==================== block 1
block_1/clock_wires.png
Scale bar: 20 um.
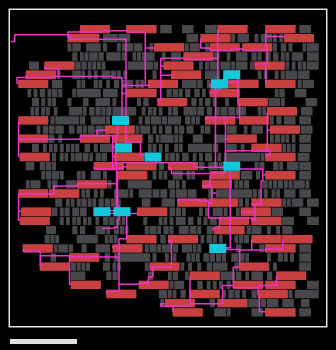
<file path="config.mk">
export PLATFORM = sky130hd
export DESIGN_NAME = conv_frame_sink
export DESIGN_NICKNAME = d
export VERILOG_FILES = /design/src/rtl/conv_pkg.sv /design/src/rtl/raster_counter.sv /design/src/rtl/conv_frame_sink.sv
export SDC_FILE = /design/constraint.sdc
export NUM_CORES = 1
export LEC_CHECK = 0
export ABC_AREA = 1
export CORE_MARGIN = 2
export CORE_UTILIZATION = 56
export CTS_CLUSTER_DIAMETER = 40
export DETAILED_ROUTE_END_ITERATION = 10
export HOLD_SLACK_MARGIN = 0.02
export PLACE_DENSITY_LB_ADDON = 0.2
export SLEW_MARGIN = 30
export SYNTH_ARGS = -nofsm -noshare
export SYNTH_HDL_FRONTEND = slang
export SYNTH_SLANG_ARGS = --single-unit
</file>
<file path="constraint.sdc">
create_clock -name i_clk -period 2.15 [get_ports i_clk]
set_input_delay 0.215 -clock i_clk [delete_from_list [all_inputs] [get_ports i_clk]]
set_output_delay 0.215 -clock i_clk [all_outputs]
set_load 0.05 [all_outputs]
</file>
<file path="src/rtl/conv_pkg.sv">
// Shared types for the convolution frame sink: pixel type and sink FSM states.
package conv_pkg;
    localparam int DATA_W = 12;

    typedef logic [DATA_W-1:0] pixel_t;

    typedef enum logic [1:0] {
        IDLE,
        PRIME,
        STREAM,
        FLUSH
    } sink_state_t;
endpackage

</file>
<file path="src/rtl/raster_counter.sv">
// Raster (x,y) position counter over a W x H frame; wraps to (0,0) after the last pixel.
module raster_counter #(
    parameter int W = 4,
    parameter int H = 3
) (
    input  logic                 i_clk,
    input  logic                 i_rst_n,
    input  logic                 inc,
    input  logic                 clr,
    output logic [$clog2(W)-1:0] x,
    output logic [$clog2(H)-1:0] y,
    output logic                 last_col,
    output logic                 last_pix
);
    localparam int XW = $clog2(W);
    localparam int YW = $clog2(H);

    assign last_col = (x == XW'(W - 1));
    assign last_pix = last_col && (y == YW'(H - 1));

    // clr together with inc means pixel 0 is consumed on this beat, so land on (1,0).
    always_ff @(posedge i_clk or negedge i_rst_n) begin
        if (!i_rst_n) begin
            x <= '0;
            y <= '0;
        end else if (clr) begin
            x <= inc ? XW'(1) : '0;
            y <= '0;
        end else if (inc) begin
            if (last_col) begin
                x <= '0;
                y <= last_pix ? '0 : y + YW'(1);
            end else begin
                x <= x + XW'(1);
            end
        end
    end
endmodule

</file>
<file path="src/rtl/conv_frame_sink.sv">
// Frame sink for the 3x3 convolution stream: strips window latency, zero-fills borders,
// emits exactly one full raster frame. Optional binarization under CONV_SINK_THRESH_EN.
module conv_frame_sink #(
    parameter int                ROW_LENGTH = 1280,
    parameter int                NUM_ROWS   = 960,
    parameter int                DATA_W     = conv_pkg::DATA_W,
    parameter logic [DATA_W-1:0] THRESH     = DATA_W'(128)
) (
    input  logic                          i_clk,
    input  logic                          i_rst_n,
    input  logic                          i_valid,
    input  logic                          i_sof,
    input  logic [DATA_W-1:0]             i_conv_data,
    output logic                          o_valid,
    output logic [DATA_W-1:0]             o_data,
    output logic [$clog2(ROW_LENGTH)-1:0] o_x,
    output logic [$clog2(NUM_ROWS)-1:0]   o_y,
    output logic                          o_sof,
    output logic                          o_eol,
    output logic                          o_eof,
    output logic                          o_overrun
);
    import conv_pkg::*;

    localparam int XW = $clog2(ROW_LENGTH);
    localparam int YW = $clog2(NUM_ROWS);

    sink_state_t state, state_nxt;

    logic [XW-1:0]     in_x, out_x;
    logic [YW-1:0]     in_y, out_y;
    logic              in_last_pix, unused_in_last_col;
    logic              out_last_col, out_last_pix;
    logic              in_inc, in_clr, out_clr;
    logic              emit, flush, overrun;
    logic              sof_beat, in_at_w, border;
    logic [DATA_W-1:0] pix_val;

    raster_counter #(.W(ROW_LENGTH), .H(NUM_ROWS)) u_in_cnt (
        .i_clk    (i_clk),
        .i_rst_n  (i_rst_n),
        .inc      (in_inc),
        .clr      (in_clr),
        .x        (in_x),
        .y        (in_y),
        .last_col (unused_in_last_col),
        .last_pix (in_last_pix)
    );

    raster_counter #(.W(ROW_LENGTH), .H(NUM_ROWS)) u_out_cnt (
        .i_clk    (i_clk),
        .i_rst_n  (i_rst_n),
        .inc      (emit),
        .clr      (out_clr),
        .x        (out_x),
        .y        (out_y),
        .last_col (out_last_col),
        .last_pix (out_last_pix)
    );

    assign sof_beat = i_valid && i_sof;
    assign in_at_w  = (in_y == YW'(1)) && (in_x == '0);
    assign border   = (out_x == '0) || out_last_col || (out_y == '0) || (out_y == YW'(NUM_ROWS - 1));

`ifdef CONV_SINK_THRESH_EN
    assign pix_val = (i_conv_data >= THRESH) ? {DATA_W{1'b1}} : '0;
`else
    logic unused_thresh;
    assign pix_val       = i_conv_data;
    assign unused_thresh = ^THRESH;
`endif

    always_ff @(posedge i_clk or negedge i_rst_n) begin
        if (!i_rst_n) state <= IDLE;
        else          state <= state_nxt;
    end

    always_comb begin
        state_nxt = state;
        case (state)
            IDLE:    if (sof_beat) state_nxt = PRIME;
            PRIME:   if (sof_beat) state_nxt = PRIME;
                     else if (i_valid && in_at_w) state_nxt = STREAM;
            STREAM:  if (sof_beat) state_nxt = PRIME;
                     else if (i_valid && in_last_pix) state_nxt = FLUSH;
            FLUSH:   if (out_last_pix) state_nxt = IDLE;
            default: state_nxt = IDLE;
        endcase
    end

    // A sof beat anywhere but FLUSH restarts the frame with itself as pixel 0.
    always_comb begin
        in_inc  = 1'b0;
        in_clr  = 1'b0;
        out_clr = 1'b0;
        emit    = 1'b0;
        flush   = 1'b0;
        overrun = 1'b0;
        case (state)
            IDLE: begin
                if (sof_beat) begin
                    in_clr  = 1'b1;
                    in_inc  = 1'b1;
                    out_clr = 1'b1;
                end else if (i_valid) begin
                    overrun = 1'b1;
                end
            end
            PRIME, STREAM: begin
                if (sof_beat) begin
                    in_clr  = 1'b1;
                    in_inc  = 1'b1;
                    out_clr = 1'b1;
                end else if (i_valid) begin
                    in_inc = 1'b1;
                    emit   = (state == STREAM);
                end
            end
            FLUSH: begin
                emit    = 1'b1;
                flush   = 1'b1;
                overrun = i_valid;
            end
            default: ;
        endcase
    end

    always_ff @(posedge i_clk or negedge i_rst_n) begin
        if (!i_rst_n) begin
            o_valid   <= 1'b0;
            o_data    <= '0;
            o_x       <= '0;
            o_y       <= '0;
            o_sof     <= 1'b0;
            o_eol     <= 1'b0;
            o_eof     <= 1'b0;
            o_overrun <= 1'b0;
        end else begin
            o_valid   <= emit;
            o_overrun <= overrun;
            o_sof     <= emit && (out_x == '0) && (out_y == '0);
            o_eol     <= emit && out_last_col;
            o_eof     <= emit && out_last_pix;
            if (emit) begin
                o_data <= (border || flush) ? '0 : pix_val;
                o_x    <= out_x;
                o_y    <= out_y;
            end
        end
    end
endmodule
</file>
==> flow_summary_export.csv <==
group,metric,value,unit
power_and_ir_drop,peakVddDrop,0.000446,V
clock_tree,postCtsSetupBuffers,0,
power_and_ir_drop,p_leak,2.70,nW
synth,ys_cells,561,
grt,met1_usage,30.8,%
synth,ys_types,39,
power_and_ir_drop,sequentialPower,1.89,mW
synth,ys.flop_type,"dfrtp_1",
power_and_ir_drop,power_density,786,mW/mm2
timing,finalSetupViolations,0,
worst_setup_path,setup.worst_path.class,"flip-flop to flip-flop",
layout,max_flop_register,"o_data",
worst_setup_path,path_delay_family,"simple AND/OR/NAND/NOR gates",
layout,final_common_cell,"nand2_1",
placed_design,routabilityCongestion,0.854,
synth,top_cell_area_share,45.2,%
die,die_area,0.00885,mm2
worst_setup_path,r2r_end,"u_out_cnt.y[4]",
worst_setup_path,cp.depth,9,
status,run_status,"complete, no violations",
worst_setup_path,r2r-start,"state[1]",
drt,ant_nets,0,
drt,met2_length,4760,um
worst_setup_path,cp_slowest_stage_delay,410,ps
drt,highest_layer,"met4",
clock_tree,cts.path.max_buffers,2,
drt,vias_per_cell,5.32,
synth,synth-edff-count,0,
grt,grt_start_max_net_pins,49,
clock_tree,cts_buffers,9,
layout,nets,645,
synth,xor_area_share,3.47,%
synth,synth_warnings,0,
grt,gr-total-overflow,0,
Notes on block_1/clock_wires.png above:
[red] flip-flops | count: 82
[magenta] clock wires | length: 970 um
[cyan] clock-net drivers | count: 9
flops lie: all over the die
routed clock nets: 10
Fin Clk Skew: 10.3 ps
clock power share: 31.7%
clk ins delay skew pair: 340 ps
Clock group: 1.35 mW

==> metrics by stage <==
stage          util [%]  instance area [um2]  hold slack, ps
2_1_floorplan         -                 4540           -80.6
3_3_place_gp       65.9                 5140             196
3_5_place_dp       65.9                 5150             198
4_1_cts            69.2                 5400             369
5_1_grt            69.3                 5410             396
6_report           69.3                 5410             359
==> final cells by class <==
class | count | area [um2]
Fill cell | 644 | 2400
Multi-Input combinational cell | 393 | 2130
Sequential cell | 82 | 2050
Timing Repair Buffer | 58 | 584
Inverter | 72 | 275
Clock buffer | 10 | 128
Tap cell | 102 | 128
Clock inverter | 6 | 114

==================== block 2
<file path="src/rtl/cdc_handshake_tx.sv">
// Source end of a req/ack clock-domain crossing.
// Accepts one word on a valid/ready port, holds it on data_out and raises
// req_out toward the remote domain. The asynchronous ack_in is brought in
// through a SYNC_STAGES-deep flop chain before the FSM looks at it.
// Optional feature macro: CDC_HANDSHAKE_TX_TWO_PHASE_EN
//   undefined -> four-phase level protocol (IDLE/REQ_HI/ACK_LO)
//   defined   -> two-phase toggle protocol (IDLE/WAIT)
module cdc_handshake_tx #(
    parameter int WIDTH       = 32,
    parameter int SYNC_STAGES = 2
) (
    input  logic             clk,
    input  logic             rst,
    input  logic             in_valid,
    output logic             in_ready,
    input  logic [WIDTH-1:0] in_data,
    output logic [WIDTH-1:0] data_out,
    output logic             req_out,
    input  logic             ack_in,
    output logic             tx_done
);

    // A single flop cannot resolve metastability, so shallow chains are refused.
    generate
        if (SYNC_STAGES < 2) begin : genBadSyncStages
            $error("cdc_handshake_tx: SYNC_STAGES must be at least 2");
        end
    endgenerate

`ifdef CDC_HANDSHAKE_TX_TWO_PHASE_EN
    typedef enum logic {
        IDLE,
        WAIT
    } StateT;
`else
    typedef enum logic [1:0] {
        IDLE,
        REQ_HI,
        ACK_LO
    } StateT;
`endif

    StateT stateQ, stateD;
    logic [SYNC_STAGES-1:0] syncQ;
    logic [WIDTH-1:0]       dataQ, dataD;
    logic                   reqQ, reqD;
    logic                   doneQ, doneD;
    logic                   ackS;

    // Shift the raw acknowledge through the synchronizer chain, bit 0 first.
    always_ff @(posedge clk) begin
        if (rst) begin
            syncQ <= '0;
        end else begin
            syncQ <= {syncQ[SYNC_STAGES-2:0], ack_in};
        end
    end

    assign ackS = syncQ[SYNC_STAGES-1];

    // Register the handshake state, request, held payload and completion pulse.
    always_ff @(posedge clk) begin
        if (rst) begin
            stateQ <= IDLE;
            reqQ   <= 1'b0;
            dataQ  <= '0;
            doneQ  <= 1'b0;
        end else begin
            stateQ <= stateD;
            reqQ   <= reqD;
            dataQ  <= dataD;
            doneQ  <= doneD;
        end
    end

`ifdef CDC_HANDSHAKE_TX_TWO_PHASE_EN
    // Toggle protocol: each accept flips req, and the transfer closes once the
    // synchronized ack has caught up with the current req level.
    always_comb begin
        stateD   = stateQ;
        reqD     = reqQ;
        dataD    = dataQ;
        doneD    = 1'b0;
        in_ready = 1'b0;
        case (stateQ)
            IDLE: begin
                in_ready = 1'b1;
                if (in_valid) begin
                    stateD = WAIT;
                    reqD   = ~reqQ;
                    dataD  = in_data;
                end
            end
            WAIT: begin
                if (ackS == reqQ) begin
                    stateD = IDLE;
                    doneD  = 1'b1;
                end
            end
            default: begin
                stateD = IDLE;
            end
        endcase
    end
`else
    // Level protocol: raise req on accept, drop it when ack rises, and finish
    // once ack has returned low. A leftover high ack in IDLE blocks new accepts.
    always_comb begin
        stateD   = stateQ;
        reqD     = reqQ;
        dataD    = dataQ;
        doneD    = 1'b0;
        in_ready = 1'b0;
        case (stateQ)
            IDLE: begin
                in_ready = ~ackS;
                if (in_valid && !ackS) begin
                    stateD = REQ_HI;
                    reqD   = 1'b1;
                    dataD  = in_data;
                end
            end
            REQ_HI: begin
                if (ackS) begin
                    stateD = ACK_LO;
                    reqD   = 1'b0;
                end
            end
            ACK_LO: begin
                if (!ackS) begin
                    stateD = IDLE;
                    doneD  = 1'b1;
                end
            end
            default: begin
                stateD = IDLE;
            end
        endcase
    end
`endif

    assign data_out = dataQ;
    assign req_out  = reqQ;
    assign tx_done  = doneQ;

endmodule

</file>
<file path="config.mk">
export PLATFORM = sky130hd
export DESIGN_NAME = cdc_handshake_tx
export DESIGN_NICKNAME = d
export VERILOG_FILES = /design/src/rtl/cdc_handshake_tx.sv
export SDC_FILE = /design/constraint.sdc
export NUM_CORES = 1
export LEC_CHECK = 0
export CAP_MARGIN = 5
export CORE_AREA = 2 2 65 67
export DETAILED_ROUTE_END_ITERATION = 10
export DIE_AREA = 0 0 67 69
export PLACE_DENSITY = 0.81
export SETUP_SLACK_MARGIN = 0.5
export SYNTH_ARGS = -nofsm -noshare
export SYNTH_HDL_FRONTEND = slang
export SYNTH_SLANG_ARGS = --single-unit
</file>
<file path="constraint.sdc">
create_clock -name clk -period 2.05 [get_ports clk]
set_clock_uncertainty 0.1 [all_clocks]
set_input_delay 0.41 -clock clk [delete_from_list [all_inputs] [get_ports clk]]
set_output_delay 0.41 -clock clk [all_outputs]
set_load 0.01 [all_outputs]
</file>
==> flow_summary_export.csv <==
group,metric,value,unit
status,run_status,"complete, no violations",
synth,ys_seq_share,44.9,%
power_and_ir_drop,clkPwrFrac,30.4,%
worst_setup_path,rrSetupSlack,590,ps
die,pin_count,71,
synth,ys_cells,160,
synth,top_cell_area_share,44.9,%
timing,finalSetupTns,0,ps
layout,nets,268,
clock_tree,postCtsSetupBuffers,1,
placed_design,routabilityCongestion,0.649,
timing,rsz0062_at_grt,"yes",
synth,syn_area,0.00169,mm2
layout,logic_gates,109,
synth,ys_chip_area,0.00169,mm2
layout,seq_share,30.8,%
worst_setup_path,setup.worst_path.class,"flip-flop to output pin",
synth,synth-simple-area-share,29.4,%
power_and_ir_drop,peakVddDrop,0.000361,V
timing,tightest_slew,562,ps
drt,detail_route.drc_violations,0,
clock_tree,cts_root_buffer,"clkbuf_8",
timing,drv_slew,0,
layout,clock_buffers,6,
power_and_ir_drop,intPower,1.23,mW
layout,num-fill-cells,356,
synth,xor_area_share,0.517,%
synth,synth_area_leader_cell,"dfxtp_1",
drt,ant_nets,0,
layout,inv_count,1,
==> through the flow <==
stage,area [um2],hold WS (ps),util (%),power (mW),std cells
finish,2480,343,63.3,1.62,281
global route,2480,364,63.3,1.71,281
detailed placement,2400,325,61.4,1.16,273
CTS,2460,342,63.0,1.64,281
global placement,2400,324,61.4,1.16,273
floorplan,1690,314,-,0.992,160
==> worst max-delay path, cell delays in order (launching register included) <==
cell	delay (ps)
dfxtp_2	370
nor3_1	200
clkbuf_2	160
==> routing by layer <==
metal	up-vias	GRT usage [%]
met5	-	0
met4	0	3.40
met3	4	6.53
met1	585	18.8
li1	655	-
met2	42	27.3
block_2/layers.png
Scale bar: 20 um. Only two layers are drawn.
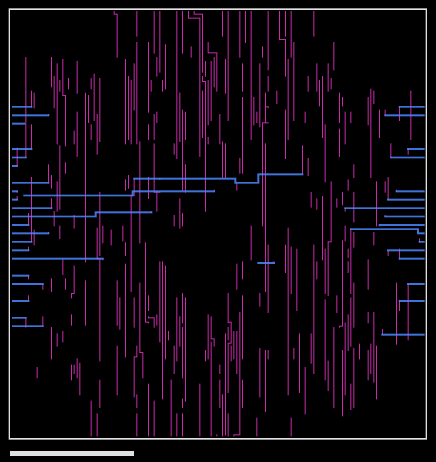
[magenta] M2 | wire length: 1740 um
[blue] M3 | wire length: 251 um
routed vias: 1286
GRT Util Overall: 16.1%

block_2/clock_wires.png
Scale bar: 20 um.
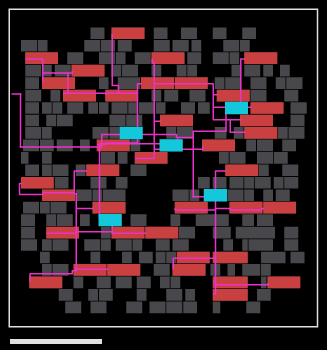
[red] flip-flops | count: 38
[magenta] clock wires | length: 446 um
[cyan] clock-net drivers | count: 5
flops lie: all over the die
routed clock nets: 6


==================== block 3
block_3/layers.png
Scale bar: 20 um. Only two layers are drawn.
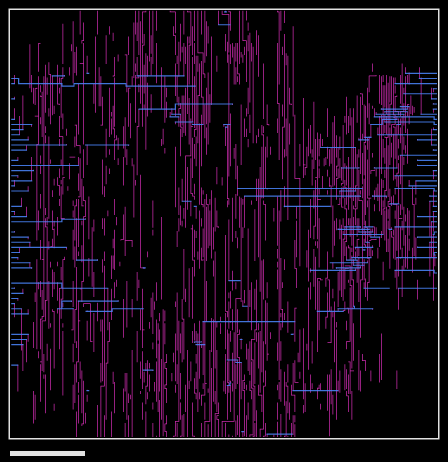
block_3/clock_nets.png
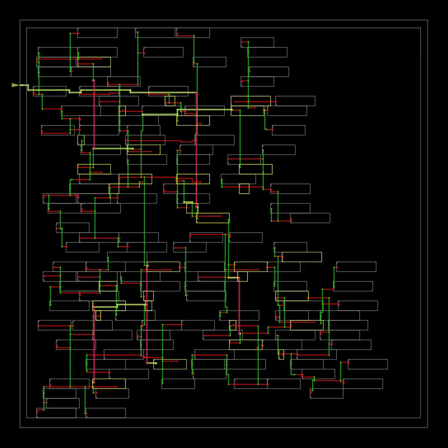
**src/rtl/wb_port_arbiter.sv**
```systemverilog
// Register-file write-port arbiter: merges the single-cycle pipeline (P)
// writeback with a buffered long-latency (L) result stream onto one
// registered write port. P normally wins; a starvation counter forces an
// L drain after STARVE_LIMIT consecutive P grants while L data waits.
module wb_port_arbiter #(
    parameter int STARVE_LIMIT = 4,
    parameter int FIFO_DEPTH   = 2
) (
    input  logic        clk,
    input  logic        rst,
    input  logic        p_valid,
    input  logic [4:0]  p_rd,
    input  logic [31:0] p_data,
    input  logic        l_valid,
    output logic        l_ready,
    input  logic [4:0]  l_rd,
    input  logic [31:0] l_data,
    output logic        p_stall,
    output logic        wb_en,
    output logic [4:0]  wb_rd,
    output logic [31:0] wb_data,
    output logic [31:0] busy
);

    localparam int AW = (FIFO_DEPTH > 1) ? $clog2(FIFO_DEPTH) : 1;
    localparam int CW = AW + 1;
    localparam int SW = 4;

    typedef struct packed {
        logic [4:0]  rd;
        logic [31:0] data;
    } wr_t;

    wr_t           mem_q [FIFO_DEPTH];
    logic [AW-1:0] rptr_q, wptr_q;
    logic [CW-1:0] cnt_q, cnt_d;
    logic [SW-1:0] starve_q, starve_d;
    logic          wb_en_q;
    logic [4:0]    wb_rd_q;
    logic [31:0]   wb_data_q;

    logic nonempty, p_req, push, pop, grant_p, grant_l;
    wr_t  head;

    assign nonempty = (cnt_q != '0);
    assign head     = mem_q[rptr_q];
    // Gated by reset directly so l_ready is low in reset and high the
    // first cycle after release; a same-cycle pop never frees a full slot.
    assign l_ready  = rst && (cnt_q < CW'(FIFO_DEPTH));
    assign p_stall  = (starve_q == SW'(STARVE_LIMIT)) && nonempty;
    assign p_req    = p_valid && (p_rd != 5'd0);
    // Writes to x0 are handshaked but never stored.
    assign push     = l_valid && l_ready && (l_rd != 5'd0);
    assign grant_l  = p_stall || (!p_req && nonempty);
    assign grant_p  = !p_stall && p_req;
    assign pop      = grant_l;

    // Next buffer occupancy and starvation count
    always_comb begin
        cnt_d    = cnt_q + CW'(push) - CW'(pop);
        starve_d = '0;
        if (grant_p && nonempty)
            starve_d = (starve_q == SW'(STARVE_LIMIT)) ? starve_q : starve_q + SW'(1);
    end

    // Buffer pointers, occupancy and starvation counter
    always_ff @(posedge clk or negedge rst) begin
        if (!rst) begin
            rptr_q   <= '0;
            wptr_q   <= '0;
            cnt_q    <= '0;
            starve_q <= '0;
        end else begin
            if (push) wptr_q <= wptr_q + AW'(1);
            if (pop)  rptr_q <= rptr_q + AW'(1);
            cnt_q    <= cnt_d;
            starve_q <= starve_d;
        end
    end

    // Buffer storage; validity comes from the pointers, so no reset needed
    always_ff @(posedge clk) begin
        if (push) mem_q[wptr_q] <= '{rd: l_rd, data: l_data};
    end

    // Registered write port; index/data hold when nothing is granted
    always_ff @(posedge clk or negedge rst) begin
        if (!rst) begin
            wb_en_q   <= 1'b0;
            wb_rd_q   <= '0;
            wb_data_q <= '0;
        end else begin
            wb_en_q <= grant_p || grant_l;
            if (grant_l) begin
                wb_rd_q   <= head.rd;
                wb_data_q <= head.data;
            end else if (grant_p) begin
                wb_rd_q   <= p_rd;
                wb_data_q <= p_data;
            end
        end
    end

    // Pending-write scoreboard: OR of rd decodes over live buffer entries
    always_comb begin
        busy = '0;
        for (int i = 0; i < FIFO_DEPTH; i++) begin
            if (CW'(i) < cnt_q)
                busy = busy | (32'(1) << mem_q[rptr_q + AW'(i)].rd);
        end
    end

    assign wb_en   = wb_en_q;
    assign wb_rd   = wb_rd_q;
    assign wb_data = wb_data_q;

endmodule

```
**config.mk**
```make
export PLATFORM = sky130hd
export DESIGN_NAME = wb_port_arbiter
export DESIGN_NICKNAME = d
export VERILOG_FILES = /design/src/rtl/wb_port_arbiter.sv
export SDC_FILE = /design/constraint.sdc
export NUM_CORES = 1
export LEC_CHECK = 0
export CAP_MARGIN = 15
export CORE_MARGIN = 1.5
export CORE_UTILIZATION = 45
export CTS_CLUSTER_DIAMETER = 120
export DETAILED_ROUTE_END_ITERATION = 6
export GPL_ROUTABILITY_DRIVEN = 0
export PLACE_DENSITY_LB_ADDON = 0.3
export SYNTH_ARGS = -nofsm -noshare
export SYNTH_HDL_FRONTEND = slang
export SYNTH_SLANG_ARGS = --single-unit
```
**constraint.sdc**
```tcl
create_clock -name clk -period 4.1 [get_ports clk]
set_input_delay 0.82 -clock clk [delete_from_list [all_inputs] [get_ports clk]]
set_output_delay 0.82 -clock clk [all_outputs]
set_load 0.03 [all_outputs]
```
==> flow_summary_export.csv <==
group,metric,value,unit
synth,syn-num-nets,556,
grt,met1_usage,28.2,%
drt,detail_route.drc_violations,0,
layout,fin_cells,779,
die,fp_util,46.1,%
min_path,hold_path.startpoint,"starve_q[0]",
placed_design,placed_area,0.00712,mm2
placed_design,placedCellCount,747,
timing,rsz0062_at_grt,"no",
job,maxCapViolCount,0,
drt,wl_per_cell,18.5,um
placed_design,dp_slack,599,ps
power_and_ir_drop,power_density,660,mW/mm2
timing,worst_hold_slack,525,ps
grt,use_met2,40.0,%
clock_tree,htree_levels,4,
grt,grtUsageTotal,23.2,%
worst_setup_path,crit_path_end_kind,"output pin",
timing,finalSetupViolations,0,
drt,vias_per_cell,5.74,
worst_setup_path,ff2ff_path_depth,10,
synth,ys.flops,120,
power_and_ir_drop,combPwrFrac,37.7,%
layout,stdcell_area,0.00769,mm2
die,pin_count,150,
min_path,hp-class,"flip-flop to flip-flop",
power_and_ir_drop,intPower,3.21,mW
drt,wl_met3,879,um
placed_design,port_buffers,149,
power_and_ir_drop,p_switching,1.87,mW
layout,buffers,158,
synth,ys_types,47,
status,run_status,"complete, no violations",
grt,antenna_found_initial,0,
synth,synth_area_per_cell,11.6,um2
power_and_ir_drop,swShare,36.9,%
grt,grt_start_max_net_pins,47,
worst_setup_path,startpoint,"rptr_q",
worst_setup_path,setup.worst_path.class,"flip-flop to output pin",
## Picture notes: block_3/layers.png
[blue] M3 | wire length: 880 um
[magenta] M2 | wire length: 7370 um

## Picture notes: block_3/clock_nets.png
TritonCTS Buffers: 17
Fin Clk Skew: 11.3 ps
clock sink count: 120
Clock group: 1.43 mW
# clk buffers: 20

==> power groups by stage <==
stage / clock network (mW) / registers (mW) / logic (mW)
after CTS: 1.44 / 1.74 / 1.92
after floorplan: 0 / 1.89 / 1.07
final: 1.43 / 1.74 / 1.91
after global placement: 0 / 1.74 / 1.88
after global routing: 1.50 / 1.77 / 2.06
after detailed placement: 0 / 1.76 / 1.91
==> cell families after synthesis <==
group           count (synthesis)
xor+xnor                        6
compound gates                128
fa+ha+maj                       4
mux                            36
flops                         120
buf+inv                        44
simple gates                  136

==================== block 4
block_4/layers.png
Scale bar: 20 um. Only two layers are drawn.
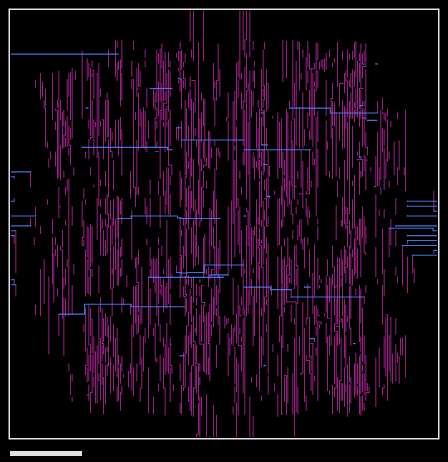
block_4/clock_nets.png
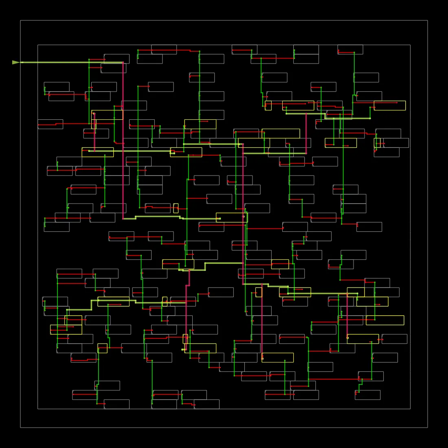
block_4/class_map.png
Fill, decap, tap and diode cells in grey.
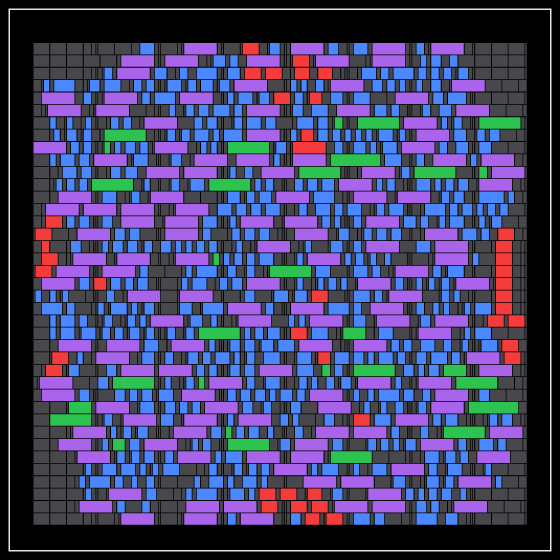
==> src/rtl/nibble_io_ports.sv <==
// nibble_io_ports
//   Board-side responder for the Nibbler core's I/O accesses. Holds the
//   three 4-bit output ports, synchronises and debounces the three 4-bit
//   pushbutton inputs and returns the debounced nibble on a read.
//
//   Optional feature macro: IO_EDGE_LATCH_EN
//     defined   -> sticky press bits st[2:0], read at io_addr=3 as {0, st},
//                  cleared by io_rd at io_addr=3 (a coincident press wins)
//     undefined -> no sticky logic, io_addr=3 reads 4'b0000, io_rd unused
//
//   Ports
//     clk            system clock, rising edge
//     reset          synchronous active-high reset
//     io_addr[1:0]   port select 0..2, 3 = status
//     io_wr          write strobe (one cycle = one write)
//     io_rd          read strobe (only side effect is the status clear)
//     wdata[3:0]     write data
//     rdata[3:0]     read data, combinational from io_addr
//     In0..In2[3:0]  raw asynchronous pushbutton inputs
//     Out0..Out2[3:0] registered output ports
module nibble_io_ports #(
   parameter int DEB_CYCLES = 4,
   parameter int CNT_W      = 8
) (
   input  logic       clk,
   input  logic       reset,
   input  logic [1:0] io_addr,
   input  logic       io_wr,
   input  logic       io_rd,
   input  logic [3:0] wdata,
   output logic [3:0] rdata,
   input  logic [3:0] In0,
   input  logic [3:0] In1,
   input  logic [3:0] In2,
   output logic [3:0] Out0,
   output logic [3:0] Out1,
   output logic [3:0] Out2
);

   localparam logic [CNT_W-1:0] CNT_LAST = CNT_W'(DEB_CYCLES - 1);
   localparam logic [CNT_W-1:0] CNT_ONE  = {{(CNT_W-1){1'b0}}, 1'b1};

   logic [3:0]              out0_q, out1_q, out2_q;
   logic [3:0]              out0_d, out1_d, out2_d;
   logic [11:0]             sync1_q, sync2_q;
   logic [11:0]             deb_q, deb_d;
   logic [11:0][CNT_W-1:0]  cnt_q, cnt_d;
   logic [3:0]              status_s;

   // Output port write decode; io_addr=3 writes are dropped
   always_comb begin
      out0_d = out0_q;
      out1_d = out1_q;
      out2_d = out2_q;
      if (io_wr) begin
         case (io_addr)
            2'd0:    out0_d = wdata;
            2'd1:    out1_d = wdata;
            2'd2:    out2_d = wdata;
            default: out0_d = out0_q;
         endcase
      end else begin
         out0_d = out0_q;
      end
   end

   // Per-bit debounce: the counter runs only while sync2 disagrees with deb
   always_comb begin
      deb_d = deb_q;
      cnt_d = cnt_q;
      for (int i = 0; i < 12; i++) begin
         if (sync2_q[i] == deb_q[i]) begin
            cnt_d[i] = '0;
         end else if (cnt_q[i] == CNT_LAST) begin
            // accept point: counter returns to zero, so it can never wrap
            deb_d[i] = sync2_q[i];
            cnt_d[i] = '0;
         end else begin
            cnt_d[i] = cnt_q[i] + CNT_ONE;
         end
      end
   end

`ifdef IO_EDGE_LATCH_EN
   logic [2:0] st_q, st_d;
   logic [2:0] rise_s;

   // Sticky press bits: clear on status read, a press in the same cycle wins
   always_comb begin
      for (int p = 0; p < 3; p++) begin
         rise_s[p] = |(deb_d[4*p +: 4] & ~deb_q[4*p +: 4]);
      end
      if (io_rd && (io_addr == 2'd3)) begin
         st_d = 3'b000;
      end else begin
         st_d = st_q;
      end
      st_d = st_d | rise_s;
   end

   // Sticky register
   always_ff @(posedge clk) begin
      if (reset) begin
         st_q <= 3'b000;
      end else begin
         st_q <= st_d;
      end
   end

   assign status_s = {1'b0, st_q};
`else
   logic unused_rd_s;
   assign unused_rd_s = io_rd;
   assign status_s    = 4'b0000;
`endif

   // Read mux: returns the pre-write state, independent of io_rd
   always_comb begin
      case (io_addr)
         2'd0:    rdata = deb_q[3:0];
         2'd1:    rdata = deb_q[7:4];
         2'd2:    rdata = deb_q[11:8];
         default: rdata = status_s;
      endcase
   end

   // State registers: output ports, synchroniser, debounce state
   always_ff @(posedge clk) begin
      if (reset) begin
         out0_q  <= 4'b0000;
         out1_q  <= 4'b0000;
         out2_q  <= 4'b0000;
         sync1_q <= 12'h000;
         sync2_q <= 12'h000;
         deb_q   <= 12'h000;
         cnt_q   <= '0;
      end else begin
         out0_q  <= out0_d;
         out1_q  <= out1_d;
         out2_q  <= out2_d;
         sync1_q <= {In2, In1, In0};
         sync2_q <= sync1_q;
         deb_q   <= deb_d;
         cnt_q   <= cnt_d;
      end
   end

   assign Out0 = out0_q;
   assign Out1 = out1_q;
   assign Out2 = out2_q;

endmodule
==> config.mk <==
export PLATFORM = sky130hd
export DESIGN_NAME = nibble_io_ports
export DESIGN_NICKNAME = d
export VERILOG_FILES = /design/src/rtl/nibble_io_ports.sv
export SDC_FILE = /design/constraint.sdc
export NUM_CORES = 1
export LEC_CHECK = 0
export CAP_MARGIN = 25
export CELL_PAD_IN_SITES_DETAIL_PLACEMENT = 1
export CELL_PAD_IN_SITES_GLOBAL_PLACEMENT = 1
export CORE_MARGIN = 5
export CORE_UTILIZATION = 49
export DETAILED_ROUTE_END_ITERATION = 8
export PLACE_DENSITY = 0.86
export SLEW_MARGIN = 20
export SYNTH_ARGS = -nofsm -noshare
export SYNTH_HDL_FRONTEND = slang
export SYNTH_SLANG_ARGS = --single-unit
export TNS_END_PERCENT = 100
==> constraint.sdc <==
create_clock -name clk -period 2.97 [get_ports clk]
set_input_delay 0.7425 -clock clk [delete_from_list [all_inputs] [get_ports clk]]
set_output_delay 0.7425 -clock clk [all_outputs]
set_load 0.02 [all_outputs]
==> flow_summary_export.csv <==
group,metric,value,unit
worst_setup_path,cp_slowest_stage_delay,540,ps
layout,seq_share,41.9,%
power_and_ir_drop,p_leak,2.39,nW
drt,detail_route.drc_violations,0,
timing,layout_min_cycle_time,2810,ps
drt,firstDrtPassIters,4,
grt,grt_pass1_wl,25000,um
synth,synth.logic.top_family,"simple AND/OR/NAND/NOR gates",
min_path,whs_endpoint,"sync2_q[2]",
layout,stdcell_area,0.00689,mm2
power_and_ir_drop,power_frac_seq,47.4,%
drt,met2_length,7610,um
min_path,hold_path.startpoint,"sync1_q[2]",
power_and_ir_drop,p_switching,0.857,mW
layout,inv_count,25,
status,run_status,"complete, no violations",
placed_design,placed_area,0.00633,mm2
worst_setup_path,critPathLaunchType,"input pin",
synth,synth_area_leader_cell,"dfxtp_1",
clock_tree,cts_root_buffer,"clkbuf_16",
drt,wirelength_met1,6080,um
grt,met1_usage,23.9,%
drt,wl_met3,390,um
timing,finalSetupViolations,0,
clock_tree,cts.path.max_buffers,2,
power_and_ir_drop,top_power_group,"clock",
layout,final_common_cell,"dfxtp_1",
power_and_ir_drop,power_density,605,mW/mm2
worst_setup_path,critical_path_required,2230,ps
synth,syn-num-nets,665,
synth,most_common_cell,"dfxtp_1",
timing,slew_headroom,56.9,%
## Picture notes: block_4/layers.png
[blue] M3 | wire length: 391 um
[magenta] M2 | wire length: 7610 um

## Picture notes: block_4/clock_nets.png
clock sink count: 144
clk ins delay skew pair: 420 ps
flop count: 144
# clk buffers: 24

## Picture notes: block_4/class_map.png
[purple] registers | cells: 144 | share of their area: 43%
[blue] remaining logic cells | cells: 476 | share of their area: 43%
[red] remaining buffers and delay cells | cells: 41 | share of their area: 6.0%
[green] clock drivers and dummy loads | cells: 30 | share of their area: 8.4%

## worst max-delay path by stage
| stage | depth (start not counted) | slack (ps) | endpoint |
|---|---|---|---|
| after floorplan | 3 | 590 | rdata[0] |
| after global placement | 5 | -170 | rdata[3] |
| after detailed placement | 5 | -170 | rdata[1] |
| after CTS | 5 | 130 | rdata[1] |
| after global routing | 5 | 80 | rdata[1] |
| final | 5 | 160 | rdata[3] |
## worst max-delay path: cells and delay by family
family,cells,cell delay (ps)
AOI/OAI and AO/OA,1,200
buffers and inverters,3,1060
muxes,1,70

==================== block 5
block_5/ff_map.png
Scale bar: 50 um. Other sequential cells in the stronger grey, the rest of the logic in the fainter grey.
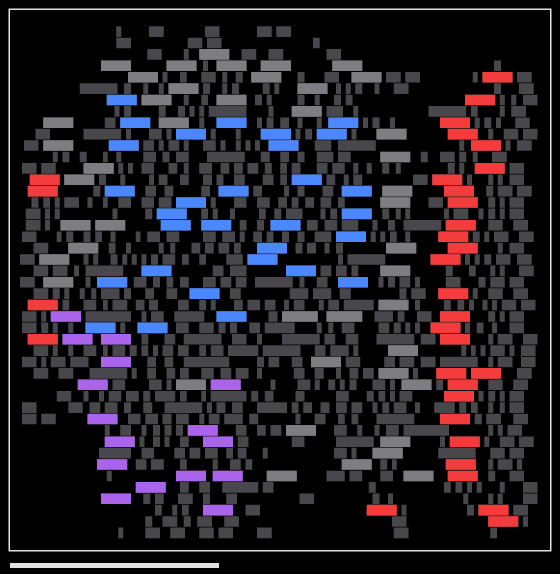
<file path="config.mk">
export PLATFORM = sky130hd
export DESIGN_NAME = instr_loader
export DESIGN_NICKNAME = d
export VERILOG_FILES = /design/src/rtl/instr_loader.sv
export SDC_FILE = /design/constraint.sdc
export NUM_CORES = 1
export LEC_CHECK = 0
export CELL_PAD_IN_SITES_DETAIL_PLACEMENT = 1
export CELL_PAD_IN_SITES_GLOBAL_PLACEMENT = 1
export CORE_MARGIN = 2
export CORE_UTILIZATION = 33
export CTS_CLUSTER_DIAMETER = 150
export CTS_CLUSTER_SIZE = 10
export DETAILED_ROUTE_END_ITERATION = 8
export PLACE_DENSITY = 0.82
export SLEW_MARGIN = 0
export SYNTH_ARGS = -nofsm -noshare
export SYNTH_HDL_FRONTEND = slang
export SYNTH_SLANG_ARGS = --single-unit
</file>
<file path="constraint.sdc">
create_clock -name clk -period 2.5 [get_ports clk]
set_clock_uncertainty 0.1 [all_clocks]
set_input_delay 0.5 -clock clk [delete_from_list [all_inputs] [get_ports clk]]
set_output_delay 0.5 -clock clk [all_outputs]
set_load 0.03 [all_outputs]
</file>
<file path="src/rtl/instr_loader.sv">
// Program loader: streams host words into the cpu's instruction memory while
// holding the cpu in reset, then releases it to run from BASE_ADDR.
module instr_loader #(
  parameter logic [31:0] BASE_ADDR = 32'h0000_0000,
  parameter int unsigned MAX_WORDS = 64,
  parameter int unsigned RST_HOLD  = 2
) (
  input  logic        clk,
  input  logic        rst,
  input  logic        start,
  input  logic        in_valid,
  input  logic [31:0] in_data,
  input  logic        in_last,
  output logic        in_ready,
  output logic        initialize,
  output logic [31:0] instruction_initialize_data,
  output logic [31:0] instruction_initialize_address,
  output logic        cpu_rst,
  output logic        done,
  output logic        error,
  output logic [15:0] word_count,
  output logic [1:0]  fsm_state
);

  typedef enum logic [1:0] {
    IDLE  = 2'd0,
    LOAD  = 2'd1,
    FLUSH = 2'd2,
    RUN   = 2'd3
  } state_t;

  localparam logic [15:0] MAX_CNT   = 16'(MAX_WORDS);
  localparam logic [7:0]  HOLD_LAST = 8'(RST_HOLD - 1);

  state_t      state;
  logic [31:0] wr_ptr;
  logic [7:0]  hold_cnt;
  logic        xfer;

  // Handshake: a word transfers at a rising edge where in_valid && in_ready.
  // in_ready is combinational from state and count, so it drops the cycle
  // the memory is full and never depends on in_valid.
  assign in_ready  = (state == LOAD) && (word_count < MAX_CNT);
  assign xfer      = in_valid && in_ready;
  assign fsm_state = state;

  always_ff @(posedge clk) begin
    if (rst) begin
      state                          <= IDLE;
      initialize                     <= 1'b0;
      instruction_initialize_data    <= 32'd0;
      instruction_initialize_address <= BASE_ADDR;
      cpu_rst                        <= 1'b1;
      done                           <= 1'b0;
      error                          <= 1'b0;
      word_count                     <= 16'd0;
      wr_ptr                         <= BASE_ADDR;
      hold_cnt                       <= 8'd0;
    end else begin
      initialize <= 1'b0;
      unique case (state)
        IDLE: begin
          if (start) begin
            state      <= LOAD;
            word_count <= 16'd0;
            error      <= 1'b0;
            wr_ptr     <= BASE_ADDR;
          end
        end
        LOAD: begin
          if (xfer) begin
            initialize                     <= 1'b1;
            instruction_initialize_data    <= in_data;
            instruction_initialize_address <= wr_ptr;
            wr_ptr                         <= wr_ptr + 32'd4;
            word_count                     <= word_count + 16'd1;
            if (in_last) begin
              state    <= FLUSH;
              hold_cnt <= 8'd0;
            end
          end else if (in_valid) begin
            // Offered while full: refuse the word and abandon the load.
            error <= 1'b1;
            state <= IDLE;
          end
        end
        FLUSH: begin
          if (hold_cnt == HOLD_LAST) begin
            state   <= RUN;
            cpu_rst <= 1'b0;
            done    <= 1'b1;
          end else begin
            hold_cnt <= hold_cnt + 8'd1;
          end
        end
        RUN: begin
          if (start) begin
            state      <= LOAD;
            done       <= 1'b0;
            cpu_rst    <= 1'b1;
            word_count <= 16'd0;
            error      <= 1'b0;
            wr_ptr     <= BASE_ADDR;
          end
        end
      endcase
    end
  end

endmodule
</file>
==> flow_summary_export.csv <==
group,metric,value,unit
worst_setup_path,critical_path_buf_inv_count,2,
clock_tree,path_clk_slew,60,ps
grt,grt_start_max_net_pins,65,
worst_setup_path,arrival,2680,ps
worst_setup_path,path_delay_family,"simple AND/OR/NAND/NOR gates",
synth,synth_area_per_cell,8.19,um2
layout,regArea,0.00245,mm2
synth,syn_area,0.00515,mm2
die,die_x,129,um
job,maxCapViolCount,0,
clock_tree,cts_tree,"built",
layout,comb_area,0.00256,mm2
synth,ys.flop_type,"dfxtp_1",
die,fp.coreArea,0.0152,mm2
synth,synth.logic.top_family,"simple AND/OR/NAND/NOR gates",
power_and_ir_drop,p_leak,2.53,nW
timing,layout_min_cycle_time,2430,ps
grt,use_met2,34.9,%
grt,antenna_found_initial,0,
status,run_status,"complete, no violations",
min_path,hp-class,"flip-flop to flip-flop",
synth,synth-edff-count,0,
synth,synth_warnings,0,
synth,synthMuxAreaShare,0.389,%
layout,clock_area_share,8.29,%
clock_tree,htree_levels,4,
layout,largest_register_ffs,32,
die,die_area,0.0166,mm2
min_path,holdPathStages,2,
power_and_ir_drop,peakVddDrop,0.000522,V
drt,num_vias,4978,
die,num_rows,45,
## Picture notes: block_5/ff_map.png
[blue] wr_ptr | sequential cells: 30
[purple] word_count | sequential cells: 16 | where: lower left
[red] instruction_initialize_data | sequential cells: 32 | where: all over the die
not coloured: 44

[synthesized netlist by cell type, types with 8 or more instances]
master | count | area, um2
dfxtp_1 | 122 | 2440
nand2_1 | 144 | 541
clkbuf_1 | 32 | 120
and4_1 | 8 | 70.1
or3_1 | 14 | 87.6
nand4_1 | 13 | 81.3
nor2_1 | 38 | 143
a21oi_1 | 89 | 445
nor4_1 | 10 | 62.6
o21ai_0 | 12 | 60.1
inv_1 | 14 | 52.6
xnor2_1 | 25 | 219
nand3_1 | 22 | 110
nor3_1 | 9 | 45.0
ha_1 | 9 | 113

==================== block 6
--- config.mk ---
export PLATFORM = sky130hd
export DESIGN_NAME = nibble_sequencer_flat
export DESIGN_NICKNAME = d
export VERILOG_FILES = /design/src/rtl/nibble_pkg.sv /design/src/rtl/nibble_sequencer_if.sv /design/src/rtl/nibble_sequencer_decode.sv /design/src/rtl/nibble_sequencer.sv /design/src/flat_wrapper.sv
export SDC_FILE = /design/constraint.sdc
export NUM_CORES = 1
export LEC_CHECK = 0
export CORE_AREA = 2 2 39 41
export DETAILED_ROUTE_END_ITERATION = 10
export DIE_AREA = 0 0 41 43
export HOLD_SLACK_MARGIN = 0.15
export PLACE_DENSITY = 0.75
export SLEW_MARGIN = 10
export SYNTH_ARGS = -nofsm -noshare
export SYNTH_HDL_FRONTEND = slang
export SYNTH_SLANG_ARGS = --single-unit
--- constraint.sdc ---
create_clock -name clock -period 1.9 [get_ports clock]
set_input_delay 0.57 -clock clock [delete_from_list [all_inputs] [get_ports clock]]
set_output_delay 0.57 -clock clock [all_outputs]
set_load 0.01 [all_outputs]
--- src/rtl/nibble_pkg.sv ---
// Shared opcode, ALU-select and FSM encodings for the nibble sequencer.
// Define NIBBLE_SEQ_STEP_EN to add the single-step input on the top.
package nibble_pkg;

    typedef enum logic {
        ST_FETCH = 1'b0,
        ST_EXEC  = 1'b1
    } state_e;

    typedef enum logic [3:0] {
        OP_JC    = 4'h0,
        OP_JNC   = 4'h1,
        OP_CMPI  = 4'h2,
        OP_CMPM  = 4'h3,
        OP_LIT   = 4'h4,
        OP_IN    = 4'h5,
        OP_LD    = 4'h6,
        OP_ST    = 4'h7,
        OP_JZ    = 4'h8,
        OP_JNZ   = 4'h9,
        OP_ADDI  = 4'hA,
        OP_ADDM  = 4'hB,
        OP_JMP   = 4'hC,
        OP_OUT   = 4'hD,
        OP_NANDI = 4'hE,
        OP_NANDM = 4'hF
    } opcode_e;

    typedef enum logic [2:0] {
        ALU_PASS_A = 3'd0,
        ALU_PASS_B = 3'd1,
        ALU_ADD    = 3'd2,
        ALU_SUB    = 3'd3,
        ALU_NAND   = 3'd4
    } alu_sel_e;

    typedef struct packed {
        logic     fetch_en;
        logic     pc_inc;
        logic     pc_load;
        logic     oprnd_oe;
        logic     in_oe;
        logic     ram_oe;
        logic     alu_oe;
        logic     accu_we;
        logic     ram_we;
        logic     out_we;
        alu_sel_e alu_sel;
        logic     upd_c;
        logic     upd_z;
    } ctrl_t;

    localparam int CTRL_W = 15;
    localparam ctrl_t CTRL_IDLE = ctrl_t'(15'd0);

    // Branch condition evaluated against the registered flags.
    function automatic logic jump_taken(input opcode_e op, input logic c, input logic z);
        logic taken;
        case (op)
            OP_JC:   taken = c;
            OP_JNC:  taken = ~c;
            OP_JZ:   taken = z;
            OP_JNZ:  taken = ~z;
            OP_JMP:  taken = 1'b1;
            default: taken = 1'b0;
        endcase
        return taken;
    endfunction

endpackage

--- src/rtl/nibble_sequencer_if.sv ---
// Control bus between the nibble sequencer (master) and its datapath (slave).
interface nibble_sequencer_if;
    import nibble_pkg::*;

    logic       enable;
    logic [3:0] instr;
    logic       alu_c;
    logic       alu_z;

    logic       phase;
    logic       c_flag;
    logic       z_flag;
    logic       fetch_en;
    logic       pc_inc;
    logic       pc_load;
    logic       oprnd_oe;
    logic       in_oe;
    logic       ram_oe;
    logic       alu_oe;
    logic       accu_we;
    logic       ram_we;
    logic       out_we;
    alu_sel_e   alu_sel;

    modport master (
        input  enable, instr, alu_c, alu_z,
        output phase, c_flag, z_flag,
        output fetch_en, pc_inc, pc_load,
        output oprnd_oe, in_oe, ram_oe, alu_oe,
        output accu_we, ram_we, out_we, alu_sel
    );

    modport slave (
        output enable, instr, alu_c, alu_z,
        input  phase, c_flag, z_flag,
        input  fetch_en, pc_inc, pc_load,
        input  oprnd_oe, in_oe, ram_oe, alu_oe,
        input  accu_we, ram_we, out_we, alu_sel
    );

endinterface

--- src/rtl/nibble_sequencer_decode.sv ---
// Combinational control-word decode: state, opcode and flags to strobes.
// kill_i forces an all-zero word so a reset cycle never issues a write.
module nibble_decode
    import nibble_pkg::*;
(
    input  state_e     state_i,
    input  logic [3:0] instr_i,
    input  logic       c_flag_i,
    input  logic       z_flag_i,
    input  logic       run_i,
    input  logic       kill_i,
    output ctrl_t      ctrl_o
);

    opcode_e op_s;
    assign op_s = opcode_e'(instr_i);

    // Control word; at most one bus driver is ever selected per opcode.
    always_comb begin
        ctrl_o = CTRL_IDLE;
        if (kill_i) begin
            ctrl_o = CTRL_IDLE;
        end else if (state_i == ST_FETCH) begin
            if (run_i) begin
                ctrl_o.fetch_en = 1'b1;
                ctrl_o.pc_inc   = 1'b1;
            end else begin
                ctrl_o = CTRL_IDLE;
            end
        end else begin
            case (op_s)
                OP_JC, OP_JNC, OP_JZ, OP_JNZ, OP_JMP: begin
                    ctrl_o.pc_load = jump_taken(op_s, c_flag_i, z_flag_i);
                end
                OP_CMPI: begin
                    ctrl_o.oprnd_oe = 1'b1;
                    ctrl_o.alu_sel  = ALU_SUB;
                    ctrl_o.upd_c    = 1'b1;
                    ctrl_o.upd_z    = 1'b1;
                end
                OP_CMPM: begin
                    ctrl_o.ram_oe  = 1'b1;
                    ctrl_o.alu_sel = ALU_SUB;
                    ctrl_o.upd_c   = 1'b1;
                    ctrl_o.upd_z   = 1'b1;
                end
                OP_LIT: begin
                    ctrl_o.oprnd_oe = 1'b1;
                    ctrl_o.accu_we  = 1'b1;
                    ctrl_o.alu_sel  = ALU_PASS_B;
                end
                OP_IN: begin
                    ctrl_o.in_oe   = 1'b1;
                    ctrl_o.accu_we = 1'b1;
                    ctrl_o.alu_sel = ALU_PASS_B;
                end
                OP_LD: begin
                    ctrl_o.ram_oe  = 1'b1;
                    ctrl_o.accu_we = 1'b1;
                    ctrl_o.alu_sel = ALU_PASS_B;
                end
                OP_ST: begin
                    ctrl_o.alu_oe  = 1'b1;
                    ctrl_o.ram_we  = 1'b1;
                    ctrl_o.alu_sel = ALU_PASS_A;
                end
                OP_ADDI: begin
                    ctrl_o.oprnd_oe = 1'b1;
                    ctrl_o.accu_we  = 1'b1;
                    ctrl_o.alu_sel  = ALU_ADD;
                    ctrl_o.upd_c    = 1'b1;
                    ctrl_o.upd_z    = 1'b1;
                end
                OP_ADDM: begin
                    ctrl_o.ram_oe  = 1'b1;
                    ctrl_o.accu_we = 1'b1;
                    ctrl_o.alu_sel = ALU_ADD;
                    ctrl_o.upd_c   = 1'b1;
                    ctrl_o.upd_z   = 1'b1;
                end
                OP_OUT: begin
                    ctrl_o.alu_oe  = 1'b1;
                    ctrl_o.out_we  = 1'b1;
                    ctrl_o.alu_sel = ALU_PASS_A;
                end
                OP_NANDI: begin
                    ctrl_o.oprnd_oe = 1'b1;
                    ctrl_o.accu_we  = 1'b1;
                    ctrl_o.alu_sel  = ALU_NAND;
                    ctrl_o.upd_z    = 1'b1;
                end
                OP_NANDM: begin
                    ctrl_o.ram_oe  = 1'b1;
                    ctrl_o.accu_we = 1'b1;
                    ctrl_o.alu_sel = ALU_NAND;
                    ctrl_o.upd_z   = 1'b1;
                end
                default: begin
                    ctrl_o = CTRL_IDLE;
                end
            endcase
        end
    end

endmodule

--- src/rtl/nibble_sequencer.sv ---
// Two-phase FETCH/EXEC sequencer with carry/zero flag registers.
// NIBBLE_SEQ_STEP_EN adds a step input that gates FETCH together with enable.
module nibble_sequencer
    import nibble_pkg::*;
(
    input  logic clock,
    input  logic reset,
`ifdef NIBBLE_SEQ_STEP_EN
    input  logic step,
`endif
    nibble_sequencer_if.master bus
);

    state_e state_q;
    state_e state_d;
    logic   c_flag_q;
    logic   z_flag_q;
    logic   run_s;
    ctrl_t  ctrl_s;

`ifdef NIBBLE_SEQ_STEP_EN
    assign run_s = bus.enable & step;
`else
    assign run_s = bus.enable;
`endif

    nibble_decode u_decode (
        .state_i  (state_q),
        .instr_i  (bus.instr),
        .c_flag_i (c_flag_q),
        .z_flag_i (z_flag_q),
        .run_i    (run_s),
        .kill_i   (reset),
        .ctrl_o   (ctrl_s)
    );

    // Next-state: EXEC always returns to FETCH after a single cycle.
    always_comb begin
        state_d = state_q;
        case (state_q)
            ST_FETCH: begin
                if (run_s) begin
                    state_d = ST_EXEC;
                end else begin
                    state_d = ST_FETCH;
                end
            end
            ST_EXEC: state_d = ST_FETCH;
            default: state_d = ST_FETCH;
        endcase
    end

    // State and flag registers; flags capture the ALU only when decode asks.
    always_ff @(posedge clock) begin
        if (reset) begin
            state_q  <= ST_FETCH;
            c_flag_q <= 1'b0;
            z_flag_q <= 1'b0;
        end else begin
            state_q <= state_d;
            if (ctrl_s.upd_c) begin
                c_flag_q <= bus.alu_c;
            end else begin
                c_flag_q <= c_flag_q;
            end
            if (ctrl_s.upd_z) begin
                z_flag_q <= bus.alu_z;
            end else begin
                z_flag_q <= z_flag_q;
            end
        end
    end

    assign bus.phase    = (state_q == ST_EXEC);
    assign bus.c_flag   = c_flag_q;
    assign bus.z_flag   = z_flag_q;
    assign bus.fetch_en = ctrl_s.fetch_en;
    assign bus.pc_inc   = ctrl_s.pc_inc;
    assign bus.pc_load  = ctrl_s.pc_load;
    assign bus.oprnd_oe = ctrl_s.oprnd_oe;
    assign bus.in_oe    = ctrl_s.in_oe;
    assign bus.ram_oe   = ctrl_s.ram_oe;
    assign bus.alu_oe   = ctrl_s.alu_oe;
    assign bus.accu_we  = ctrl_s.accu_we;
    assign bus.ram_we   = ctrl_s.ram_we;
    assign bus.out_we   = ctrl_s.out_we;
    assign bus.alu_sel  = ctrl_s.alu_sel;

endmodule

--- src/flat_wrapper.sv ---
// flat-port wrapper written by rule: the top's interface ports become plain ports
module nibble_sequencer_flat import nibble_pkg::*;
  (clock, reset, bus_enable, bus_instr, bus_alu_c, bus_alu_z, bus_phase, bus_c_flag, bus_z_flag, bus_fetch_en, bus_pc_inc, bus_pc_load, bus_oprnd_oe, bus_in_oe, bus_ram_oe, bus_alu_oe, bus_accu_we, bus_ram_we, bus_out_we, bus_alu_sel);
  nibble_sequencer_if bus_i ();
  input  logic clock;
  input  logic reset;
  input wire logic [$bits(bus_i.enable)-1:0] bus_enable;
  input wire logic [$bits(bus_i.instr)-1:0] bus_instr;
  input wire logic [$bits(bus_i.alu_c)-1:0] bus_alu_c;
  input wire logic [$bits(bus_i.alu_z)-1:0] bus_alu_z;
  output wire logic [$bits(bus_i.phase)-1:0] bus_phase;
  output wire logic [$bits(bus_i.c_flag)-1:0] bus_c_flag;
  output wire logic [$bits(bus_i.z_flag)-1:0] bus_z_flag;
  output wire logic [$bits(bus_i.fetch_en)-1:0] bus_fetch_en;
  output wire logic [$bits(bus_i.pc_inc)-1:0] bus_pc_inc;
  output wire logic [$bits(bus_i.pc_load)-1:0] bus_pc_load;
  output wire logic [$bits(bus_i.oprnd_oe)-1:0] bus_oprnd_oe;
  output wire logic [$bits(bus_i.in_oe)-1:0] bus_in_oe;
  output wire logic [$bits(bus_i.ram_oe)-1:0] bus_ram_oe;
  output wire logic [$bits(bus_i.alu_oe)-1:0] bus_alu_oe;
  output wire logic [$bits(bus_i.accu_we)-1:0] bus_accu_we;
  output wire logic [$bits(bus_i.ram_we)-1:0] bus_ram_we;
  output wire logic [$bits(bus_i.out_we)-1:0] bus_out_we;
  output wire logic [$bits(bus_i.alu_sel)-1:0] bus_alu_sel;
  assign bus_i.enable = bus_enable;
  assign bus_i.instr = bus_instr;
  assign bus_i.alu_c = bus_alu_c;
  assign bus_i.alu_z = bus_alu_z;
  assign bus_phase = bus_i.phase;
  assign bus_c_flag = bus_i.c_flag;
  assign bus_z_flag = bus_i.z_flag;
  assign bus_fetch_en = bus_i.fetch_en;
  assign bus_pc_inc = bus_i.pc_inc;
  assign bus_pc_load = bus_i.pc_load;
  assign bus_oprnd_oe = bus_i.oprnd_oe;
  assign bus_in_oe = bus_i.in_oe;
  assign bus_ram_oe = bus_i.ram_oe;
  assign bus_alu_oe = bus_i.alu_oe;
  assign bus_accu_we = bus_i.accu_we;
  assign bus_ram_we = bus_i.ram_we;
  assign bus_out_we = bus_i.out_we;
  assign bus_alu_sel = bus_i.alu_sel;
  nibble_sequencer u_core (.clock(clock), .reset(reset), .bus(bus_i));
endmodule
block_6/m1.png
Scale bar: 10 um. Cells faint in the background.
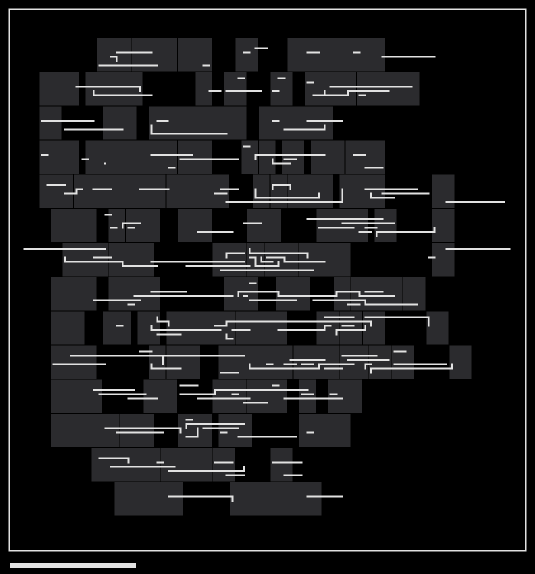
share of all routed wire: 37%
longest straight run: 13.8 um
Routed WL: 1190 um
Global Route met1 Usage: 16.7%
routed vias: 489

==> flow_summary_export.csv <==
group,metric,value,unit
power_and_ir_drop,top_power_group,"combinational cells",
status,run_status,"complete, but fails checks",
timing,finalSetupViolations,6,
layout,nets,99,
synth,syn_area,352,um2
worst_setup_path,crit_path_end_kind,"output pin",
synth,adder_share,0,%
power_and_ir_drop,p_switching,0.0827,mW
clock_tree,insertion_delay,230,ps
power_and_ir_drop,power_density,379,mW/mm2
power_and_ir_drop,swShare,27.6,%
drt,wl_met3,90,um
power_and_ir_drop,sequentialPower,0.0681,mW
timing,rsz0062_at_grt,"yes",
job,warnings,29,
status,violations,"negative setup slack",
worst_setup_path,critPathCapture,"bus_pc_load",
power_and_ir_drop,intPower,0.217,mW
timing,worst_slack,-315,ps
placed_design,routabilityCongestion,0.696,
grt,grt_pass1_vias,432,
clock_tree,postCtsResizedCells,76,
worst_setup_path,startpoint,"bus_instr[3]",
worst_setup_path,rrSetupSlack,500,ps
synth,synthMuxAreaShare,13.2,%
block_6/layers.png
Scale bar: 10 um. Only two layers are drawn.
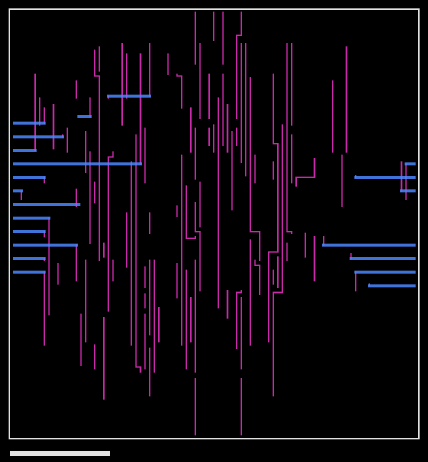
[blue] M3 | wire length: 90.3 um
[magenta] M2 | wire length: 649 um
GRT Util Overall: 14.0%
WL/cell: 11.4 um

==> per-layer routing <==
metal | vias to the layer above | global-route usage, %
met5 | - | 0
met4 | 0 | 4.00
met3 | 2 | 5.24
met2 | 21 | 22.5
met1 | 222 | 16.7
li1 | 244 | -
==> worst register-to-register path: stages (launching register included) <==
cell	delay, ps
dfxtp_2	350
buf_4	120
nand3b_1	100
buf_6	150
buf_4	120
nor2_1	110
mux2_1	330
==> registers in the layout, indices dropped and copies added, names as in the netlist <==
register and cells:
u_core.bus.c_flag 1, u_core.bus.phase 1, u_core.bus.z_flag 1

==================== block 7
block_7/ff_map.png
Scale bar: 20 um. Other sequential cells in the stronger grey, the rest of the logic in the fainter grey.
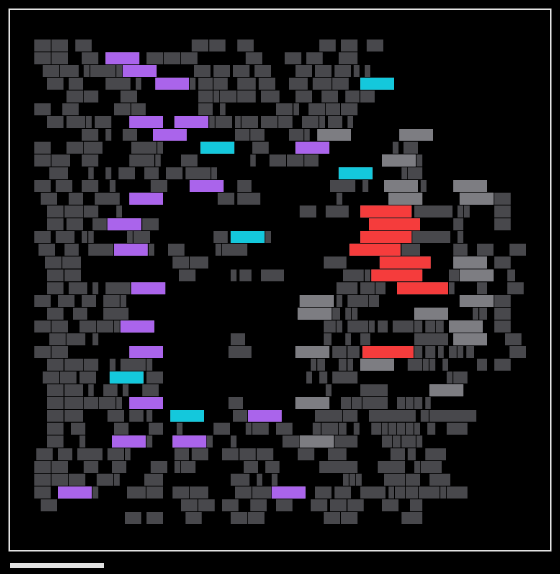
block_7/layers.png
Scale bar: 20 um. Only two layers are drawn.
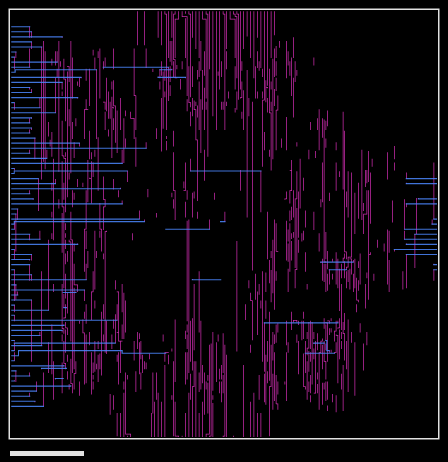
$ cat src/rtl/rpc_ctrl_pkg.sv
// Shared types and helpers for the RPC DRAM controller command path.
// arb_cmd_t carries the widest supported payload; users keep the low bits
// that match their own address/length parameters.
// The optional RPC_ARB_AGE_EN build of rpc_cmd_arbiter needs nothing extra here.
package rpc_ctrl_pkg;

  localparam int ARB_MAX_CH   = 16;
  localparam int ARB_ADDR_MAX = 32;
  localparam int ARB_LEN_MAX  = 16;

  typedef struct packed {
    logic                    write;
    logic [ARB_ADDR_MAX-1:0] addr;
    logic [ARB_LEN_MAX-1:0]  len;
  } arb_cmd_t;

  // Round-robin pick: scan from ptr upward (wrapping at num_ch) and return a
  // one-hot vector marking the first valid channel, or zero if none is valid.
  function automatic logic [ARB_MAX_CH-1:0] rr_pick(
    input logic [ARB_MAX_CH-1:0] valid,
    input int unsigned           ptr,
    input int unsigned           num_ch
  );
    logic [ARB_MAX_CH-1:0] grant;
    logic                  found;
    int unsigned           idx;
    grant = '0;
    found = 1'b0;
    idx   = 0;
    for (int unsigned i = 0; i < ARB_MAX_CH; i++) begin
      if (i < num_ch) begin
        idx = ptr + i;
        if (idx >= num_ch) idx = idx - num_ch;
        if (!found && valid[idx]) begin
          grant[idx] = 1'b1;
          found      = 1'b1;
        end
      end
    end
    return grant;
  endfunction

endpackage

$ cat src/rtl/rpc_id_fifo.sv
// In-flight channel-ID FIFO. Records the issuing channel of every granted
// command so completions, which return in command order, can be routed back.
// Depth must be a power of two so the pointers wrap naturally.
module rpc_id_fifo
  import rpc_ctrl_pkg::*;
#(
  parameter int Width = 2,
  parameter int Depth = 4
) (
  input  logic                   clk_i,
  input  logic                   rst_i,
  input  logic                   push_i,
  input  logic [Width-1:0]       data_i,
  input  logic                   pop_i,
  output logic [Width-1:0]       data_o,
  output logic                   full_o,
  output logic                   empty_o,
  output logic [$clog2(Depth):0] count_o
);

  localparam int PtrW = $clog2(Depth);
  localparam int CntW = PtrW + 1;

  logic [Width-1:0] mem [Depth];
  logic [PtrW-1:0]  wr_ptr;
  logic [PtrW-1:0]  rd_ptr;
  logic [CntW-1:0]  count;
  logic             push_ok;
  logic             pop_ok;

  assign full_o  = (count == CntW'(Depth));
  assign empty_o = (count == '0);
  assign count_o = count;
  assign data_o  = mem[rd_ptr];
  assign push_ok = push_i && !full_o;
  assign pop_ok  = pop_i && !empty_o;

  // Storage array; contents are don't-care until written, so no reset.
  always_ff @(posedge clk_i) begin
    if (push_ok) mem[wr_ptr] <= data_i;
  end

  // Pointers and occupancy; a simultaneous push and pop leaves count unchanged.
  always_ff @(posedge clk_i) begin
    if (rst_i) begin
      wr_ptr <= '0;
      rd_ptr <= '0;
      count  <= '0;
    end else begin
      if (push_ok) wr_ptr <= wr_ptr + PtrW'(1);
      if (pop_ok)  rd_ptr <= rd_ptr + PtrW'(1);
      case ({push_ok, pop_ok})
        2'b10:   count <= count + CntW'(1);
        2'b01:   count <= count - CntW'(1);
        default: count <= count;
      endcase
    end
  end

endmodule

$ cat src/rtl/rpc_cmd_arbiter.sv
// Round-robin command arbiter merging NumCh channels onto the single RPC DRAM
// controller command port, with in-order completion routing back to channels.
// Optional build macro RPC_ARB_AGE_EN: per-channel wait counters; any channel
// that has waited AgeLimit cycles wins over round-robin (lowest index first).
//
// Handshake: a channel command transfers when ch_valid_i[k] && ch_ready_o[k];
// the controller command transfers when cmd_valid_o && cmd_ready_i. Payload is
// held stable while cmd_valid_o && !cmd_ready_i.
module rpc_cmd_arbiter
  import rpc_ctrl_pkg::*;
#(
  parameter int NumCh          = 4,
  parameter int DramAddrWidth  = 20,
  parameter int DramLenWidth   = 6,
  parameter int MaxOutstanding = 4,
  parameter int AgeLimit       = 16
) (
  input  logic                              clk_i,
  input  logic                              rst_i,
  input  logic [NumCh-1:0]                  ch_valid_i,
  output logic [NumCh-1:0]                  ch_ready_o,
  input  logic [NumCh-1:0]                  ch_write_i,
  input  logic [NumCh*DramAddrWidth-1:0]    ch_addr_i,
  input  logic [NumCh*DramLenWidth-1:0]     ch_len_i,
  output logic [NumCh-1:0]                  ch_done_o,
  output logic                              cmd_valid_o,
  input  logic                              cmd_ready_i,
  output logic                              cmd_write_o,
  output logic [DramAddrWidth-1:0]          cmd_addr_o,
  output logic [DramLenWidth-1:0]           cmd_len_o,
  output logic [$clog2(NumCh)-1:0]          cmd_ch_o,
  input  logic                              done_i,
  output logic                              err_o
);

  localparam int ChW  = $clog2(NumCh);
  localparam int CntW = $clog2(MaxOutstanding) + 1;

  // Elaboration-time parameter sanity checks.
  if (NumCh < 2 || NumCh > ARB_MAX_CH) begin : g_bad_numch
    $error("rpc_cmd_arbiter: NumCh out of range");
  end
  if (MaxOutstanding < 2 || (MaxOutstanding & (MaxOutstanding - 1)) != 0) begin : g_bad_depth
    $error("rpc_cmd_arbiter: MaxOutstanding must be a power of two >= 2");
  end
  if (DramAddrWidth > ARB_ADDR_MAX || DramLenWidth > ARB_LEN_MAX) begin : g_bad_width
    $error("rpc_cmd_arbiter: payload wider than arb_cmd_t");
  end
  if (AgeLimit < 1) begin : g_bad_age
    $error("rpc_cmd_arbiter: AgeLimit must be >= 1");
  end

  logic [ChW-1:0]        rr_q;
  logic [ARB_MAX_CH-1:0] valid_ext;
  logic [ARB_MAX_CH-1:0] rr_oh_ext;
  logic [NumCh-1:0]      sel_oh;
  logic [NumCh-1:0]      grant_oh;
  logic                  grant_any;
  logic [ChW-1:0]        grant_idx;
  logic                  can_accept;
  arb_cmd_t              sel_cmd;
  arb_cmd_t              cmd_q;
  logic                  cmd_valid_q;
  logic [ChW-1:0]        cmd_ch_q;
  logic [NumCh-1:0]      ch_done_q;
  logic                  err_q;

  logic                  fifo_push;
  logic                  fifo_pop;
  logic [ChW-1:0]        fifo_head;
  logic                  fifo_full;
  logic                  fifo_empty;
  logic [CntW-1:0]       fifo_count;

  // Upper bits of the wide helper results are structurally zero.
  logic unused_wide;
  assign unused_wide = ^rr_oh_ext ^ ^cmd_q;

  // The output stage is counted as outstanding, and a pop in this cycle does
  // not open a slot until the next cycle.
  assign can_accept = (!cmd_valid_q || cmd_ready_i) &&
                      (fifo_count < CntW'(MaxOutstanding));

  // Widen the request vector for the package round-robin helper.
  always_comb begin
    valid_ext              = '0;
    valid_ext[NumCh-1:0]   = ch_valid_i;
  end

  assign rr_oh_ext = rr_pick(valid_ext, 32'(rr_q), 32'(NumCh));

`ifdef RPC_ARB_AGE_EN
  localparam int AgeW = $clog2(AgeLimit + 1);

  logic [AgeW-1:0]  age_q [NumCh];
  logic [NumCh-1:0] aged;

  // A channel is aged once its wait counter has saturated while still requesting.
  always_comb begin
    for (int k = 0; k < NumCh; k++) begin
      aged[k] = ch_valid_i[k] && (age_q[k] == AgeW'(AgeLimit));
    end
  end

  // Wait counters: count up while requesting and not granted, clear otherwise.
  always_ff @(posedge clk_i) begin
    for (int k = 0; k < NumCh; k++) begin
      if (rst_i || !ch_valid_i[k] || grant_oh[k]) begin
        age_q[k] <= '0;
      end else if (age_q[k] != AgeW'(AgeLimit)) begin
        age_q[k] <= age_q[k] + AgeW'(1);
      end
    end
  end

  // Aged channels override round-robin; lowest aged index wins.
  always_comb begin
    sel_oh = rr_oh_ext[NumCh-1:0];
    if (|aged) sel_oh = aged & (-aged);
  end
`else
  // Pure round-robin selection.
  always_comb begin
    sel_oh = rr_oh_ext[NumCh-1:0];
  end
`endif

  // Gate the selection with the accept condition and encode the winner.
  always_comb begin
    grant_oh  = can_accept ? sel_oh : '0;
    grant_any = |grant_oh;
    grant_idx = '0;
    for (int k = 0; k < NumCh; k++) begin
      if (grant_oh[k]) grant_idx = ChW'(k);
    end
  end

  assign ch_ready_o = grant_oh;

  // Mux the winning channel's payload into the command struct.
  always_comb begin
    sel_cmd                        = '0;
    sel_cmd.write                  = ch_write_i[grant_idx];
    sel_cmd.addr[DramAddrWidth-1:0] = ch_addr_i[grant_idx*DramAddrWidth +: DramAddrWidth];
    sel_cmd.len[DramLenWidth-1:0]   = ch_len_i[grant_idx*DramLenWidth +: DramLenWidth];
  end

  // Output stage: load on grant, clear after a handshake with no refill.
  always_ff @(posedge clk_i) begin
    if (rst_i) begin
      cmd_valid_q <= 1'b0;
      cmd_q       <= '0;
      cmd_ch_q    <= '0;
    end else if (grant_any) begin
      cmd_valid_q <= 1'b1;
      cmd_q       <= sel_cmd;
      cmd_ch_q    <= grant_idx;
    end else if (cmd_ready_i) begin
      cmd_valid_q <= 1'b0;
    end
  end

  // Round-robin pointer moves to the channel after the one just granted.
  always_ff @(posedge clk_i) begin
    if (rst_i) begin
      rr_q <= '0;
    end else if (grant_any) begin
      rr_q <= (grant_idx == ChW'(NumCh - 1)) ? '0 : grant_idx + ChW'(1);
    end
  end

  assign fifo_push = grant_any && !fifo_full;
  assign fifo_pop  = done_i && !fifo_empty;

  rpc_id_fifo #(
    .Width (ChW),
    .Depth (MaxOutstanding)
  ) u_id_fifo (
    .clk_i   (clk_i),
    .rst_i   (rst_i),
    .push_i  (fifo_push),
    .data_i  (grant_idx),
    .pop_i   (fifo_pop),
    .data_o  (fifo_head),
    .full_o  (fifo_full),
    .empty_o (fifo_empty),
    .count_o (fifo_count)
  );

  // Completion routing pulse and sticky error for a completion with nothing in flight.
  always_ff @(posedge clk_i) begin
    if (rst_i) begin
      ch_done_q <= '0;
      err_q     <= 1'b0;
    end else begin
      ch_done_q <= '0;
      if (fifo_pop) ch_done_q[fifo_head] <= 1'b1;
      if (done_i && fifo_empty) err_q <= 1'b1;
    end
  end

  assign cmd_valid_o = cmd_valid_q;
  assign cmd_write_o = cmd_q.write;
  assign cmd_addr_o  = cmd_q.addr[DramAddrWidth-1:0];
  assign cmd_len_o   = cmd_q.len[DramLenWidth-1:0];
  assign cmd_ch_o    = cmd_ch_q;
  assign ch_done_o   = ch_done_q;
  assign err_o       = err_q;

endmodule

$ cat config.mk
export PLATFORM = sky130hd
export DESIGN_NAME = rpc_cmd_arbiter
export DESIGN_NICKNAME = d
export VERILOG_FILES = /design/src/rtl/rpc_ctrl_pkg.sv /design/src/rtl/rpc_id_fifo.sv /design/src/rtl/rpc_cmd_arbiter.sv
export SDC_FILE = /design/constraint.sdc
export NUM_CORES = 1
export LEC_CHECK = 0
export CAP_MARGIN = 20
export CORE_MARGIN = 5
export CORE_UTILIZATION = 30
export DETAILED_ROUTE_END_ITERATION = 8
export PLACE_DENSITY = 0.6
export SYNTH_ARGS = -nofsm -noshare
export SYNTH_HDL_FRONTEND = slang
export SYNTH_SLANG_ARGS = --single-unit
$ cat constraint.sdc
create_clock -name clk_i -period 9.46 [get_ports clk_i]
set_clock_uncertainty 0.15 [all_clocks]
set_input_delay 0.946 -clock clk_i [delete_from_list [all_inputs] [get_ports clk_i]]
set_output_delay 0.946 -clock clk_i [all_outputs]
set_load 0.005 [all_outputs]
==> flow_summary_export.csv <==
group,metric,value,unit
layout,inv_count,11,
clock_tree,postCtsResizedCells,0,
synth,synth_area_per_cell,9.93,um2
drt,wl_per_cell,16.4,um
timing,worst_hold_slack,325,ps
synth,syn_area,0.00331,mm2
layout,ff_count,54,
clock_tree,postCtsSetupBuffers,0,
status,run_status,"complete, no violations",
worst_setup_path,r2r-start,"rr_q[0]",
layout,sh_comb_area,38.9,%
layout,utilization,45.8,%
power_and_ir_drop,combPwrFrac,68.8,%
worst_setup_path,critPathCapture,"ch_ready_o[3]",
layout,area_growth,50.3,%
Notes on block_7/ff_map.png above:
[red] u_id_fifo.mem | sequential cells: 8
[purple] cmd_addr_o | sequential cells: 20
[cyan] cmd_len_o | sequential cells: 6

Notes on block_7/layers.png above:
[blue] M3 | wire length: 1010 um
[magenta] M2 | wire length: 4910 um

-- worst max-delay path, cell delays in order --
cell,delay (ps)
clkdlybuf4s50_1,440
mux2i_1,240
mux2i_2,190
nor3_4,330
nand3_1,180
a41oi_4,420
clkdlybuf4s50_1,600
-- kinds of logic after synthesis --
kind of cell | after synthesis | synth area share (%)
and+or+nand+nor | 120 | 17.3
AOI/OAI and AO/OA | 70 | 21.3
DFF | 54 | 35.1
buffers and inverters | 36 | 6.77
muxes | 35 | 13.0
adders and majority gates | 13 | 5.15
xor gates and xnor gates | 5 | 1.32

==================== block 8
block_8/ff_map.png
Scale bar: 20 um. Other sequential cells in the stronger grey, the rest of the logic in the fainter grey.
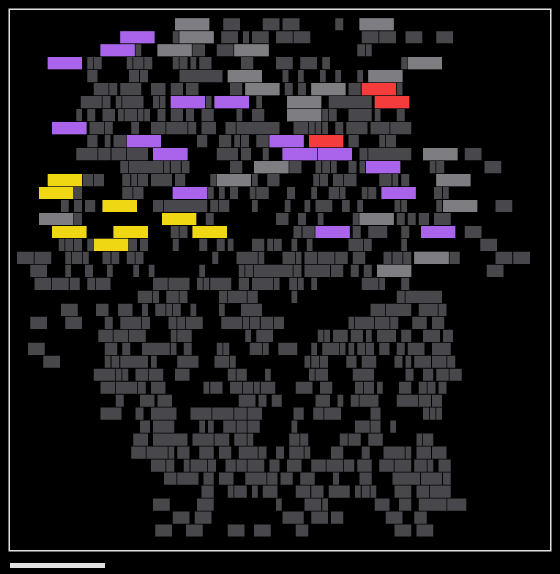
block_8/clock_nets.png
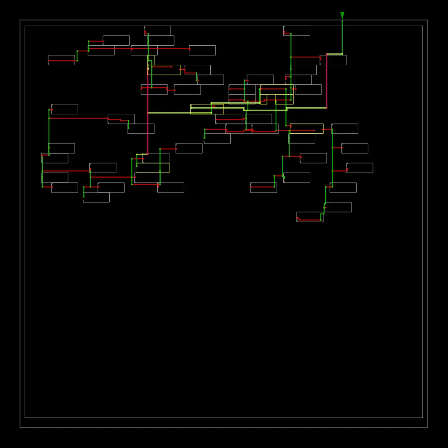
File: src/rtl/alu_seq_w.sv
// Sequential ALU with registered result and C/DC/Z status, a valid/ready request port,
// a one-cycle completion strobe and a shift-add unsigned multiply that stalls new requests.
module alu_seq_w #(
    parameter int WIDTH  = 8,
    parameter int DC_BIT = 4
) (
    input  logic             clk,
    input  logic             rst,
    input  logic             in_valid,
    output logic             in_ready,
    input  logic [3:0]       op,
    input  logic [WIDTH-1:0] op_a,
    input  logic [WIDTH-1:0] op_b,
    input  logic             flag_load,
    input  logic [2:0]       flags_in,
    output logic [WIDTH-1:0] result,
    output logic [WIDTH-1:0] result_hi,
    output logic             out_valid,
    output logic             c_flag,
    output logic             dc_flag,
    output logic             z_flag
);
    localparam int HALF = WIDTH / 2;
    localparam int CW   = $clog2(WIDTH);

    typedef enum logic [3:0] {
        OP_CLR  = 4'd0,  OP_MOV = 4'd1,  OP_SWAP = 4'd2,  OP_RLF = 4'd3,
        OP_RRF  = 4'd4,  OP_IOR = 4'd5,  OP_AND  = 4'd6,  OP_XOR = 4'd7,
        OP_COMP = 4'd8,  OP_ADD = 4'd9,  OP_SUB  = 4'd10, OP_INC = 4'd11,
        OP_DEC  = 4'd12, OP_MUL = 4'd13
    } op_e;

    typedef enum logic {ST_IDLE, ST_BUSY} state_e;

    state_e                 state_q, state_d;
    logic [WIDTH-1:0]       result_q, result_d;
    logic [WIDTH-1:0]       result_hi_q, result_hi_d;
    logic [WIDTH-1:0]       mcand_q, mcand_d;
    logic [2*WIDTH-1:0]     prod_q, prod_d;
    logic [CW-1:0]          count_q, count_d;
    logic                   c_q, c_d, dc_q, dc_d, z_q, z_d;
    logic                   out_valid_q, out_valid_d;

    // Handshake: a request transfers on a rising edge where in_valid && in_ready.
    // in_ready is low in reset and while a multiply is busy; the requester holds
    // in_valid and its operands until the transfer happens.
    assign in_ready = (state_q == ST_IDLE) && !rst;

    logic             sub_op;
    logic [WIDTH-1:0] b_eff;
    logic [WIDTH:0]   sum_full;
    logic [DC_BIT:0]  sum_lo;

    // Add and subtract share one adder; subtract is a + ~b + 1, so carry means no borrow.
    assign sub_op   = (op == OP_SUB);
    assign b_eff    = sub_op ? ~op_b : op_b;
    assign sum_full = {1'b0, op_a} + {1'b0, b_eff} + {{WIDTH{1'b0}}, sub_op};
    assign sum_lo   = {1'b0, op_a[DC_BIT-1:0]} + {1'b0, b_eff[DC_BIT-1:0]}
                    + {{DC_BIT{1'b0}}, sub_op};

    logic [WIDTH-1:0] alu_res;
    logic             alu_c, alu_dc, alu_wr_c, alu_wr_dc, alu_wr_z;

    always_comb begin
        alu_res   = op_a;
        alu_c     = c_q;
        alu_dc    = dc_q;
        alu_wr_c  = 1'b0;
        alu_wr_dc = 1'b0;
        alu_wr_z  = 1'b1;
        case (op)
            OP_CLR:  alu_res = '0;
            OP_MOV:  alu_res = op_a;
            OP_SWAP: alu_res = {op_a[HALF-1:0], op_a[WIDTH-1:HALF]};
            OP_RLF: begin
                alu_res  = {op_a[WIDTH-2:0], c_q};
                alu_c    = op_a[WIDTH-1];
                alu_wr_c = 1'b1;
            end
            OP_RRF: begin
                alu_res  = {c_q, op_a[WIDTH-1:1]};
                alu_c    = op_a[0];
                alu_wr_c = 1'b1;
            end
            OP_IOR:  alu_res = op_a | op_b;
            OP_AND:  alu_res = op_a & op_b;
            OP_XOR:  alu_res = op_a ^ op_b;
            OP_COMP: alu_res = ~op_a;
            OP_ADD, OP_SUB: begin
                alu_res   = sum_full[WIDTH-1:0];
                alu_c     = sum_full[WIDTH];
                alu_dc    = sum_lo[DC_BIT];
                alu_wr_c  = 1'b1;
                alu_wr_dc = 1'b1;
            end
            OP_INC:  alu_res = op_a + WIDTH'(1);
            OP_DEC:  alu_res = op_a - WIDTH'(1);
            default: alu_wr_z = 1'b0;
        endcase
    end

    logic [WIDTH:0] mul_sum;

    // One shift-add step: add the multiplicand into the upper half when the current
    // multiplier bit (LSB of the product register) is set, then shift right.
    assign mul_sum = {1'b0, prod_q[2*WIDTH-1:WIDTH]} + (prod_q[0] ? {1'b0, mcand_q} : '0);

    always_comb begin
        state_d     = state_q;
        result_d    = result_q;
        result_hi_d = result_hi_q;
        mcand_d     = mcand_q;
        prod_d      = prod_q;
        count_d     = count_q;
        c_d         = c_q;
        dc_d        = dc_q;
        z_d         = z_q;
        out_valid_d = 1'b0;
        case (state_q)
            ST_IDLE: begin
                if (flag_load) {c_d, dc_d, z_d} = flags_in;
                if (in_valid) begin
                    if (op == OP_MUL) begin
                        mcand_d = op_a;
                        prod_d  = {{WIDTH{1'b0}}, op_b};
                        count_d = '0;
                        state_d = ST_BUSY;
                    end else begin
                        result_d    = alu_res;
                        result_hi_d = '0;
                        if (alu_wr_c)  c_d  = alu_c;
                        if (alu_wr_dc) dc_d = alu_dc;
                        if (alu_wr_z)  z_d  = (alu_res == '0);
                        out_valid_d = 1'b1;
                    end
                end
            end
            ST_BUSY: begin
                prod_d  = {mul_sum, prod_q[WIDTH-1:1]};
                count_d = count_q + CW'(1);
                if (count_q == CW'(WIDTH - 1)) begin
                    state_d     = ST_IDLE;
                    result_d    = prod_d[WIDTH-1:0];
                    result_hi_d = prod_d[2*WIDTH-1:WIDTH];
                    c_d         = |prod_d[2*WIDTH-1:WIDTH];
                    z_d         = (prod_d == '0);
                    out_valid_d = 1'b1;
                end
            end
            default: state_d = ST_IDLE;
        endcase
    end

    always_ff @(posedge clk) begin
        if (rst) begin
            state_q     <= ST_IDLE;
            result_q    <= '0;
            result_hi_q <= '0;
            mcand_q     <= '0;
            prod_q      <= '0;
            count_q     <= '0;
            c_q         <= 1'b0;
            dc_q        <= 1'b0;
            z_q         <= 1'b0;
            out_valid_q <= 1'b0;
        end else begin
            state_q     <= state_d;
            result_q    <= result_d;
            result_hi_q <= result_hi_d;
            mcand_q     <= mcand_d;
            prod_q      <= prod_d;
            count_q     <= count_d;
            c_q         <= c_d;
            dc_q        <= dc_d;
            z_q         <= z_d;
            out_valid_q <= out_valid_d;
        end
    end

    assign result    = result_q;
    assign result_hi = result_hi_q;
    assign out_valid = out_valid_q;
    assign c_flag    = c_q;
    assign dc_flag   = dc_q;
    assign z_flag    = z_q;
endmodule

File: config.mk
export PLATFORM = sky130hd
export DESIGN_NAME = alu_seq_w
export DESIGN_NICKNAME = d
export VERILOG_FILES = /design/src/rtl/alu_seq_w.sv
export SDC_FILE = /design/constraint.sdc
export NUM_CORES = 1
export LEC_CHECK = 0
export CAP_MARGIN = 10
export CORE_UTILIZATION = 35
export CTS_CLUSTER_DIAMETER = 120
export CTS_CLUSTER_SIZE = 12
export DETAILED_ROUTE_END_ITERATION = 12
export GPL_ROUTABILITY_DRIVEN = 1
export PLACE_DENSITY = 0.61
export SLEW_MARGIN = 20
export SYNTH_ARGS = -nofsm -noshare
export SYNTH_HDL_FRONTEND = slang
export SYNTH_SLANG_ARGS = --single-unit
File: constraint.sdc
create_clock -name clk -period 4.14 [get_ports clk]
set_input_delay 0.414 -clock clk [delete_from_list [all_inputs] [get_ports clk]]
set_output_delay 0.414 -clock clk [all_outputs]
set_load 0.005 [all_outputs]
==> flow_summary_export.csv <==
group,metric,value,unit
grt,grt_pass1_wl,21800,um
clock_tree,hold_buffers,0,
timing,rsz0062_at_grt,"no",
layout,logic_gates,452,
min_path,whs_endpoint,"result_hi[6]",
grt,grt_start_max_net_pins,51,
layout,dominant_cells,"combinational gates",
synth,ys.flop_type,"dfxtp_1",
worst_setup_path,arrival,3820,ps
power_and_ir_drop,combPwrFrac,29.2,%
layout,antenna_cells,0,
die,tap_cells,147,
placed_design,routabilityCongestion,0.908,
layout,max_flop_register,"prod_q",
synth,area_leaders,"dfxtp_1, ha_1, nor2_1",
grt,antenna_found_initial,0,
power_and_ir_drop,p_total,1.26,mW
status,run_status,"complete, no violations",
synth,synth_warnings,0,
power_and_ir_drop,power_frac_seq,38.6,%
power_and_ir_drop,power_density,249,mW/mm2
worst_setup_path,cp.depth,12,
clock_tree,cts_root_buffer,"clkbuf_16",
layout,largest_register_ffs,16,
timing,finalHoldViolations,0,
placed_design,port_buffers,47,
grt,grt_util_met3,5.68,%
clock_tree,cts.path.max_buffers,2,
Notes on block_8/ff_map.png above:
[red] count_q | sequential cells: 3
[purple] prod_q | sequential cells: 16
[yellow] mcand_q | sequential cells: 8 | where: middle left
Reg area: 961 um2
Power Sequential: 0.485 mW
flop share of the area: 19.1%
fin util: 42.0%

Notes on block_8/clock_nets.png above:
clk ins delay skew pair: 290 ps
clock sink count: 48
Fin Clk Skew: 6.28 ps
flop count: 48

[per-stage QoR]
step,hold slack [ps],std cells
after floorplan,448,566
after global placement,449,736
after detailed placement,453,736
after CTS,461,744
after global routing,486,744
final,460,744
[cells by family (layout without fill, tap and decap cells)]
kind of cell / Yosys count / in the layout / share of synthesized area [%]
simple gates: 219 / 219 / 26.4
fa+ha+maj: 36 / 36 / 10.8
compound gates: 160 / 160 / 24.9
buf+inv: 66 / 97 / 7.35
flops: 48 / 48 / 22.2
xor+xnor: 21 / 21 / 4.25
mux: 16 / 16 / 4.14

==================== block 9
==> src/rtl/change_dispenser.sv <==
// Coin-output stage of the ticket vending machine: pays out a change amount
// one coin at a time, largest available denomination first.
module change_dispenser #(
  parameter int unsigned PULSE_GAP = 2
) (
  input  logic       clk,
  input  logic       rst,
  input  logic       in_RDY,
  input  logic [7:0] DATA_in,
  input  logic [3:0] hopper_empty,
  output logic [7:0] coin_out,
  output logic       out_busy,
  output logic       out_done,
  output logic       out_err,
  output logic [7:0] DATA_out
);

  // state    | meaning
  // IDLE     | waiting for a change request
  // SELECT   | pick largest fitting, non-empty denomination
  // PULSE    | eject one coin, deduct it from remaining
  // GAP      | PULSE_GAP quiet cycles between coins
  // DONE     | full amount paid out
  // FAULT    | remainder cannot be paid, report it
  localparam logic [2:0] S_IDLE   = 3'd0;
  localparam logic [2:0] S_SELECT = 3'd1;
  localparam logic [2:0] S_PULSE  = 3'd2;
  localparam logic [2:0] S_GAP    = 3'd3;
  localparam logic [2:0] S_DONE   = 3'd4;
  localparam logic [2:0] S_FAULT  = 3'd5;

  localparam logic [3:0] GAP_LOAD = 4'(PULSE_GAP - 1);

  logic [2:0] state_q, state_d;
  logic [7:0] rem_q, rem_d;
  logic [1:0] den_q, den_d;
  logic [3:0] gap_q, gap_d;
  logic [7:0] coin_q;
  logic       busy_q, done_q, err_q;
  logic [7:0] data_q;

  logic       pick_ok;
  logic [1:0] pick_idx;

  // Denomination index: 0 -> 1, 1 -> 2, 2 -> 5, 3 -> 10 (matches hopper_empty bits).
  function automatic logic [7:0] den_value(input logic [1:0] idx);
    case (idx)
      2'd3:    den_value = 8'd10;
      2'd2:    den_value = 8'd5;
      2'd1:    den_value = 8'd2;
      default: den_value = 8'd1;
    endcase
  endfunction

  always_comb begin
    pick_ok  = 1'b1;
    pick_idx = 2'd3;
    if (!hopper_empty[3] && rem_q >= 8'd10)      pick_idx = 2'd3;
    else if (!hopper_empty[2] && rem_q >= 8'd5)  pick_idx = 2'd2;
    else if (!hopper_empty[1] && rem_q >= 8'd2)  pick_idx = 2'd1;
    else if (!hopper_empty[0] && rem_q >= 8'd1)  pick_idx = 2'd0;
    else                                         pick_ok  = 1'b0;
  end

  always_comb begin
    state_d = state_q;
    rem_d   = rem_q;
    den_d   = den_q;
    gap_d   = gap_q;
    case (state_q)
      S_IDLE: begin
        if (in_RDY) begin
          rem_d   = DATA_in;
          state_d = S_SELECT;
        end
      end
      S_SELECT: begin
        if (rem_q == 8'd0) begin
          state_d = S_DONE;
        end else if (pick_ok) begin
          den_d   = pick_idx;
          state_d = S_PULSE;
        end else begin
          state_d = S_FAULT;
        end
      end
      S_PULSE: begin
        rem_d   = rem_q - den_value(den_q);
        gap_d   = GAP_LOAD;
        state_d = S_GAP;
      end
      S_GAP: begin
        if (gap_q == 4'd0) state_d = S_SELECT;
        else               gap_d   = gap_q - 4'd1;
      end
      S_DONE:  state_d = S_IDLE;
      S_FAULT: state_d = S_IDLE;
      default: state_d = S_IDLE;
    endcase
  end

  // Outputs are registered from the next state so they line up with the state they describe.
  always_ff @(posedge clk) begin
    if (rst) begin
      state_q <= S_IDLE;
      rem_q   <= 8'd0;
      den_q   <= 2'd0;
      gap_q   <= 4'd0;
      coin_q  <= 8'd0;
      busy_q  <= 1'b0;
      done_q  <= 1'b0;
      err_q   <= 1'b0;
      data_q  <= 8'd0;
    end else begin
      state_q <= state_d;
      rem_q   <= rem_d;
      den_q   <= den_d;
      gap_q   <= gap_d;
      coin_q  <= (state_d == S_PULSE) ? (8'd1 << den_d) : 8'd0;
      busy_q  <= (state_d != S_IDLE);
      done_q  <= (state_d == S_DONE);
      err_q   <= (state_d == S_FAULT);
      if (state_d == S_DONE)       data_q <= 8'd0;
      else if (state_d == S_FAULT) data_q <= rem_d;
    end
  end

  assign coin_out = coin_q;
  assign out_busy = busy_q;
  assign out_done = done_q;
  assign out_err  = err_q;
  assign DATA_out = data_q;

endmodule

==> config.mk <==
export PLATFORM = sky130hd
export DESIGN_NAME = change_dispenser
export DESIGN_NICKNAME = d
export VERILOG_FILES = /design/src/rtl/change_dispenser.sv
export SDC_FILE = /design/constraint.sdc
export NUM_CORES = 1
export LEC_CHECK = 0
export CORE_AREA = 2 2 69 58
export DETAILED_ROUTE_END_ITERATION = 8
export DIE_AREA = 0 0 71 60
export PLACE_DENSITY = 0.77
export SYNTH_ARGS = -nofsm -noshare
export SYNTH_HDL_FRONTEND = slang
export SYNTH_SLANG_ARGS = --single-unit
==> constraint.sdc <==
create_clock -name clk -period 2.4 [get_ports clk]
set_clock_uncertainty 0.05 [all_clocks]
set_input_delay 0.24 -clock clk [delete_from_list [all_inputs] [get_ports clk]]
set_output_delay 0.24 -clock clk [all_outputs]
set_load 0.01 [all_outputs]
block_9/layers.png
Scale bar: 20 um. Only two layers are drawn.
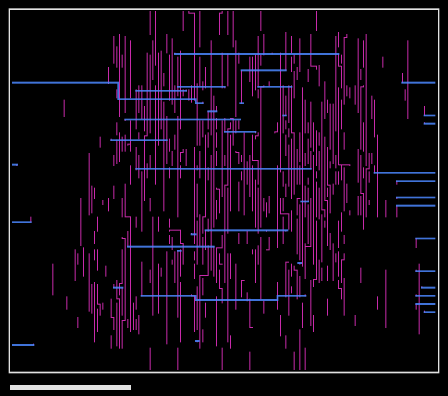
[blue] M3 | wire length: 275 um
[magenta] M2 | wire length: 2020 um

==> flow_summary_export.csv <==
group,metric,value,unit
power_and_ir_drop,power_density,1140,mW/mm2
power_and_ir_drop,p_switching,1.06,mW
layout,inv_count,9,
drt,ant_nets,0,
synth,synth_area_leader_cell,"dfxtp_1",
synth,ys_cells,219,
layout,regArea,641,um2
die,dieHeight,60,um
layout,dominant_cells,"combinational gates",
grt,grt_pass1_wl,7300,um
clock_tree,cts_buffers,5,
layout,antenna_cells,0,
drt,firstDrtPassIters,4,
worst_setup_path,rrSetupSlack,150,ps
layout,area_growth,28.9,%
min_path,holdPathStages,2,
status,run_status,"complete, no violations",
grt,grt_start_max_net_pins,17,
power_and_ir_drop,intPower,1.55,mW
synth,adder_share,5.36,%
layout,logic_gates,167,
timing,finalSetupViolations,0,
layout,buffers,41,
layout,stdcell_area,0.00229,mm2
worst_setup_path,startpoint,"den_q[0]",
die,die_x,71,um
worst_setup_path,critical_path_buf_inv_count,2,
timing,finalSetupTns,0,ps
layout,nets,278,
layout,num-fill-cells,332,
worst register-to-register path: stages, from the launching register on:
cell and delay (ps):
dfxtp_1 330, inv_1 160, ha_1 200, inv_1 50, fa_1 400, a21o_1 180
a21oi_2 200, nand2_1 90, a311oi_2 320, a211oi_1 120
metrics by stage:
stage | power, mW | instances
6_report | 2.61 | 301
5_1_grt | 2.79 | 301
4_1_cts | 2.58 | 301
3_5_place_dp | 2.00 | 293
3_3_place_gp | 1.97 | 293
2_1_floorplan | 1.58 | 222
what timing repair did:
action,4_1_cts,5_1_grt
setup endpoints to repair,0,2
resized,0,2
buffers inserted,0,0

==================== block 10
block_10/class_map.png
Fill, decap, tap and diode cells in grey.
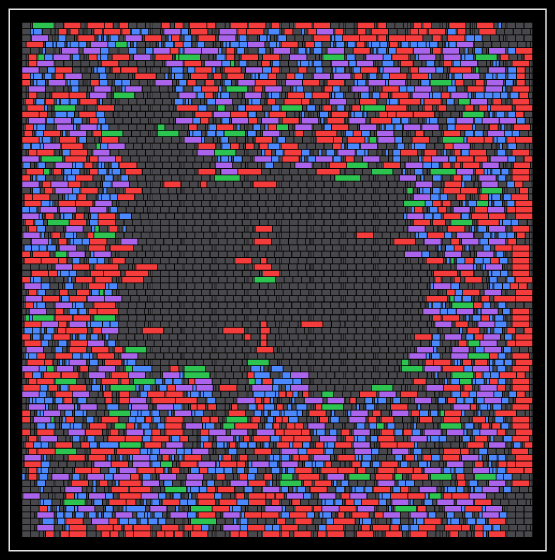
block_10/clock_wires.png
Scale bar: 50 um.
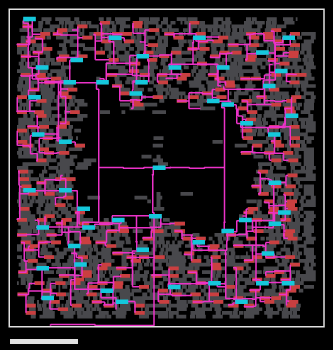
<file path="config.mk">
export PLATFORM = sky130hd
export DESIGN_NAME = cache_flush_walker
export DESIGN_NICKNAME = d
export VERILOG_FILES = /design/src/rtl/cache_flush_pkg.sv /design/src/rtl/flush_wb_buffer.sv /design/src/rtl/cache_flush_walker.sv
export SDC_FILE = /design/constraint.sdc
export NUM_CORES = 1
export LEC_CHECK = 0
export CORE_AREA = 5 5 224 226
export CTS_CLUSTER_DIAMETER = 40
export DETAILED_ROUTE_END_ITERATION = 8
export DIE_AREA = 0 0 229 231
export HOLD_SLACK_MARGIN = 0.15
export SYNTH_ARGS = -nofsm -noshare
export SYNTH_HDL_FRONTEND = slang
export SYNTH_HIERARCHICAL = 1
export SYNTH_SLANG_ARGS = --single-unit
</file>
<file path="constraint.sdc">
create_clock -name clk -period 1.65 [get_ports clk]
set_input_delay 0.2475 -clock clk [delete_from_list [all_inputs] [get_ports clk]]
set_output_delay 0.2475 -clock clk [all_outputs]
set_load 0.1 [all_outputs]
</file>
<file path="src/rtl/cache_flush_pkg.sv">
// cache_flush_pkg
// Shared widths, FSM state encoding and the writeback address helper for
// the cache flush walker.
//   S_OFFSET / S_INDEX / S_TAG / S_LINE : cache geometry (tag+index+offset = 32)
//   NUM_SETS                            : number of sets walked per flush
//   LAST_IDX                            : index of the final set
//   flush_state_t                       : walker FSM states
//   make_wb_addr(tag, idx)              : line-aligned physical writeback address
package cache_flush_pkg;

    localparam int S_OFFSET = 5;
    localparam int S_INDEX  = 3;
    localparam int S_TAG    = 24;
    localparam int S_LINE   = 256;
    localparam int NUM_SETS = 1 << S_INDEX;

    localparam logic [S_INDEX-1:0] LAST_IDX = S_INDEX'(NUM_SETS - 1);

    typedef enum logic [2:0] {
        ST_IDLE      = 3'd0,
        ST_SCAN      = 3'd1,
        ST_WRITEBACK = 3'd2,
        ST_CLEAR     = 3'd3,
        ST_DONE      = 3'd4
    } flush_state_t;

    function automatic logic [31:0] make_wb_addr(input logic [S_TAG-1:0]   tag,
                                                 input logic [S_INDEX-1:0] idx);
        return {tag, idx, {S_OFFSET{1'b0}}};
    endfunction

endpackage

</file>
<file path="src/rtl/flush_wb_buffer.sv">
// flush_wb_buffer
// Captures the tag and data line of the set being written back so the pmem
// request stays stable while the walker holds pmem_write.
//   clk, rst  : clock, synchronous active-high reset (clears the buffer)
//   load      : capture tag_d / line_d this cycle
//   clr       : zero the buffer (load is ignored when clr is set)
//   tag_d     : tag from the array read port
//   line_d    : data line from the array read port
//   tag_q     : captured tag
//   line_q    : captured line
module flush_wb_buffer
    import cache_flush_pkg::*;
(
    input  logic              clk,
    input  logic              rst,
    input  logic              load,
    input  logic              clr,
    input  logic [S_TAG-1:0]  tag_d,
    input  logic [S_LINE-1:0] line_d,
    output logic [S_TAG-1:0]  tag_q,
    output logic [S_LINE-1:0] line_q
);

    always_ff @(posedge clk) begin
        if (rst || clr) begin
            tag_q  <= '0;
            line_q <= '0;
        end else if (load) begin
            tag_q  <= tag_d;
            line_q <= line_d;
        end
    end

endmodule

</file>
<file path="src/rtl/cache_flush_walker.sv">
// cache_flush_walker
// Walks every set of a direct-mapped cache on a flush request, writes each
// valid+dirty line back over the pmem handshake and invalidates every set.
//   clk, rst                 : clock, synchronous active-high reset
//   flush_req                : start a walk (only looked at in IDLE)
//   busy, flush_done         : walk in progress / one-cycle completion pulse
//   arr_rindex, arr_windex   : array read / write index (both the walk index)
//   valid_in, dirty_in,
//   tag_in, line_in          : combinational array read data at arr_rindex
//   valid_load, dirty_load   : invalidate strobes, write data arr_datain (=0)
//   pmem_address, pmem_wdata,
//   pmem_write, pmem_resp    : writeback request, held until pmem_resp
//
// state      | meaning
// -----------+-----------------------------------------------------------
// IDLE       | waiting for flush_req
// SCAN       | inspect set idx; clean/invalid sets are invalidated here
// WRITEBACK  | pmem_write held with latched tag/line until pmem_resp
// CLEAR      | invalidate set idx after its writeback
// DONE       | flush_done pulse, back to IDLE
module cache_flush_walker
    import cache_flush_pkg::*;
(
    input  logic               clk,
    input  logic               rst,
    input  logic               flush_req,
    output logic               busy,
    output logic               flush_done,
    output logic [S_INDEX-1:0] arr_rindex,
    input  logic               valid_in,
    input  logic               dirty_in,
    input  logic [S_TAG-1:0]   tag_in,
    input  logic [S_LINE-1:0]  line_in,
    output logic [S_INDEX-1:0] arr_windex,
    output logic               valid_load,
    output logic               dirty_load,
    output logic               arr_datain,
    output logic [31:0]        pmem_address,
    output logic [S_LINE-1:0]  pmem_wdata,
    output logic               pmem_write,
    input  logic               pmem_resp
);

    flush_state_t       state;
    logic [S_INDEX-1:0] idx;
    logic               needs_wb;
    logic               last_set;
    logic               clear_set;
    logic [S_TAG-1:0]   tag_q;
    logic [S_LINE-1:0]  line_q;

    assign needs_wb = valid_in & dirty_in;
    assign last_set = (idx == LAST_IDX);

    always_ff @(posedge clk) begin
        if (rst) begin
            state <= ST_IDLE;
            idx   <= '0;
        end else begin
            case (state)
                ST_IDLE: begin
                    if (flush_req) begin
                        idx   <= '0;
                        state <= ST_SCAN;
                    end
                end
                ST_SCAN: begin
                    if (needs_wb) begin
                        state <= ST_WRITEBACK;
                    end else if (last_set) begin
                        state <= ST_DONE;
                    end else begin
                        idx <= idx + 1'b1;
                    end
                end
                ST_WRITEBACK: begin
                    if (pmem_resp) begin
                        state <= ST_CLEAR;
                    end
                end
                ST_CLEAR: begin
                    if (last_set) begin
                        state <= ST_DONE;
                    end else begin
                        idx   <= idx + 1'b1;
                        state <= ST_SCAN;
                    end
                end
                ST_DONE: state <= ST_IDLE;
                default: state <= ST_IDLE;
            endcase
        end
    end

    flush_wb_buffer u_wb_buffer (
        .clk    (clk),
        .rst    (rst),
        .load   ((state == ST_SCAN) && needs_wb),
        .clr    (state == ST_DONE),
        .tag_d  (tag_in),
        .line_d (line_in),
        .tag_q  (tag_q),
        .line_q (line_q)
    );

    // Clean or invalid sets are invalidated in the same SCAN cycle they are
    // read; the array's write bypass makes that read/write overlap safe.
    assign clear_set = ((state == ST_SCAN) && !needs_wb) || (state == ST_CLEAR);

    assign busy       = (state != ST_IDLE);
    assign flush_done = (state == ST_DONE);
    assign arr_rindex = idx;
    assign arr_windex = idx;
    assign valid_load = clear_set;
    assign dirty_load = clear_set;
    assign arr_datain = 1'b0;

    // The pmem bus is driven only while a writeback is outstanding.
    assign pmem_write   = (state == ST_WRITEBACK);
    assign pmem_address = pmem_write ? make_wb_addr(tag_q, idx) : 32'd0;
    assign pmem_wdata   = pmem_write ? line_q : '0;

endmodule

</file>
==> flow_summary_export.csv <==
group,metric,value,unit
synth,synth_area_leader_cell,"dfxtp_1",
layout,sh_comb_area,25.8,%
synth,most_common_cell,"dfxtp_1",
synth,synth.logic.top_family,"simple AND/OR/NAND/NOR gates",
synth,synth_warnings,6,
die,tap_cells,622,
layout,clock_buffers,69,
layout,area_growth,112,%
grt,met1_usage,18.0,%
min_path,hp-class,"input pin to flip-flop",
layout,reg_top3,"u_wb_buffer/line_q (256), u_wb_buffer/tag_q (24)",
drt,wl,50900,um
grt,use_met2,29.9,%
status,run_status,"complete, but fails checks",
synth,ys_seq_share,46.5,%
timing,layout_min_cycle_time,2220,ps
grt,gr-total-overflow,0,
timing,worst_slack,-574,ps
clock_tree,cts.sinks,286,
timing,finalSetupViolations,550,
power_and_ir_drop,swShare,23.5,%
status,violations,"negative setup slack",
clock_tree,cts.path.max_buffers,3,
worst_setup_path,rrSetupSlack,-140,ps
timing,worst_hold_slack,301,ps
## Picture notes: block_10/class_map.png
[green] clock drivers and dummy loads | cells: 94 | share of their area: 7.1%
[red] remaining buffers and delay cells | cells: 716 | share of their area: 44%
[purple] registers | cells: 286 | share of their area: 23%
[blue] remaining logic cells | cells: 883 | share of their area: 27%
core area: 0.0481 mm2
flop share of the area: 22.0%

## Picture notes: block_10/clock_wires.png
[red] flip-flops | count: 286
[cyan] clock-net drivers | count: 51
[magenta] clock wires | length: 4680 um
flops lie: all over the die
Clock group: 10.9 mW
Fin Clk Skew: 20.6 ps
clk ins delay skew pair: 560 ps

==> power groups by stage <==
stage	combinational (mW)	clock [mW]	sequential, mW
floorplan	1.01	0	7.35
global placement	2.05	0	7.36
detailed placement	2.09	0	7.37
CTS	2.13	11.2	7.23
global route	2.55	11.5	7.25
finish	2.42	10.9	7.23
==> timing repair <==
action | 4_1_cts | 5_1_grt
setup buffers | 3 | 20
gates cloned | 2 | 36
endpoints found under the setup margin | 294 | 569
gates resized | 21 | 98
pin swaps | 7 | 49

==================== block 11
`src/rtl/clk_gen_pkg.sv`:
```
// Shared types and reset constants for the clk_gen programmable clock generator.
package clk_gen_pkg;

  typedef enum logic [2:0] {
    IDLE,
    PHASE,
    RUN_HI,
    RUN_LO,
    STOP
  } state_e;

  localparam int unsigned RST_DIV   = 1;
  localparam int unsigned RST_HI    = 1;
  localparam int unsigned RST_PHASE = 0;

endpackage

```
`src/rtl/clk_gen_cnt.sv`:
```
// Loadable down-counter with terminal-count flag; shared by phase, high and low intervals.
module clk_gen_cnt #(
  parameter int CNT_W = 8
) (
  input  logic             clk_i,
  input  logic             rst_i,
  input  logic             load_i,
  input  logic [CNT_W-1:0] load_val_i,
  output logic             tc_o
);

  logic [CNT_W-1:0] cnt_q, cnt_d;

  // Counter parks at zero so it never wraps past the loaded range.
  always_comb begin
    cnt_d = cnt_q;
    if (load_i) begin
      cnt_d = load_val_i;
    end else if (cnt_q != '0) begin
      cnt_d = cnt_q - 1'b1;
    end
  end

  always_ff @(posedge clk_i) begin
    if (rst_i) begin
      cnt_q <= '0;
    end else begin
      cnt_q <= cnt_d;
    end
  end

  assign tc_o = (cnt_q == '0);

endmodule

```
`src/rtl/clk_gen.sv`:
```
// Programmable clock generator with phase delay, shadowed configuration and lock flag.
// Define CLK_GEN_DUTY_EN to add the hi_val port for independent high-phase length.
module clk_gen
  import clk_gen_pkg::*;
#(
  parameter int CNT_W = 8
) (
  input  logic             mclk,
  input  logic             rst,
  input  logic             en,
  input  logic             cfg_load,
  input  logic [CNT_W-1:0] div_val,
  input  logic [CNT_W-1:0] phase_val,
`ifdef CLK_GEN_DUTY_EN
  input  logic [CNT_W-1:0] hi_val,
`endif
  output logic             cfg_ack,
  output logic             gclk,
  output logic             period_tick,
  output logic             locked
);

  state_e state_q, state_d;
  logic gclk_q, gclk_d, tick_q, tick_d, locked_q, locked_d, ack_q;
  logic pending_q, pending_d;
  logic [CNT_W-1:0] shadowDiv_q, shadowPhase_q, activeDiv_q, activePhase_q;
  logic [CNT_W-1:0] shadowHi, activeHi, clampDiv, clampHi, useHi, usePhase;
  logic apply, boundary, cntLoad, cntTc;
  logic [CNT_W-1:0] cntVal;

  // A period boundary is the only point in RUN where a pending configuration may take effect.
  assign boundary  = (state_q == RUN_LO) && en && cntTc;
  assign apply     = (state_q == IDLE) || (boundary && pending_q);
  assign pending_d = cfg_load | (pending_q & ~apply);
  assign clampDiv  = (shadowDiv_q == '0) ? CNT_W'(1) : shadowDiv_q;
  assign clampHi   = (shadowHi == '0) ? CNT_W'(1) : shadowHi;
  assign useHi     = apply ? clampHi : activeHi;
  assign usePhase  = apply ? shadowPhase_q : activePhase_q;

  always_ff @(posedge mclk) begin
    if (rst) begin
      shadowDiv_q   <= CNT_W'(RST_DIV);
      shadowPhase_q <= CNT_W'(RST_PHASE);
      activeDiv_q   <= CNT_W'(RST_DIV);
      activePhase_q <= CNT_W'(RST_PHASE);
      pending_q     <= 1'b0;
    end else begin
      if (cfg_load) begin
        shadowDiv_q   <= div_val;
        shadowPhase_q <= phase_val;
      end
      if (apply) begin
        activeDiv_q   <= clampDiv;
        activePhase_q <= shadowPhase_q;
      end
      pending_q <= pending_d;
    end
  end

`ifdef CLK_GEN_DUTY_EN
  logic [CNT_W-1:0] shadowHi_q, activeHi_q;

  always_ff @(posedge mclk) begin
    if (rst) begin
      shadowHi_q <= CNT_W'(RST_HI);
      activeHi_q <= CNT_W'(RST_HI);
    end else begin
      if (cfg_load) begin
        shadowHi_q <= hi_val;
      end
      if (apply) begin
        activeHi_q <= clampHi;
      end
    end
  end

  assign shadowHi = shadowHi_q;
  assign activeHi = activeHi_q;
`else
  assign shadowHi = shadowDiv_q;
  assign activeHi = activeDiv_q;
`endif

  always_ff @(posedge mclk) begin
    if (rst) begin
      state_q <= IDLE;
    end else begin
      state_q <= state_d;
    end
  end

  // STOP reuses the running count; gclk_q tells whether it is still in the high half.
  always_comb begin
    state_d = state_q;
    cntLoad = 1'b0;
    cntVal  = '0;
    case (state_q)
      IDLE: begin
        if (en) begin
          cntLoad = 1'b1;
          if (usePhase != '0) begin
            state_d = PHASE;
            cntVal  = usePhase - 1'b1;
          end else begin
            state_d = RUN_HI;
            cntVal  = useHi - 1'b1;
          end
        end
      end
      PHASE: begin
        if (!en) begin
          state_d = IDLE;
        end else if (cntTc) begin
          state_d = RUN_HI;
          cntLoad = 1'b1;
          cntVal  = useHi - 1'b1;
        end
      end
      RUN_HI: begin
        if (cntTc) begin
          state_d = en ? RUN_LO : STOP;
          cntLoad = 1'b1;
          cntVal  = activeDiv_q - 1'b1;
        end else if (!en) begin
          state_d = STOP;
        end
      end
      RUN_LO: begin
        if (cntTc) begin
          if (en) begin
            state_d = RUN_HI;
            cntLoad = 1'b1;
            cntVal  = useHi - 1'b1;
          end else begin
            state_d = IDLE;
          end
        end else if (!en) begin
          state_d = STOP;
        end
      end
      STOP: begin
        if (cntTc) begin
          if (gclk_q) begin
            cntLoad = 1'b1;
            cntVal  = activeDiv_q - 1'b1;
          end else begin
            state_d = IDLE;
          end
        end
      end
      default: state_d = IDLE;
    endcase
  end

  always_comb begin
    gclk_d   = 1'b0;
    tick_d   = 1'b0;
    locked_d = locked_q;
    case (state_d)
      RUN_HI: begin
        gclk_d = 1'b1;
        tick_d = (state_q != RUN_HI);
        if (boundary) begin
          locked_d = ~pending_q;
        end
      end
      RUN_LO: begin
        gclk_d = 1'b0;
      end
      STOP: begin
        gclk_d   = gclk_q & ~cntTc;
        locked_d = 1'b0;
      end
      default: begin
        locked_d = 1'b0;
      end
    endcase
  end

  always_ff @(posedge mclk) begin
    if (rst) begin
      gclk_q   <= 1'b0;
      tick_q   <= 1'b0;
      locked_q <= 1'b0;
      ack_q    <= 1'b0;
    end else begin
      gclk_q   <= gclk_d;
      tick_q   <= tick_d;
      locked_q <= locked_d;
      ack_q    <= cfg_load;
    end
  end

  clk_gen_cnt #(
    .CNT_W(CNT_W)
  ) u_cnt (
    .clk_i     (mclk),
    .rst_i     (rst),
    .load_i    (cntLoad),
    .load_val_i(cntVal),
    .tc_o      (cntTc)
  );

  assign gclk        = gclk_q;
  assign period_tick = tick_q;
  assign locked      = locked_q;
  assign cfg_ack     = ack_q;

endmodule

```
`config.mk`:
```
export PLATFORM = sky130hd
export DESIGN_NAME = clk_gen
export DESIGN_NICKNAME = d
export VERILOG_FILES = /design/src/rtl/clk_gen_pkg.sv /design/src/rtl/clk_gen_cnt.sv /design/src/rtl/clk_gen.sv
export SDC_FILE = /design/constraint.sdc
export NUM_CORES = 1
export LEC_CHECK = 0
export CAP_MARGIN = 40
export CORE_UTILIZATION = 58
export DETAILED_ROUTE_END_ITERATION = 10
export PLACE_DENSITY = 0.8
export SLEW_MARGIN = 10
export SYNTH_ARGS = -nofsm -noshare
export SYNTH_HDL_FRONTEND = slang
export SYNTH_SLANG_ARGS = --single-unit
```
`constraint.sdc`:
```
create_clock -name mclk -period 3.6 [get_ports mclk]
set_input_delay 0.72 -clock mclk [delete_from_list [all_inputs] [get_ports mclk]]
set_output_delay 0.72 -clock mclk [all_outputs]
set_load 0.02 [all_outputs]
```
block_11/class_map.png
Fill, decap, tap and diode cells in grey.
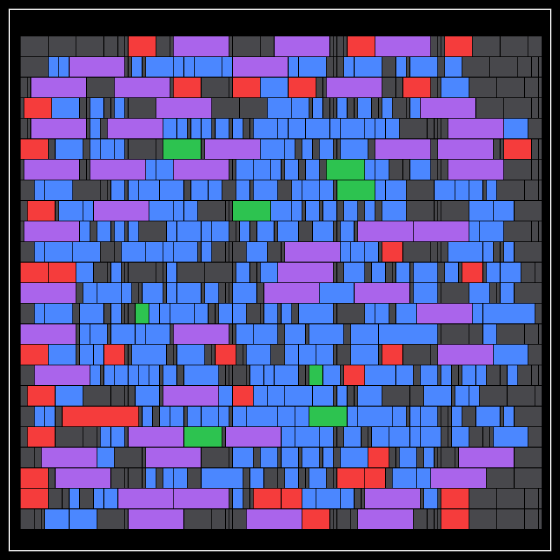
[purple] registers | cells: 48 | share of their area: 31%
[red] remaining buffers and delay cells | cells: 34 | share of their area: 11%
[blue] remaining logic cells | cells: 282 | share of their area: 56%
[green] clock drivers and dummy loads | cells: 8 | share of their area: 3.0%
flop share of the area: 30.0%
Final Instance Area: 0.00320 mm2
fin util: 71.0%

block_11/layers.png
Scale bar: 20 um. Only two layers are drawn.
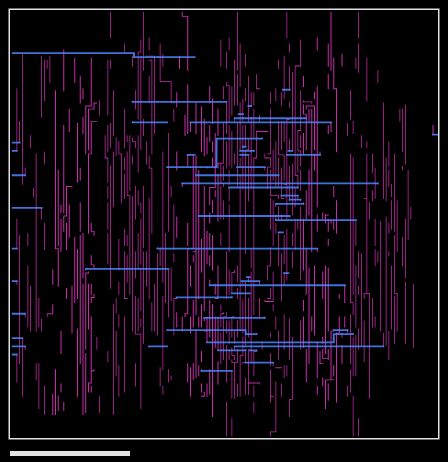
[blue] M3 | wire length: 416 um
[magenta] M2 | wire length: 2990 um

==> flow_summary_export.csv <==
group,metric,value,unit
die,fp.coreArea,0.00450,mm2
die,tap_cells,52,
clock_tree,hold_buffers,0,
clock_tree,postCtsSetupBuffers,0,
layout,antenna_cells,0,
die,die_area,0.00511,mm2
worst_setup_path,ff2ff_path_depth,12,
power_and_ir_drop,power_frac_seq,36.5,%
worst_setup_path,cp_max_fo,4,
worst_setup_path,r2r-start,"u_cnt.cnt_q[0]",
layout,layout.nonclk_buf_share,10.4,%
layout,drive_gt1_share,8.06,%
die,dieHeight,71.5,um
drt,vias_per_cell,6.02,
synth,ys.flops,48,
power_and_ir_drop,top_power_group,"combinational cells",
synth,async_flop_share,0,%
timing,finalSetupTns,0,ps
synth,ys_types,56,
drt,detail_route.drc_violations,0,
grt,gr-total-overflow,0,
status,run_status,"complete, no violations",
layout,sh_comb_area,53.8,%
synth,synth_area_leader_cell,"dfxtp_1",
power_and_ir_drop,combPwrFrac,46.1,%
placed_design,routabilityCongestion,0.927,
grt,top_usage_layer,"met2",
placed_design,placed_area,0.00311,mm2
layout,inv_count,7,
timing,rsz0062_at_grt,"no",
block_11/clock_nets.png
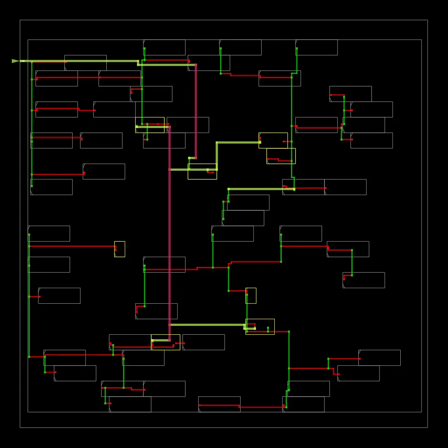
flop count: 48
Fin Clk Skew: 14.2 ps
clock sink count: 48
# clk buffers: 6
clk ins delay skew pair: 310 ps

[worst max-delay path, stage by stage]
cell             delay (ps)
clkdlybuf4s50_1         410
and4b_1                 220
and4_1                  240
nor2_4                  140
mux2i_1                 380
ha_1                    260
nand4_1                 110
o21a_1                  170
a211o_1                 270
and3b_1                 190
a211oi_2                220
[sequential cells by signal (all words and copies together), names as in the netlist]
register / cells
locked: 1
shadowPhase_q: 8
activePhase_q: 8
activeDiv_q: 8
pending_q: 1
gclk: 1
period_tick: 1
state_q: 3
shadowDiv_q: 8
u_cnt.cnt_q: 8
cfg_ack: 1

==================== block 12
### src/rtl/io_test_pkg.sv
// io_test_pkg: state encodings, active-low RGB codes and the checker-pattern helper
package io_test_pkg;
  typedef enum logic [2:0] {
    IDLE = 3'd0, WALK = 3'd1, CHECK_A = 3'd2, CHECK_B = 3'd3, ALL_ON = 3'd4, DONE = 3'd5
  } state_t;
  localparam logic [2:0] RGB_OFF = 3'b111;
  localparam logic [2:0] RGB_RED = 3'b110;
  localparam logic [2:0] RGB_GRN = 3'b101;
  localparam logic [2:0] RGB_BLU = 3'b011;
  localparam logic [2:0] RGB_WHT = 3'b000;
  localparam logic [2:0] RGB_YEL = 3'b100;
  function automatic logic checker_bit(input int pin, input logic odd);
    return (pin % 2 == 1) == odd;
  endfunction
endpackage

### src/rtl/io_test_dwell_timer.sv
// io_test_dwell_timer: counts enabled ticks and pulses step on the DWELL_TICKS-th one
module io_test_dwell_timer #(
  parameter int DWELL_TICKS = 1
) (
  input  logic clk,
  input  logic rst,
  input  logic clr,
  input  logic en,
  output logic step
);
  localparam int DW = $clog2(DWELL_TICKS + 1);
  logic [DW-1:0] cnt;
  assign step = en && cnt == DW'(DWELL_TICKS - 1);
  always_ff @(posedge clk) begin
    if (rst || clr || step) cnt <= '0;
    else if (en) cnt <= cnt + DW'(1);
  end
endmodule

### src/rtl/io_test_sequencer.sv
// io_test_sequencer: start/abort controlled walk/checker/all-on IO and LED test scheduler
// Optional IO_TEST_HOLD_EN adds a hold input that freezes the pattern while busy.
module io_test_sequencer
  import io_test_pkg::*;
#(
  parameter int NUM_PINS    = 20,
  parameter int DWELL_TICKS = 1,
  parameter int NUM_PASSES  = 2
) (
  input  logic                              clk,
  input  logic                              rst,
  input  logic                              start,
  input  logic                              abort,
  input  logic                              tick,
`ifdef IO_TEST_HOLD_EN
  input  logic                              hold,
`endif
  output logic [NUM_PINS-1:0]               io_out,
  output logic [2:0]                        rgb_n,
  output logic                              busy,
  output logic                              done,
  output logic [$clog2(NUM_PASSES+1)-1:0]   pass_cnt
);
  localparam int PW = $clog2(NUM_PASSES + 1);
  localparam int IW = $clog2(NUM_PINS);
  state_t state, state_d;
  logic [IW-1:0] idx, idx_d;
  logic [PW-1:0] pass_d;
  logic [NUM_PINS-1:0] io_d, chk_a, chk_b;
  logic [2:0] rgb_d;
  logic step, busy_d, hold_in;
`ifdef IO_TEST_HOLD_EN
  assign hold_in = hold;
`else
  assign hold_in = 1'b0;
`endif
  io_test_dwell_timer #(.DWELL_TICKS(DWELL_TICKS)) u_dwell (
    .clk (clk),
    .rst (rst),
    .clr (abort || !busy),
    .en  (tick && busy && !hold_in),
    .step(step)
  );
  always_comb begin
    for (int i = 0; i < NUM_PINS; i++) begin
      chk_a[i] = checker_bit(i, 1'b0);
      chk_b[i] = checker_bit(i, 1'b1);
    end
  end
  always_comb begin
    state_d = state;
    idx_d   = idx;
    pass_d  = pass_cnt;
    if (abort) begin
      state_d = IDLE;
      idx_d   = '0;
    end else if (state == IDLE || state == DONE) begin
      if (start) begin
        state_d = WALK;
        idx_d   = '0;
        pass_d  = '0;
      end
    end else if (step) begin
      case (state)
        WALK: begin
          idx_d   = idx == IW'(NUM_PINS - 1) ? '0 : idx + 1'b1;
          state_d = idx == IW'(NUM_PINS - 1) ? CHECK_A : WALK;
        end
        CHECK_A: state_d = CHECK_B;
        CHECK_B: state_d = ALL_ON;
        ALL_ON: begin
          pass_d  = pass_cnt + 1'b1;
          state_d = pass_d == PW'(NUM_PASSES) ? DONE : WALK;
        end
        default: state_d = IDLE;
      endcase
    end
    busy_d = state_d inside {WALK, CHECK_A, CHECK_B, ALL_ON};
    io_d   = state_d == WALK    ? NUM_PINS'(1) << idx_d :
             state_d == CHECK_A ? chk_a :
             state_d == CHECK_B ? chk_b :
             state_d == ALL_ON  ? '1 : '0;
    rgb_d  = (hold_in && busy_d)                      ? RGB_YEL :
             state_d == IDLE                          ? RGB_OFF :
             state_d == WALK                          ? RGB_RED :
             (state_d == CHECK_A || state_d == CHECK_B) ? RGB_GRN :
             state_d == ALL_ON                        ? RGB_BLU : RGB_WHT;
  end
  always_ff @(posedge clk) begin
    if (rst) begin
      state    <= IDLE;
      idx      <= '0;
      pass_cnt <= '0;
      io_out   <= '0;
      rgb_n    <= RGB_OFF;
      busy     <= 1'b0;
      done     <= 1'b0;
    end else begin
      state    <= state_d;
      idx      <= idx_d;
      pass_cnt <= pass_d;
      io_out   <= io_d;
      rgb_n    <= rgb_d;
      busy     <= busy_d;
      done     <= state_d == DONE;
    end
  end
endmodule

### config.mk
export PLATFORM = sky130hd
export DESIGN_NAME = io_test_sequencer
export DESIGN_NICKNAME = d
export VERILOG_FILES = /design/src/rtl/io_test_pkg.sv /design/src/rtl/io_test_dwell_timer.sv /design/src/rtl/io_test_sequencer.sv
export SDC_FILE = /design/constraint.sdc
export NUM_CORES = 1
export LEC_CHECK = 0
export CORE_UTILIZATION = 45
export CTS_BUF_LIST = sky130_fd_sc_hd__clkbuf_16
export CTS_CLUSTER_SIZE = 28
export DETAILED_ROUTE_END_ITERATION = 12
export PLACE_DENSITY_LB_ADDON = 0.25
export REMOVE_ABC_BUFFERS = 1
export SETUP_SLACK_MARGIN = 0.4
export SYNTH_ARGS = -nofsm -noshare
export SYNTH_HDL_FRONTEND = slang
export SYNTH_SLANG_ARGS = --single-unit
### constraint.sdc
create_clock -name clk -period 1.9 [get_ports clk]
set_input_delay 0.38 -clock clk [delete_from_list [all_inputs] [get_ports clk]]
set_output_delay 0.38 -clock clk [all_outputs]
set_load 0.05 [all_outputs]
block_12/clock_wires.png
Scale bar: 20 um.
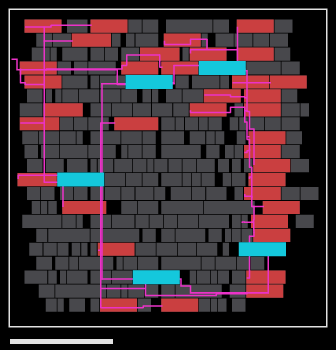
[magenta] clock wires | length: 488 um
[cyan] clock-net drivers | count: 5
[red] flip-flops | count: 36
flops lie: all over the die

==> flow_summary_export.csv <==
group,metric,value,unit
status,run_status,"complete, but fails checks",
status,violations,"negative setup slack",
worst_setup_path,r2r_end,"io_out[9]",
grt,gr-total-overflow,0,
timing,worst_slack,-257,ps
power_and_ir_drop,comb_power,0.163,mW
drt,ant_nets,0,
worst_setup_path,critPathLaunchType,"flip-flop",
die,pin_count,32,
power_and_ir_drop,power_density,608,mW/mm2
placed_design,routabilityCongestion,0.913,
timing,finalSetupViolations,25,
worst_setup_path,ff2ff_path_depth,10,
power_and_ir_drop,clkPwrFrac,46.4,%
grt,grt_start_max_net_pins,12,
layout,reg_top3,"io_out (20), idx (5)",
worst_setup_path,critical_path_required,2110,ps
layout,final_common_cell,"buf_4",
drt,met2_length,3010,um
synth,yosys-top-cells-count,"dfxtp_1, o21ai_0, nor2_1",
placed_design,port_buffers,31,
synth,ys_cells,176,
block_12/clock_nets.png
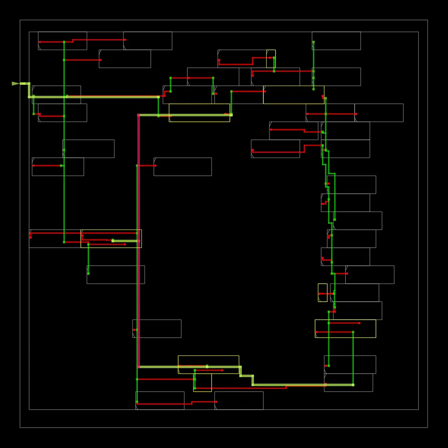
Fin Clk Skew: 7.37 ps
Clock group: 0.800 mW
flop count: 36

kinds of logic (layout without fill, tap and decap cells):
family	after synthesis	count (layout)
xor gates and xnor gates	3	3
DFF	36	36
muxes	3	3
adders and majority gates	2	2
and+or+nand+nor	68	68
buffers and inverters	13	96
AOI/OAI and AO/OA	51	52
metrics by stage:
step / setup TNS (ps) / worst slack, ps / util [%] / area [um2]
finish: -4540 / -257 / 84.4 / 2840
global route: -7880 / -383 / 84.4 / 2840
CTS: -2580 / -156 / 77.0 / 2590
detailed placement: -16770 / -714 / 64.4 / 2170
global placement: -14140 / -582 / 64.4 / 2170
floorplan: -9030 / -474 / - / 1550


==> layout pictures side by side <==
Placement by cell class.
Fill, decap, tap and diode cells in grey.
Plate I
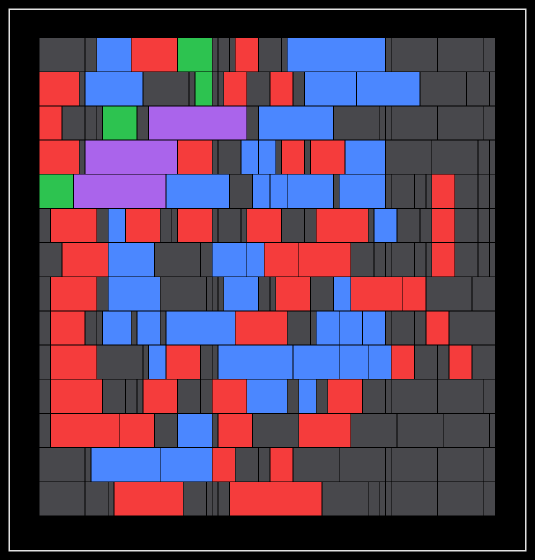
Plate II
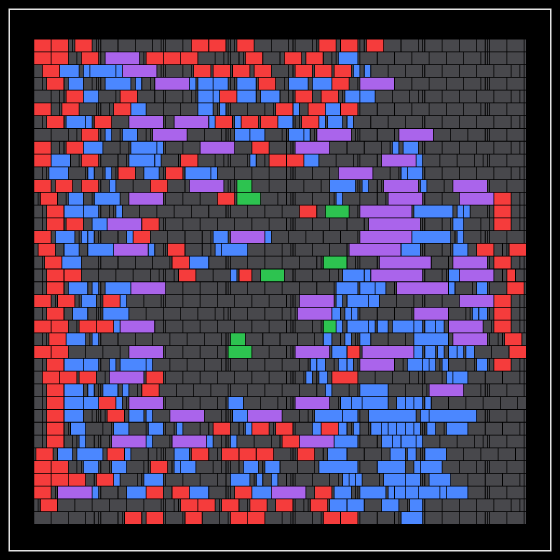
Plate III
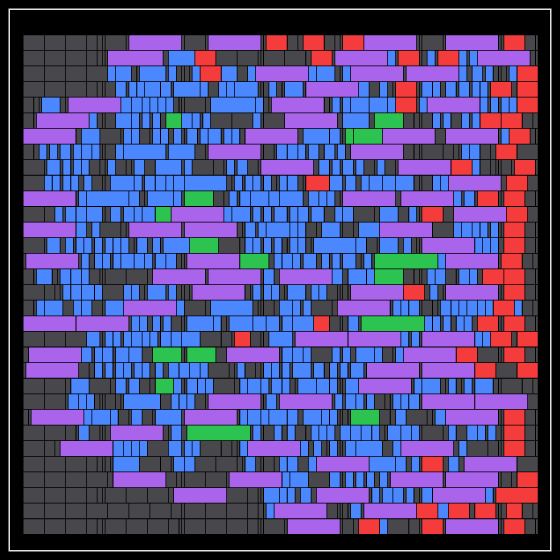
Plate IV
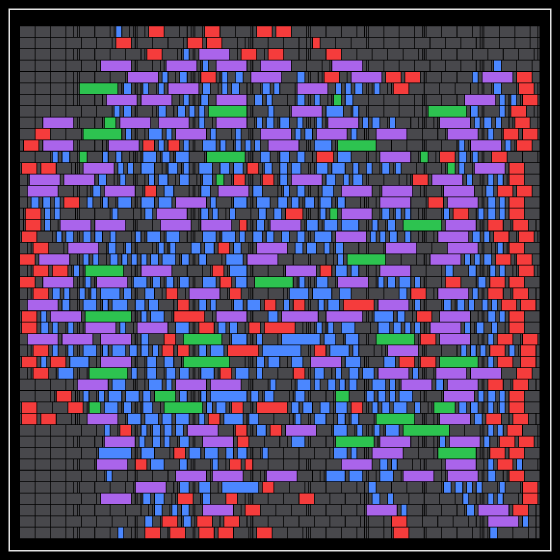
Plate V
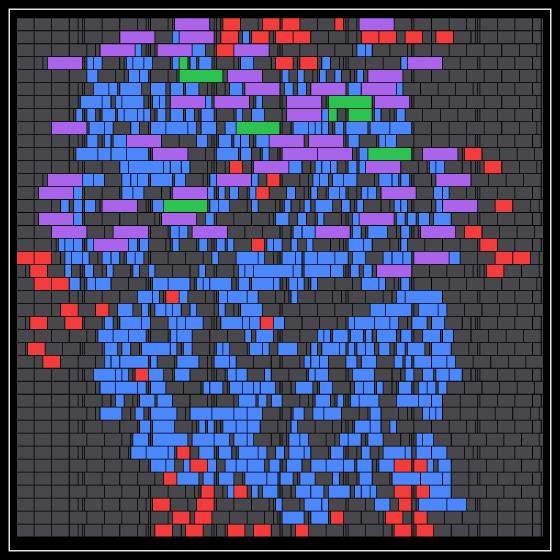
Plate VI
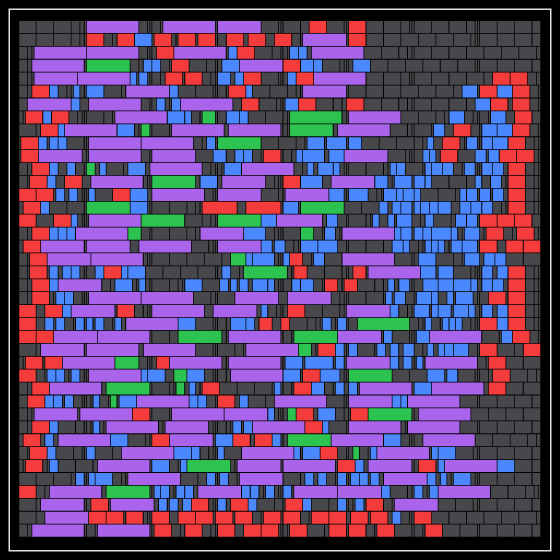
Plate VI -> block 3
Plate I -> block 6
Plate II -> block 7
Plate III -> block 1
Plate IV -> block 5
Plate V -> block 8


==> gallery <==
Where the registers sit.
picture 1
Scale bar: 50 um. Other sequential cells in the stronger grey, the rest of the logic in the fainter grey.
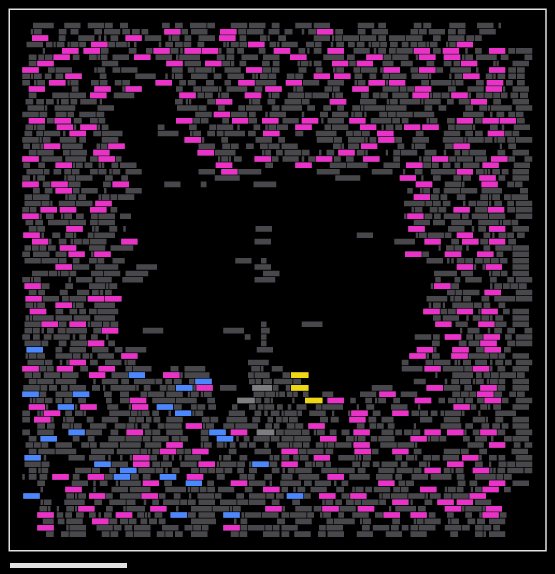
picture 2
Scale bar: 20 um. Other sequential cells in the stronger grey, the rest of the logic in the fainter grey.
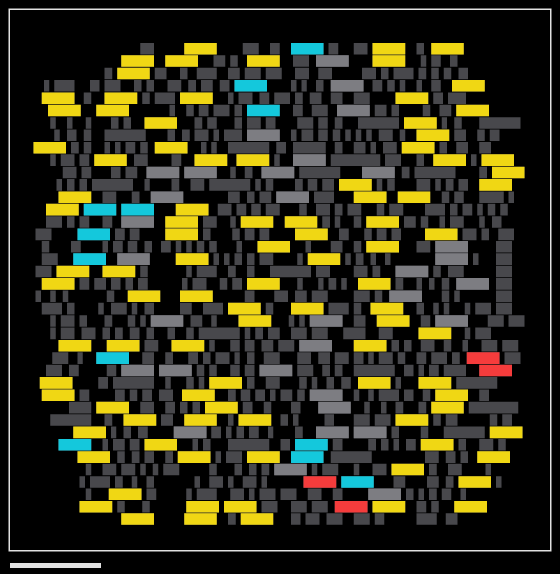
picture 3
Scale bar: 20 um. Other sequential cells in the stronger grey, the rest of the logic in the fainter grey.
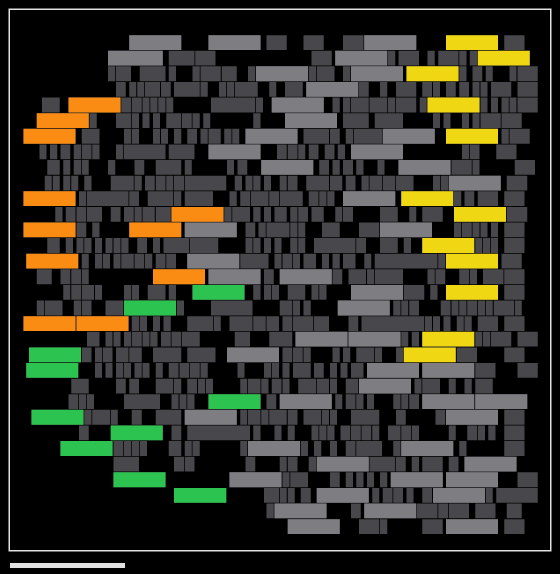
picture 4
Scale bar: 20 um. Other sequential cells in the stronger grey, the rest of the logic in the fainter grey.
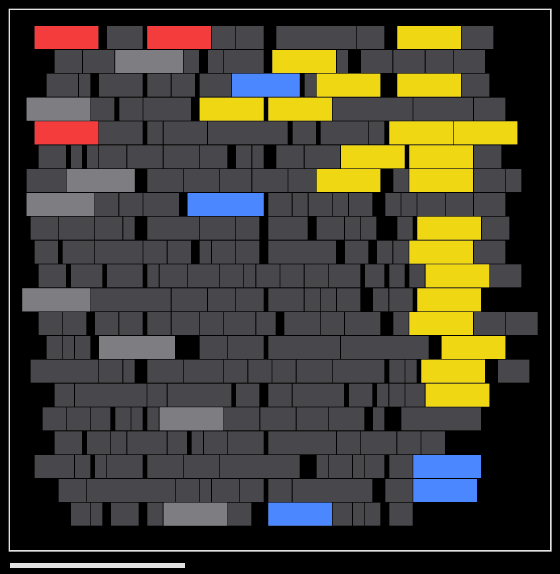
picture 5
Scale bar: 20 um. Other sequential cells in the stronger grey, the rest of the logic in the fainter grey.
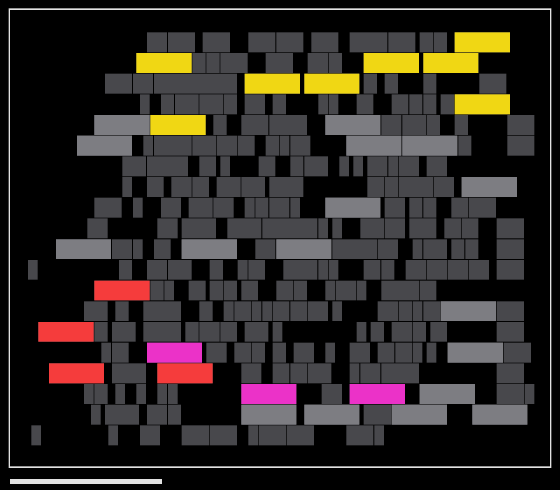
picture 6
Scale bar: 20 um. Other sequential cells in the stronger grey, the rest of the logic in the fainter grey.
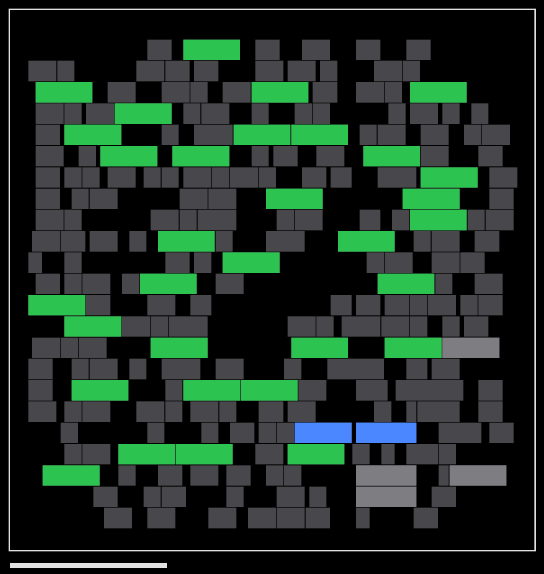
Picture 3 is block 1.
Picture 5 is block 9.
Picture 2 is block 4.
Picture 1 is block 10.
Picture 6 is block 2.
Picture 4 is block 12.

Power figures rest on the tool's default switching activity, not on a simulated workload.
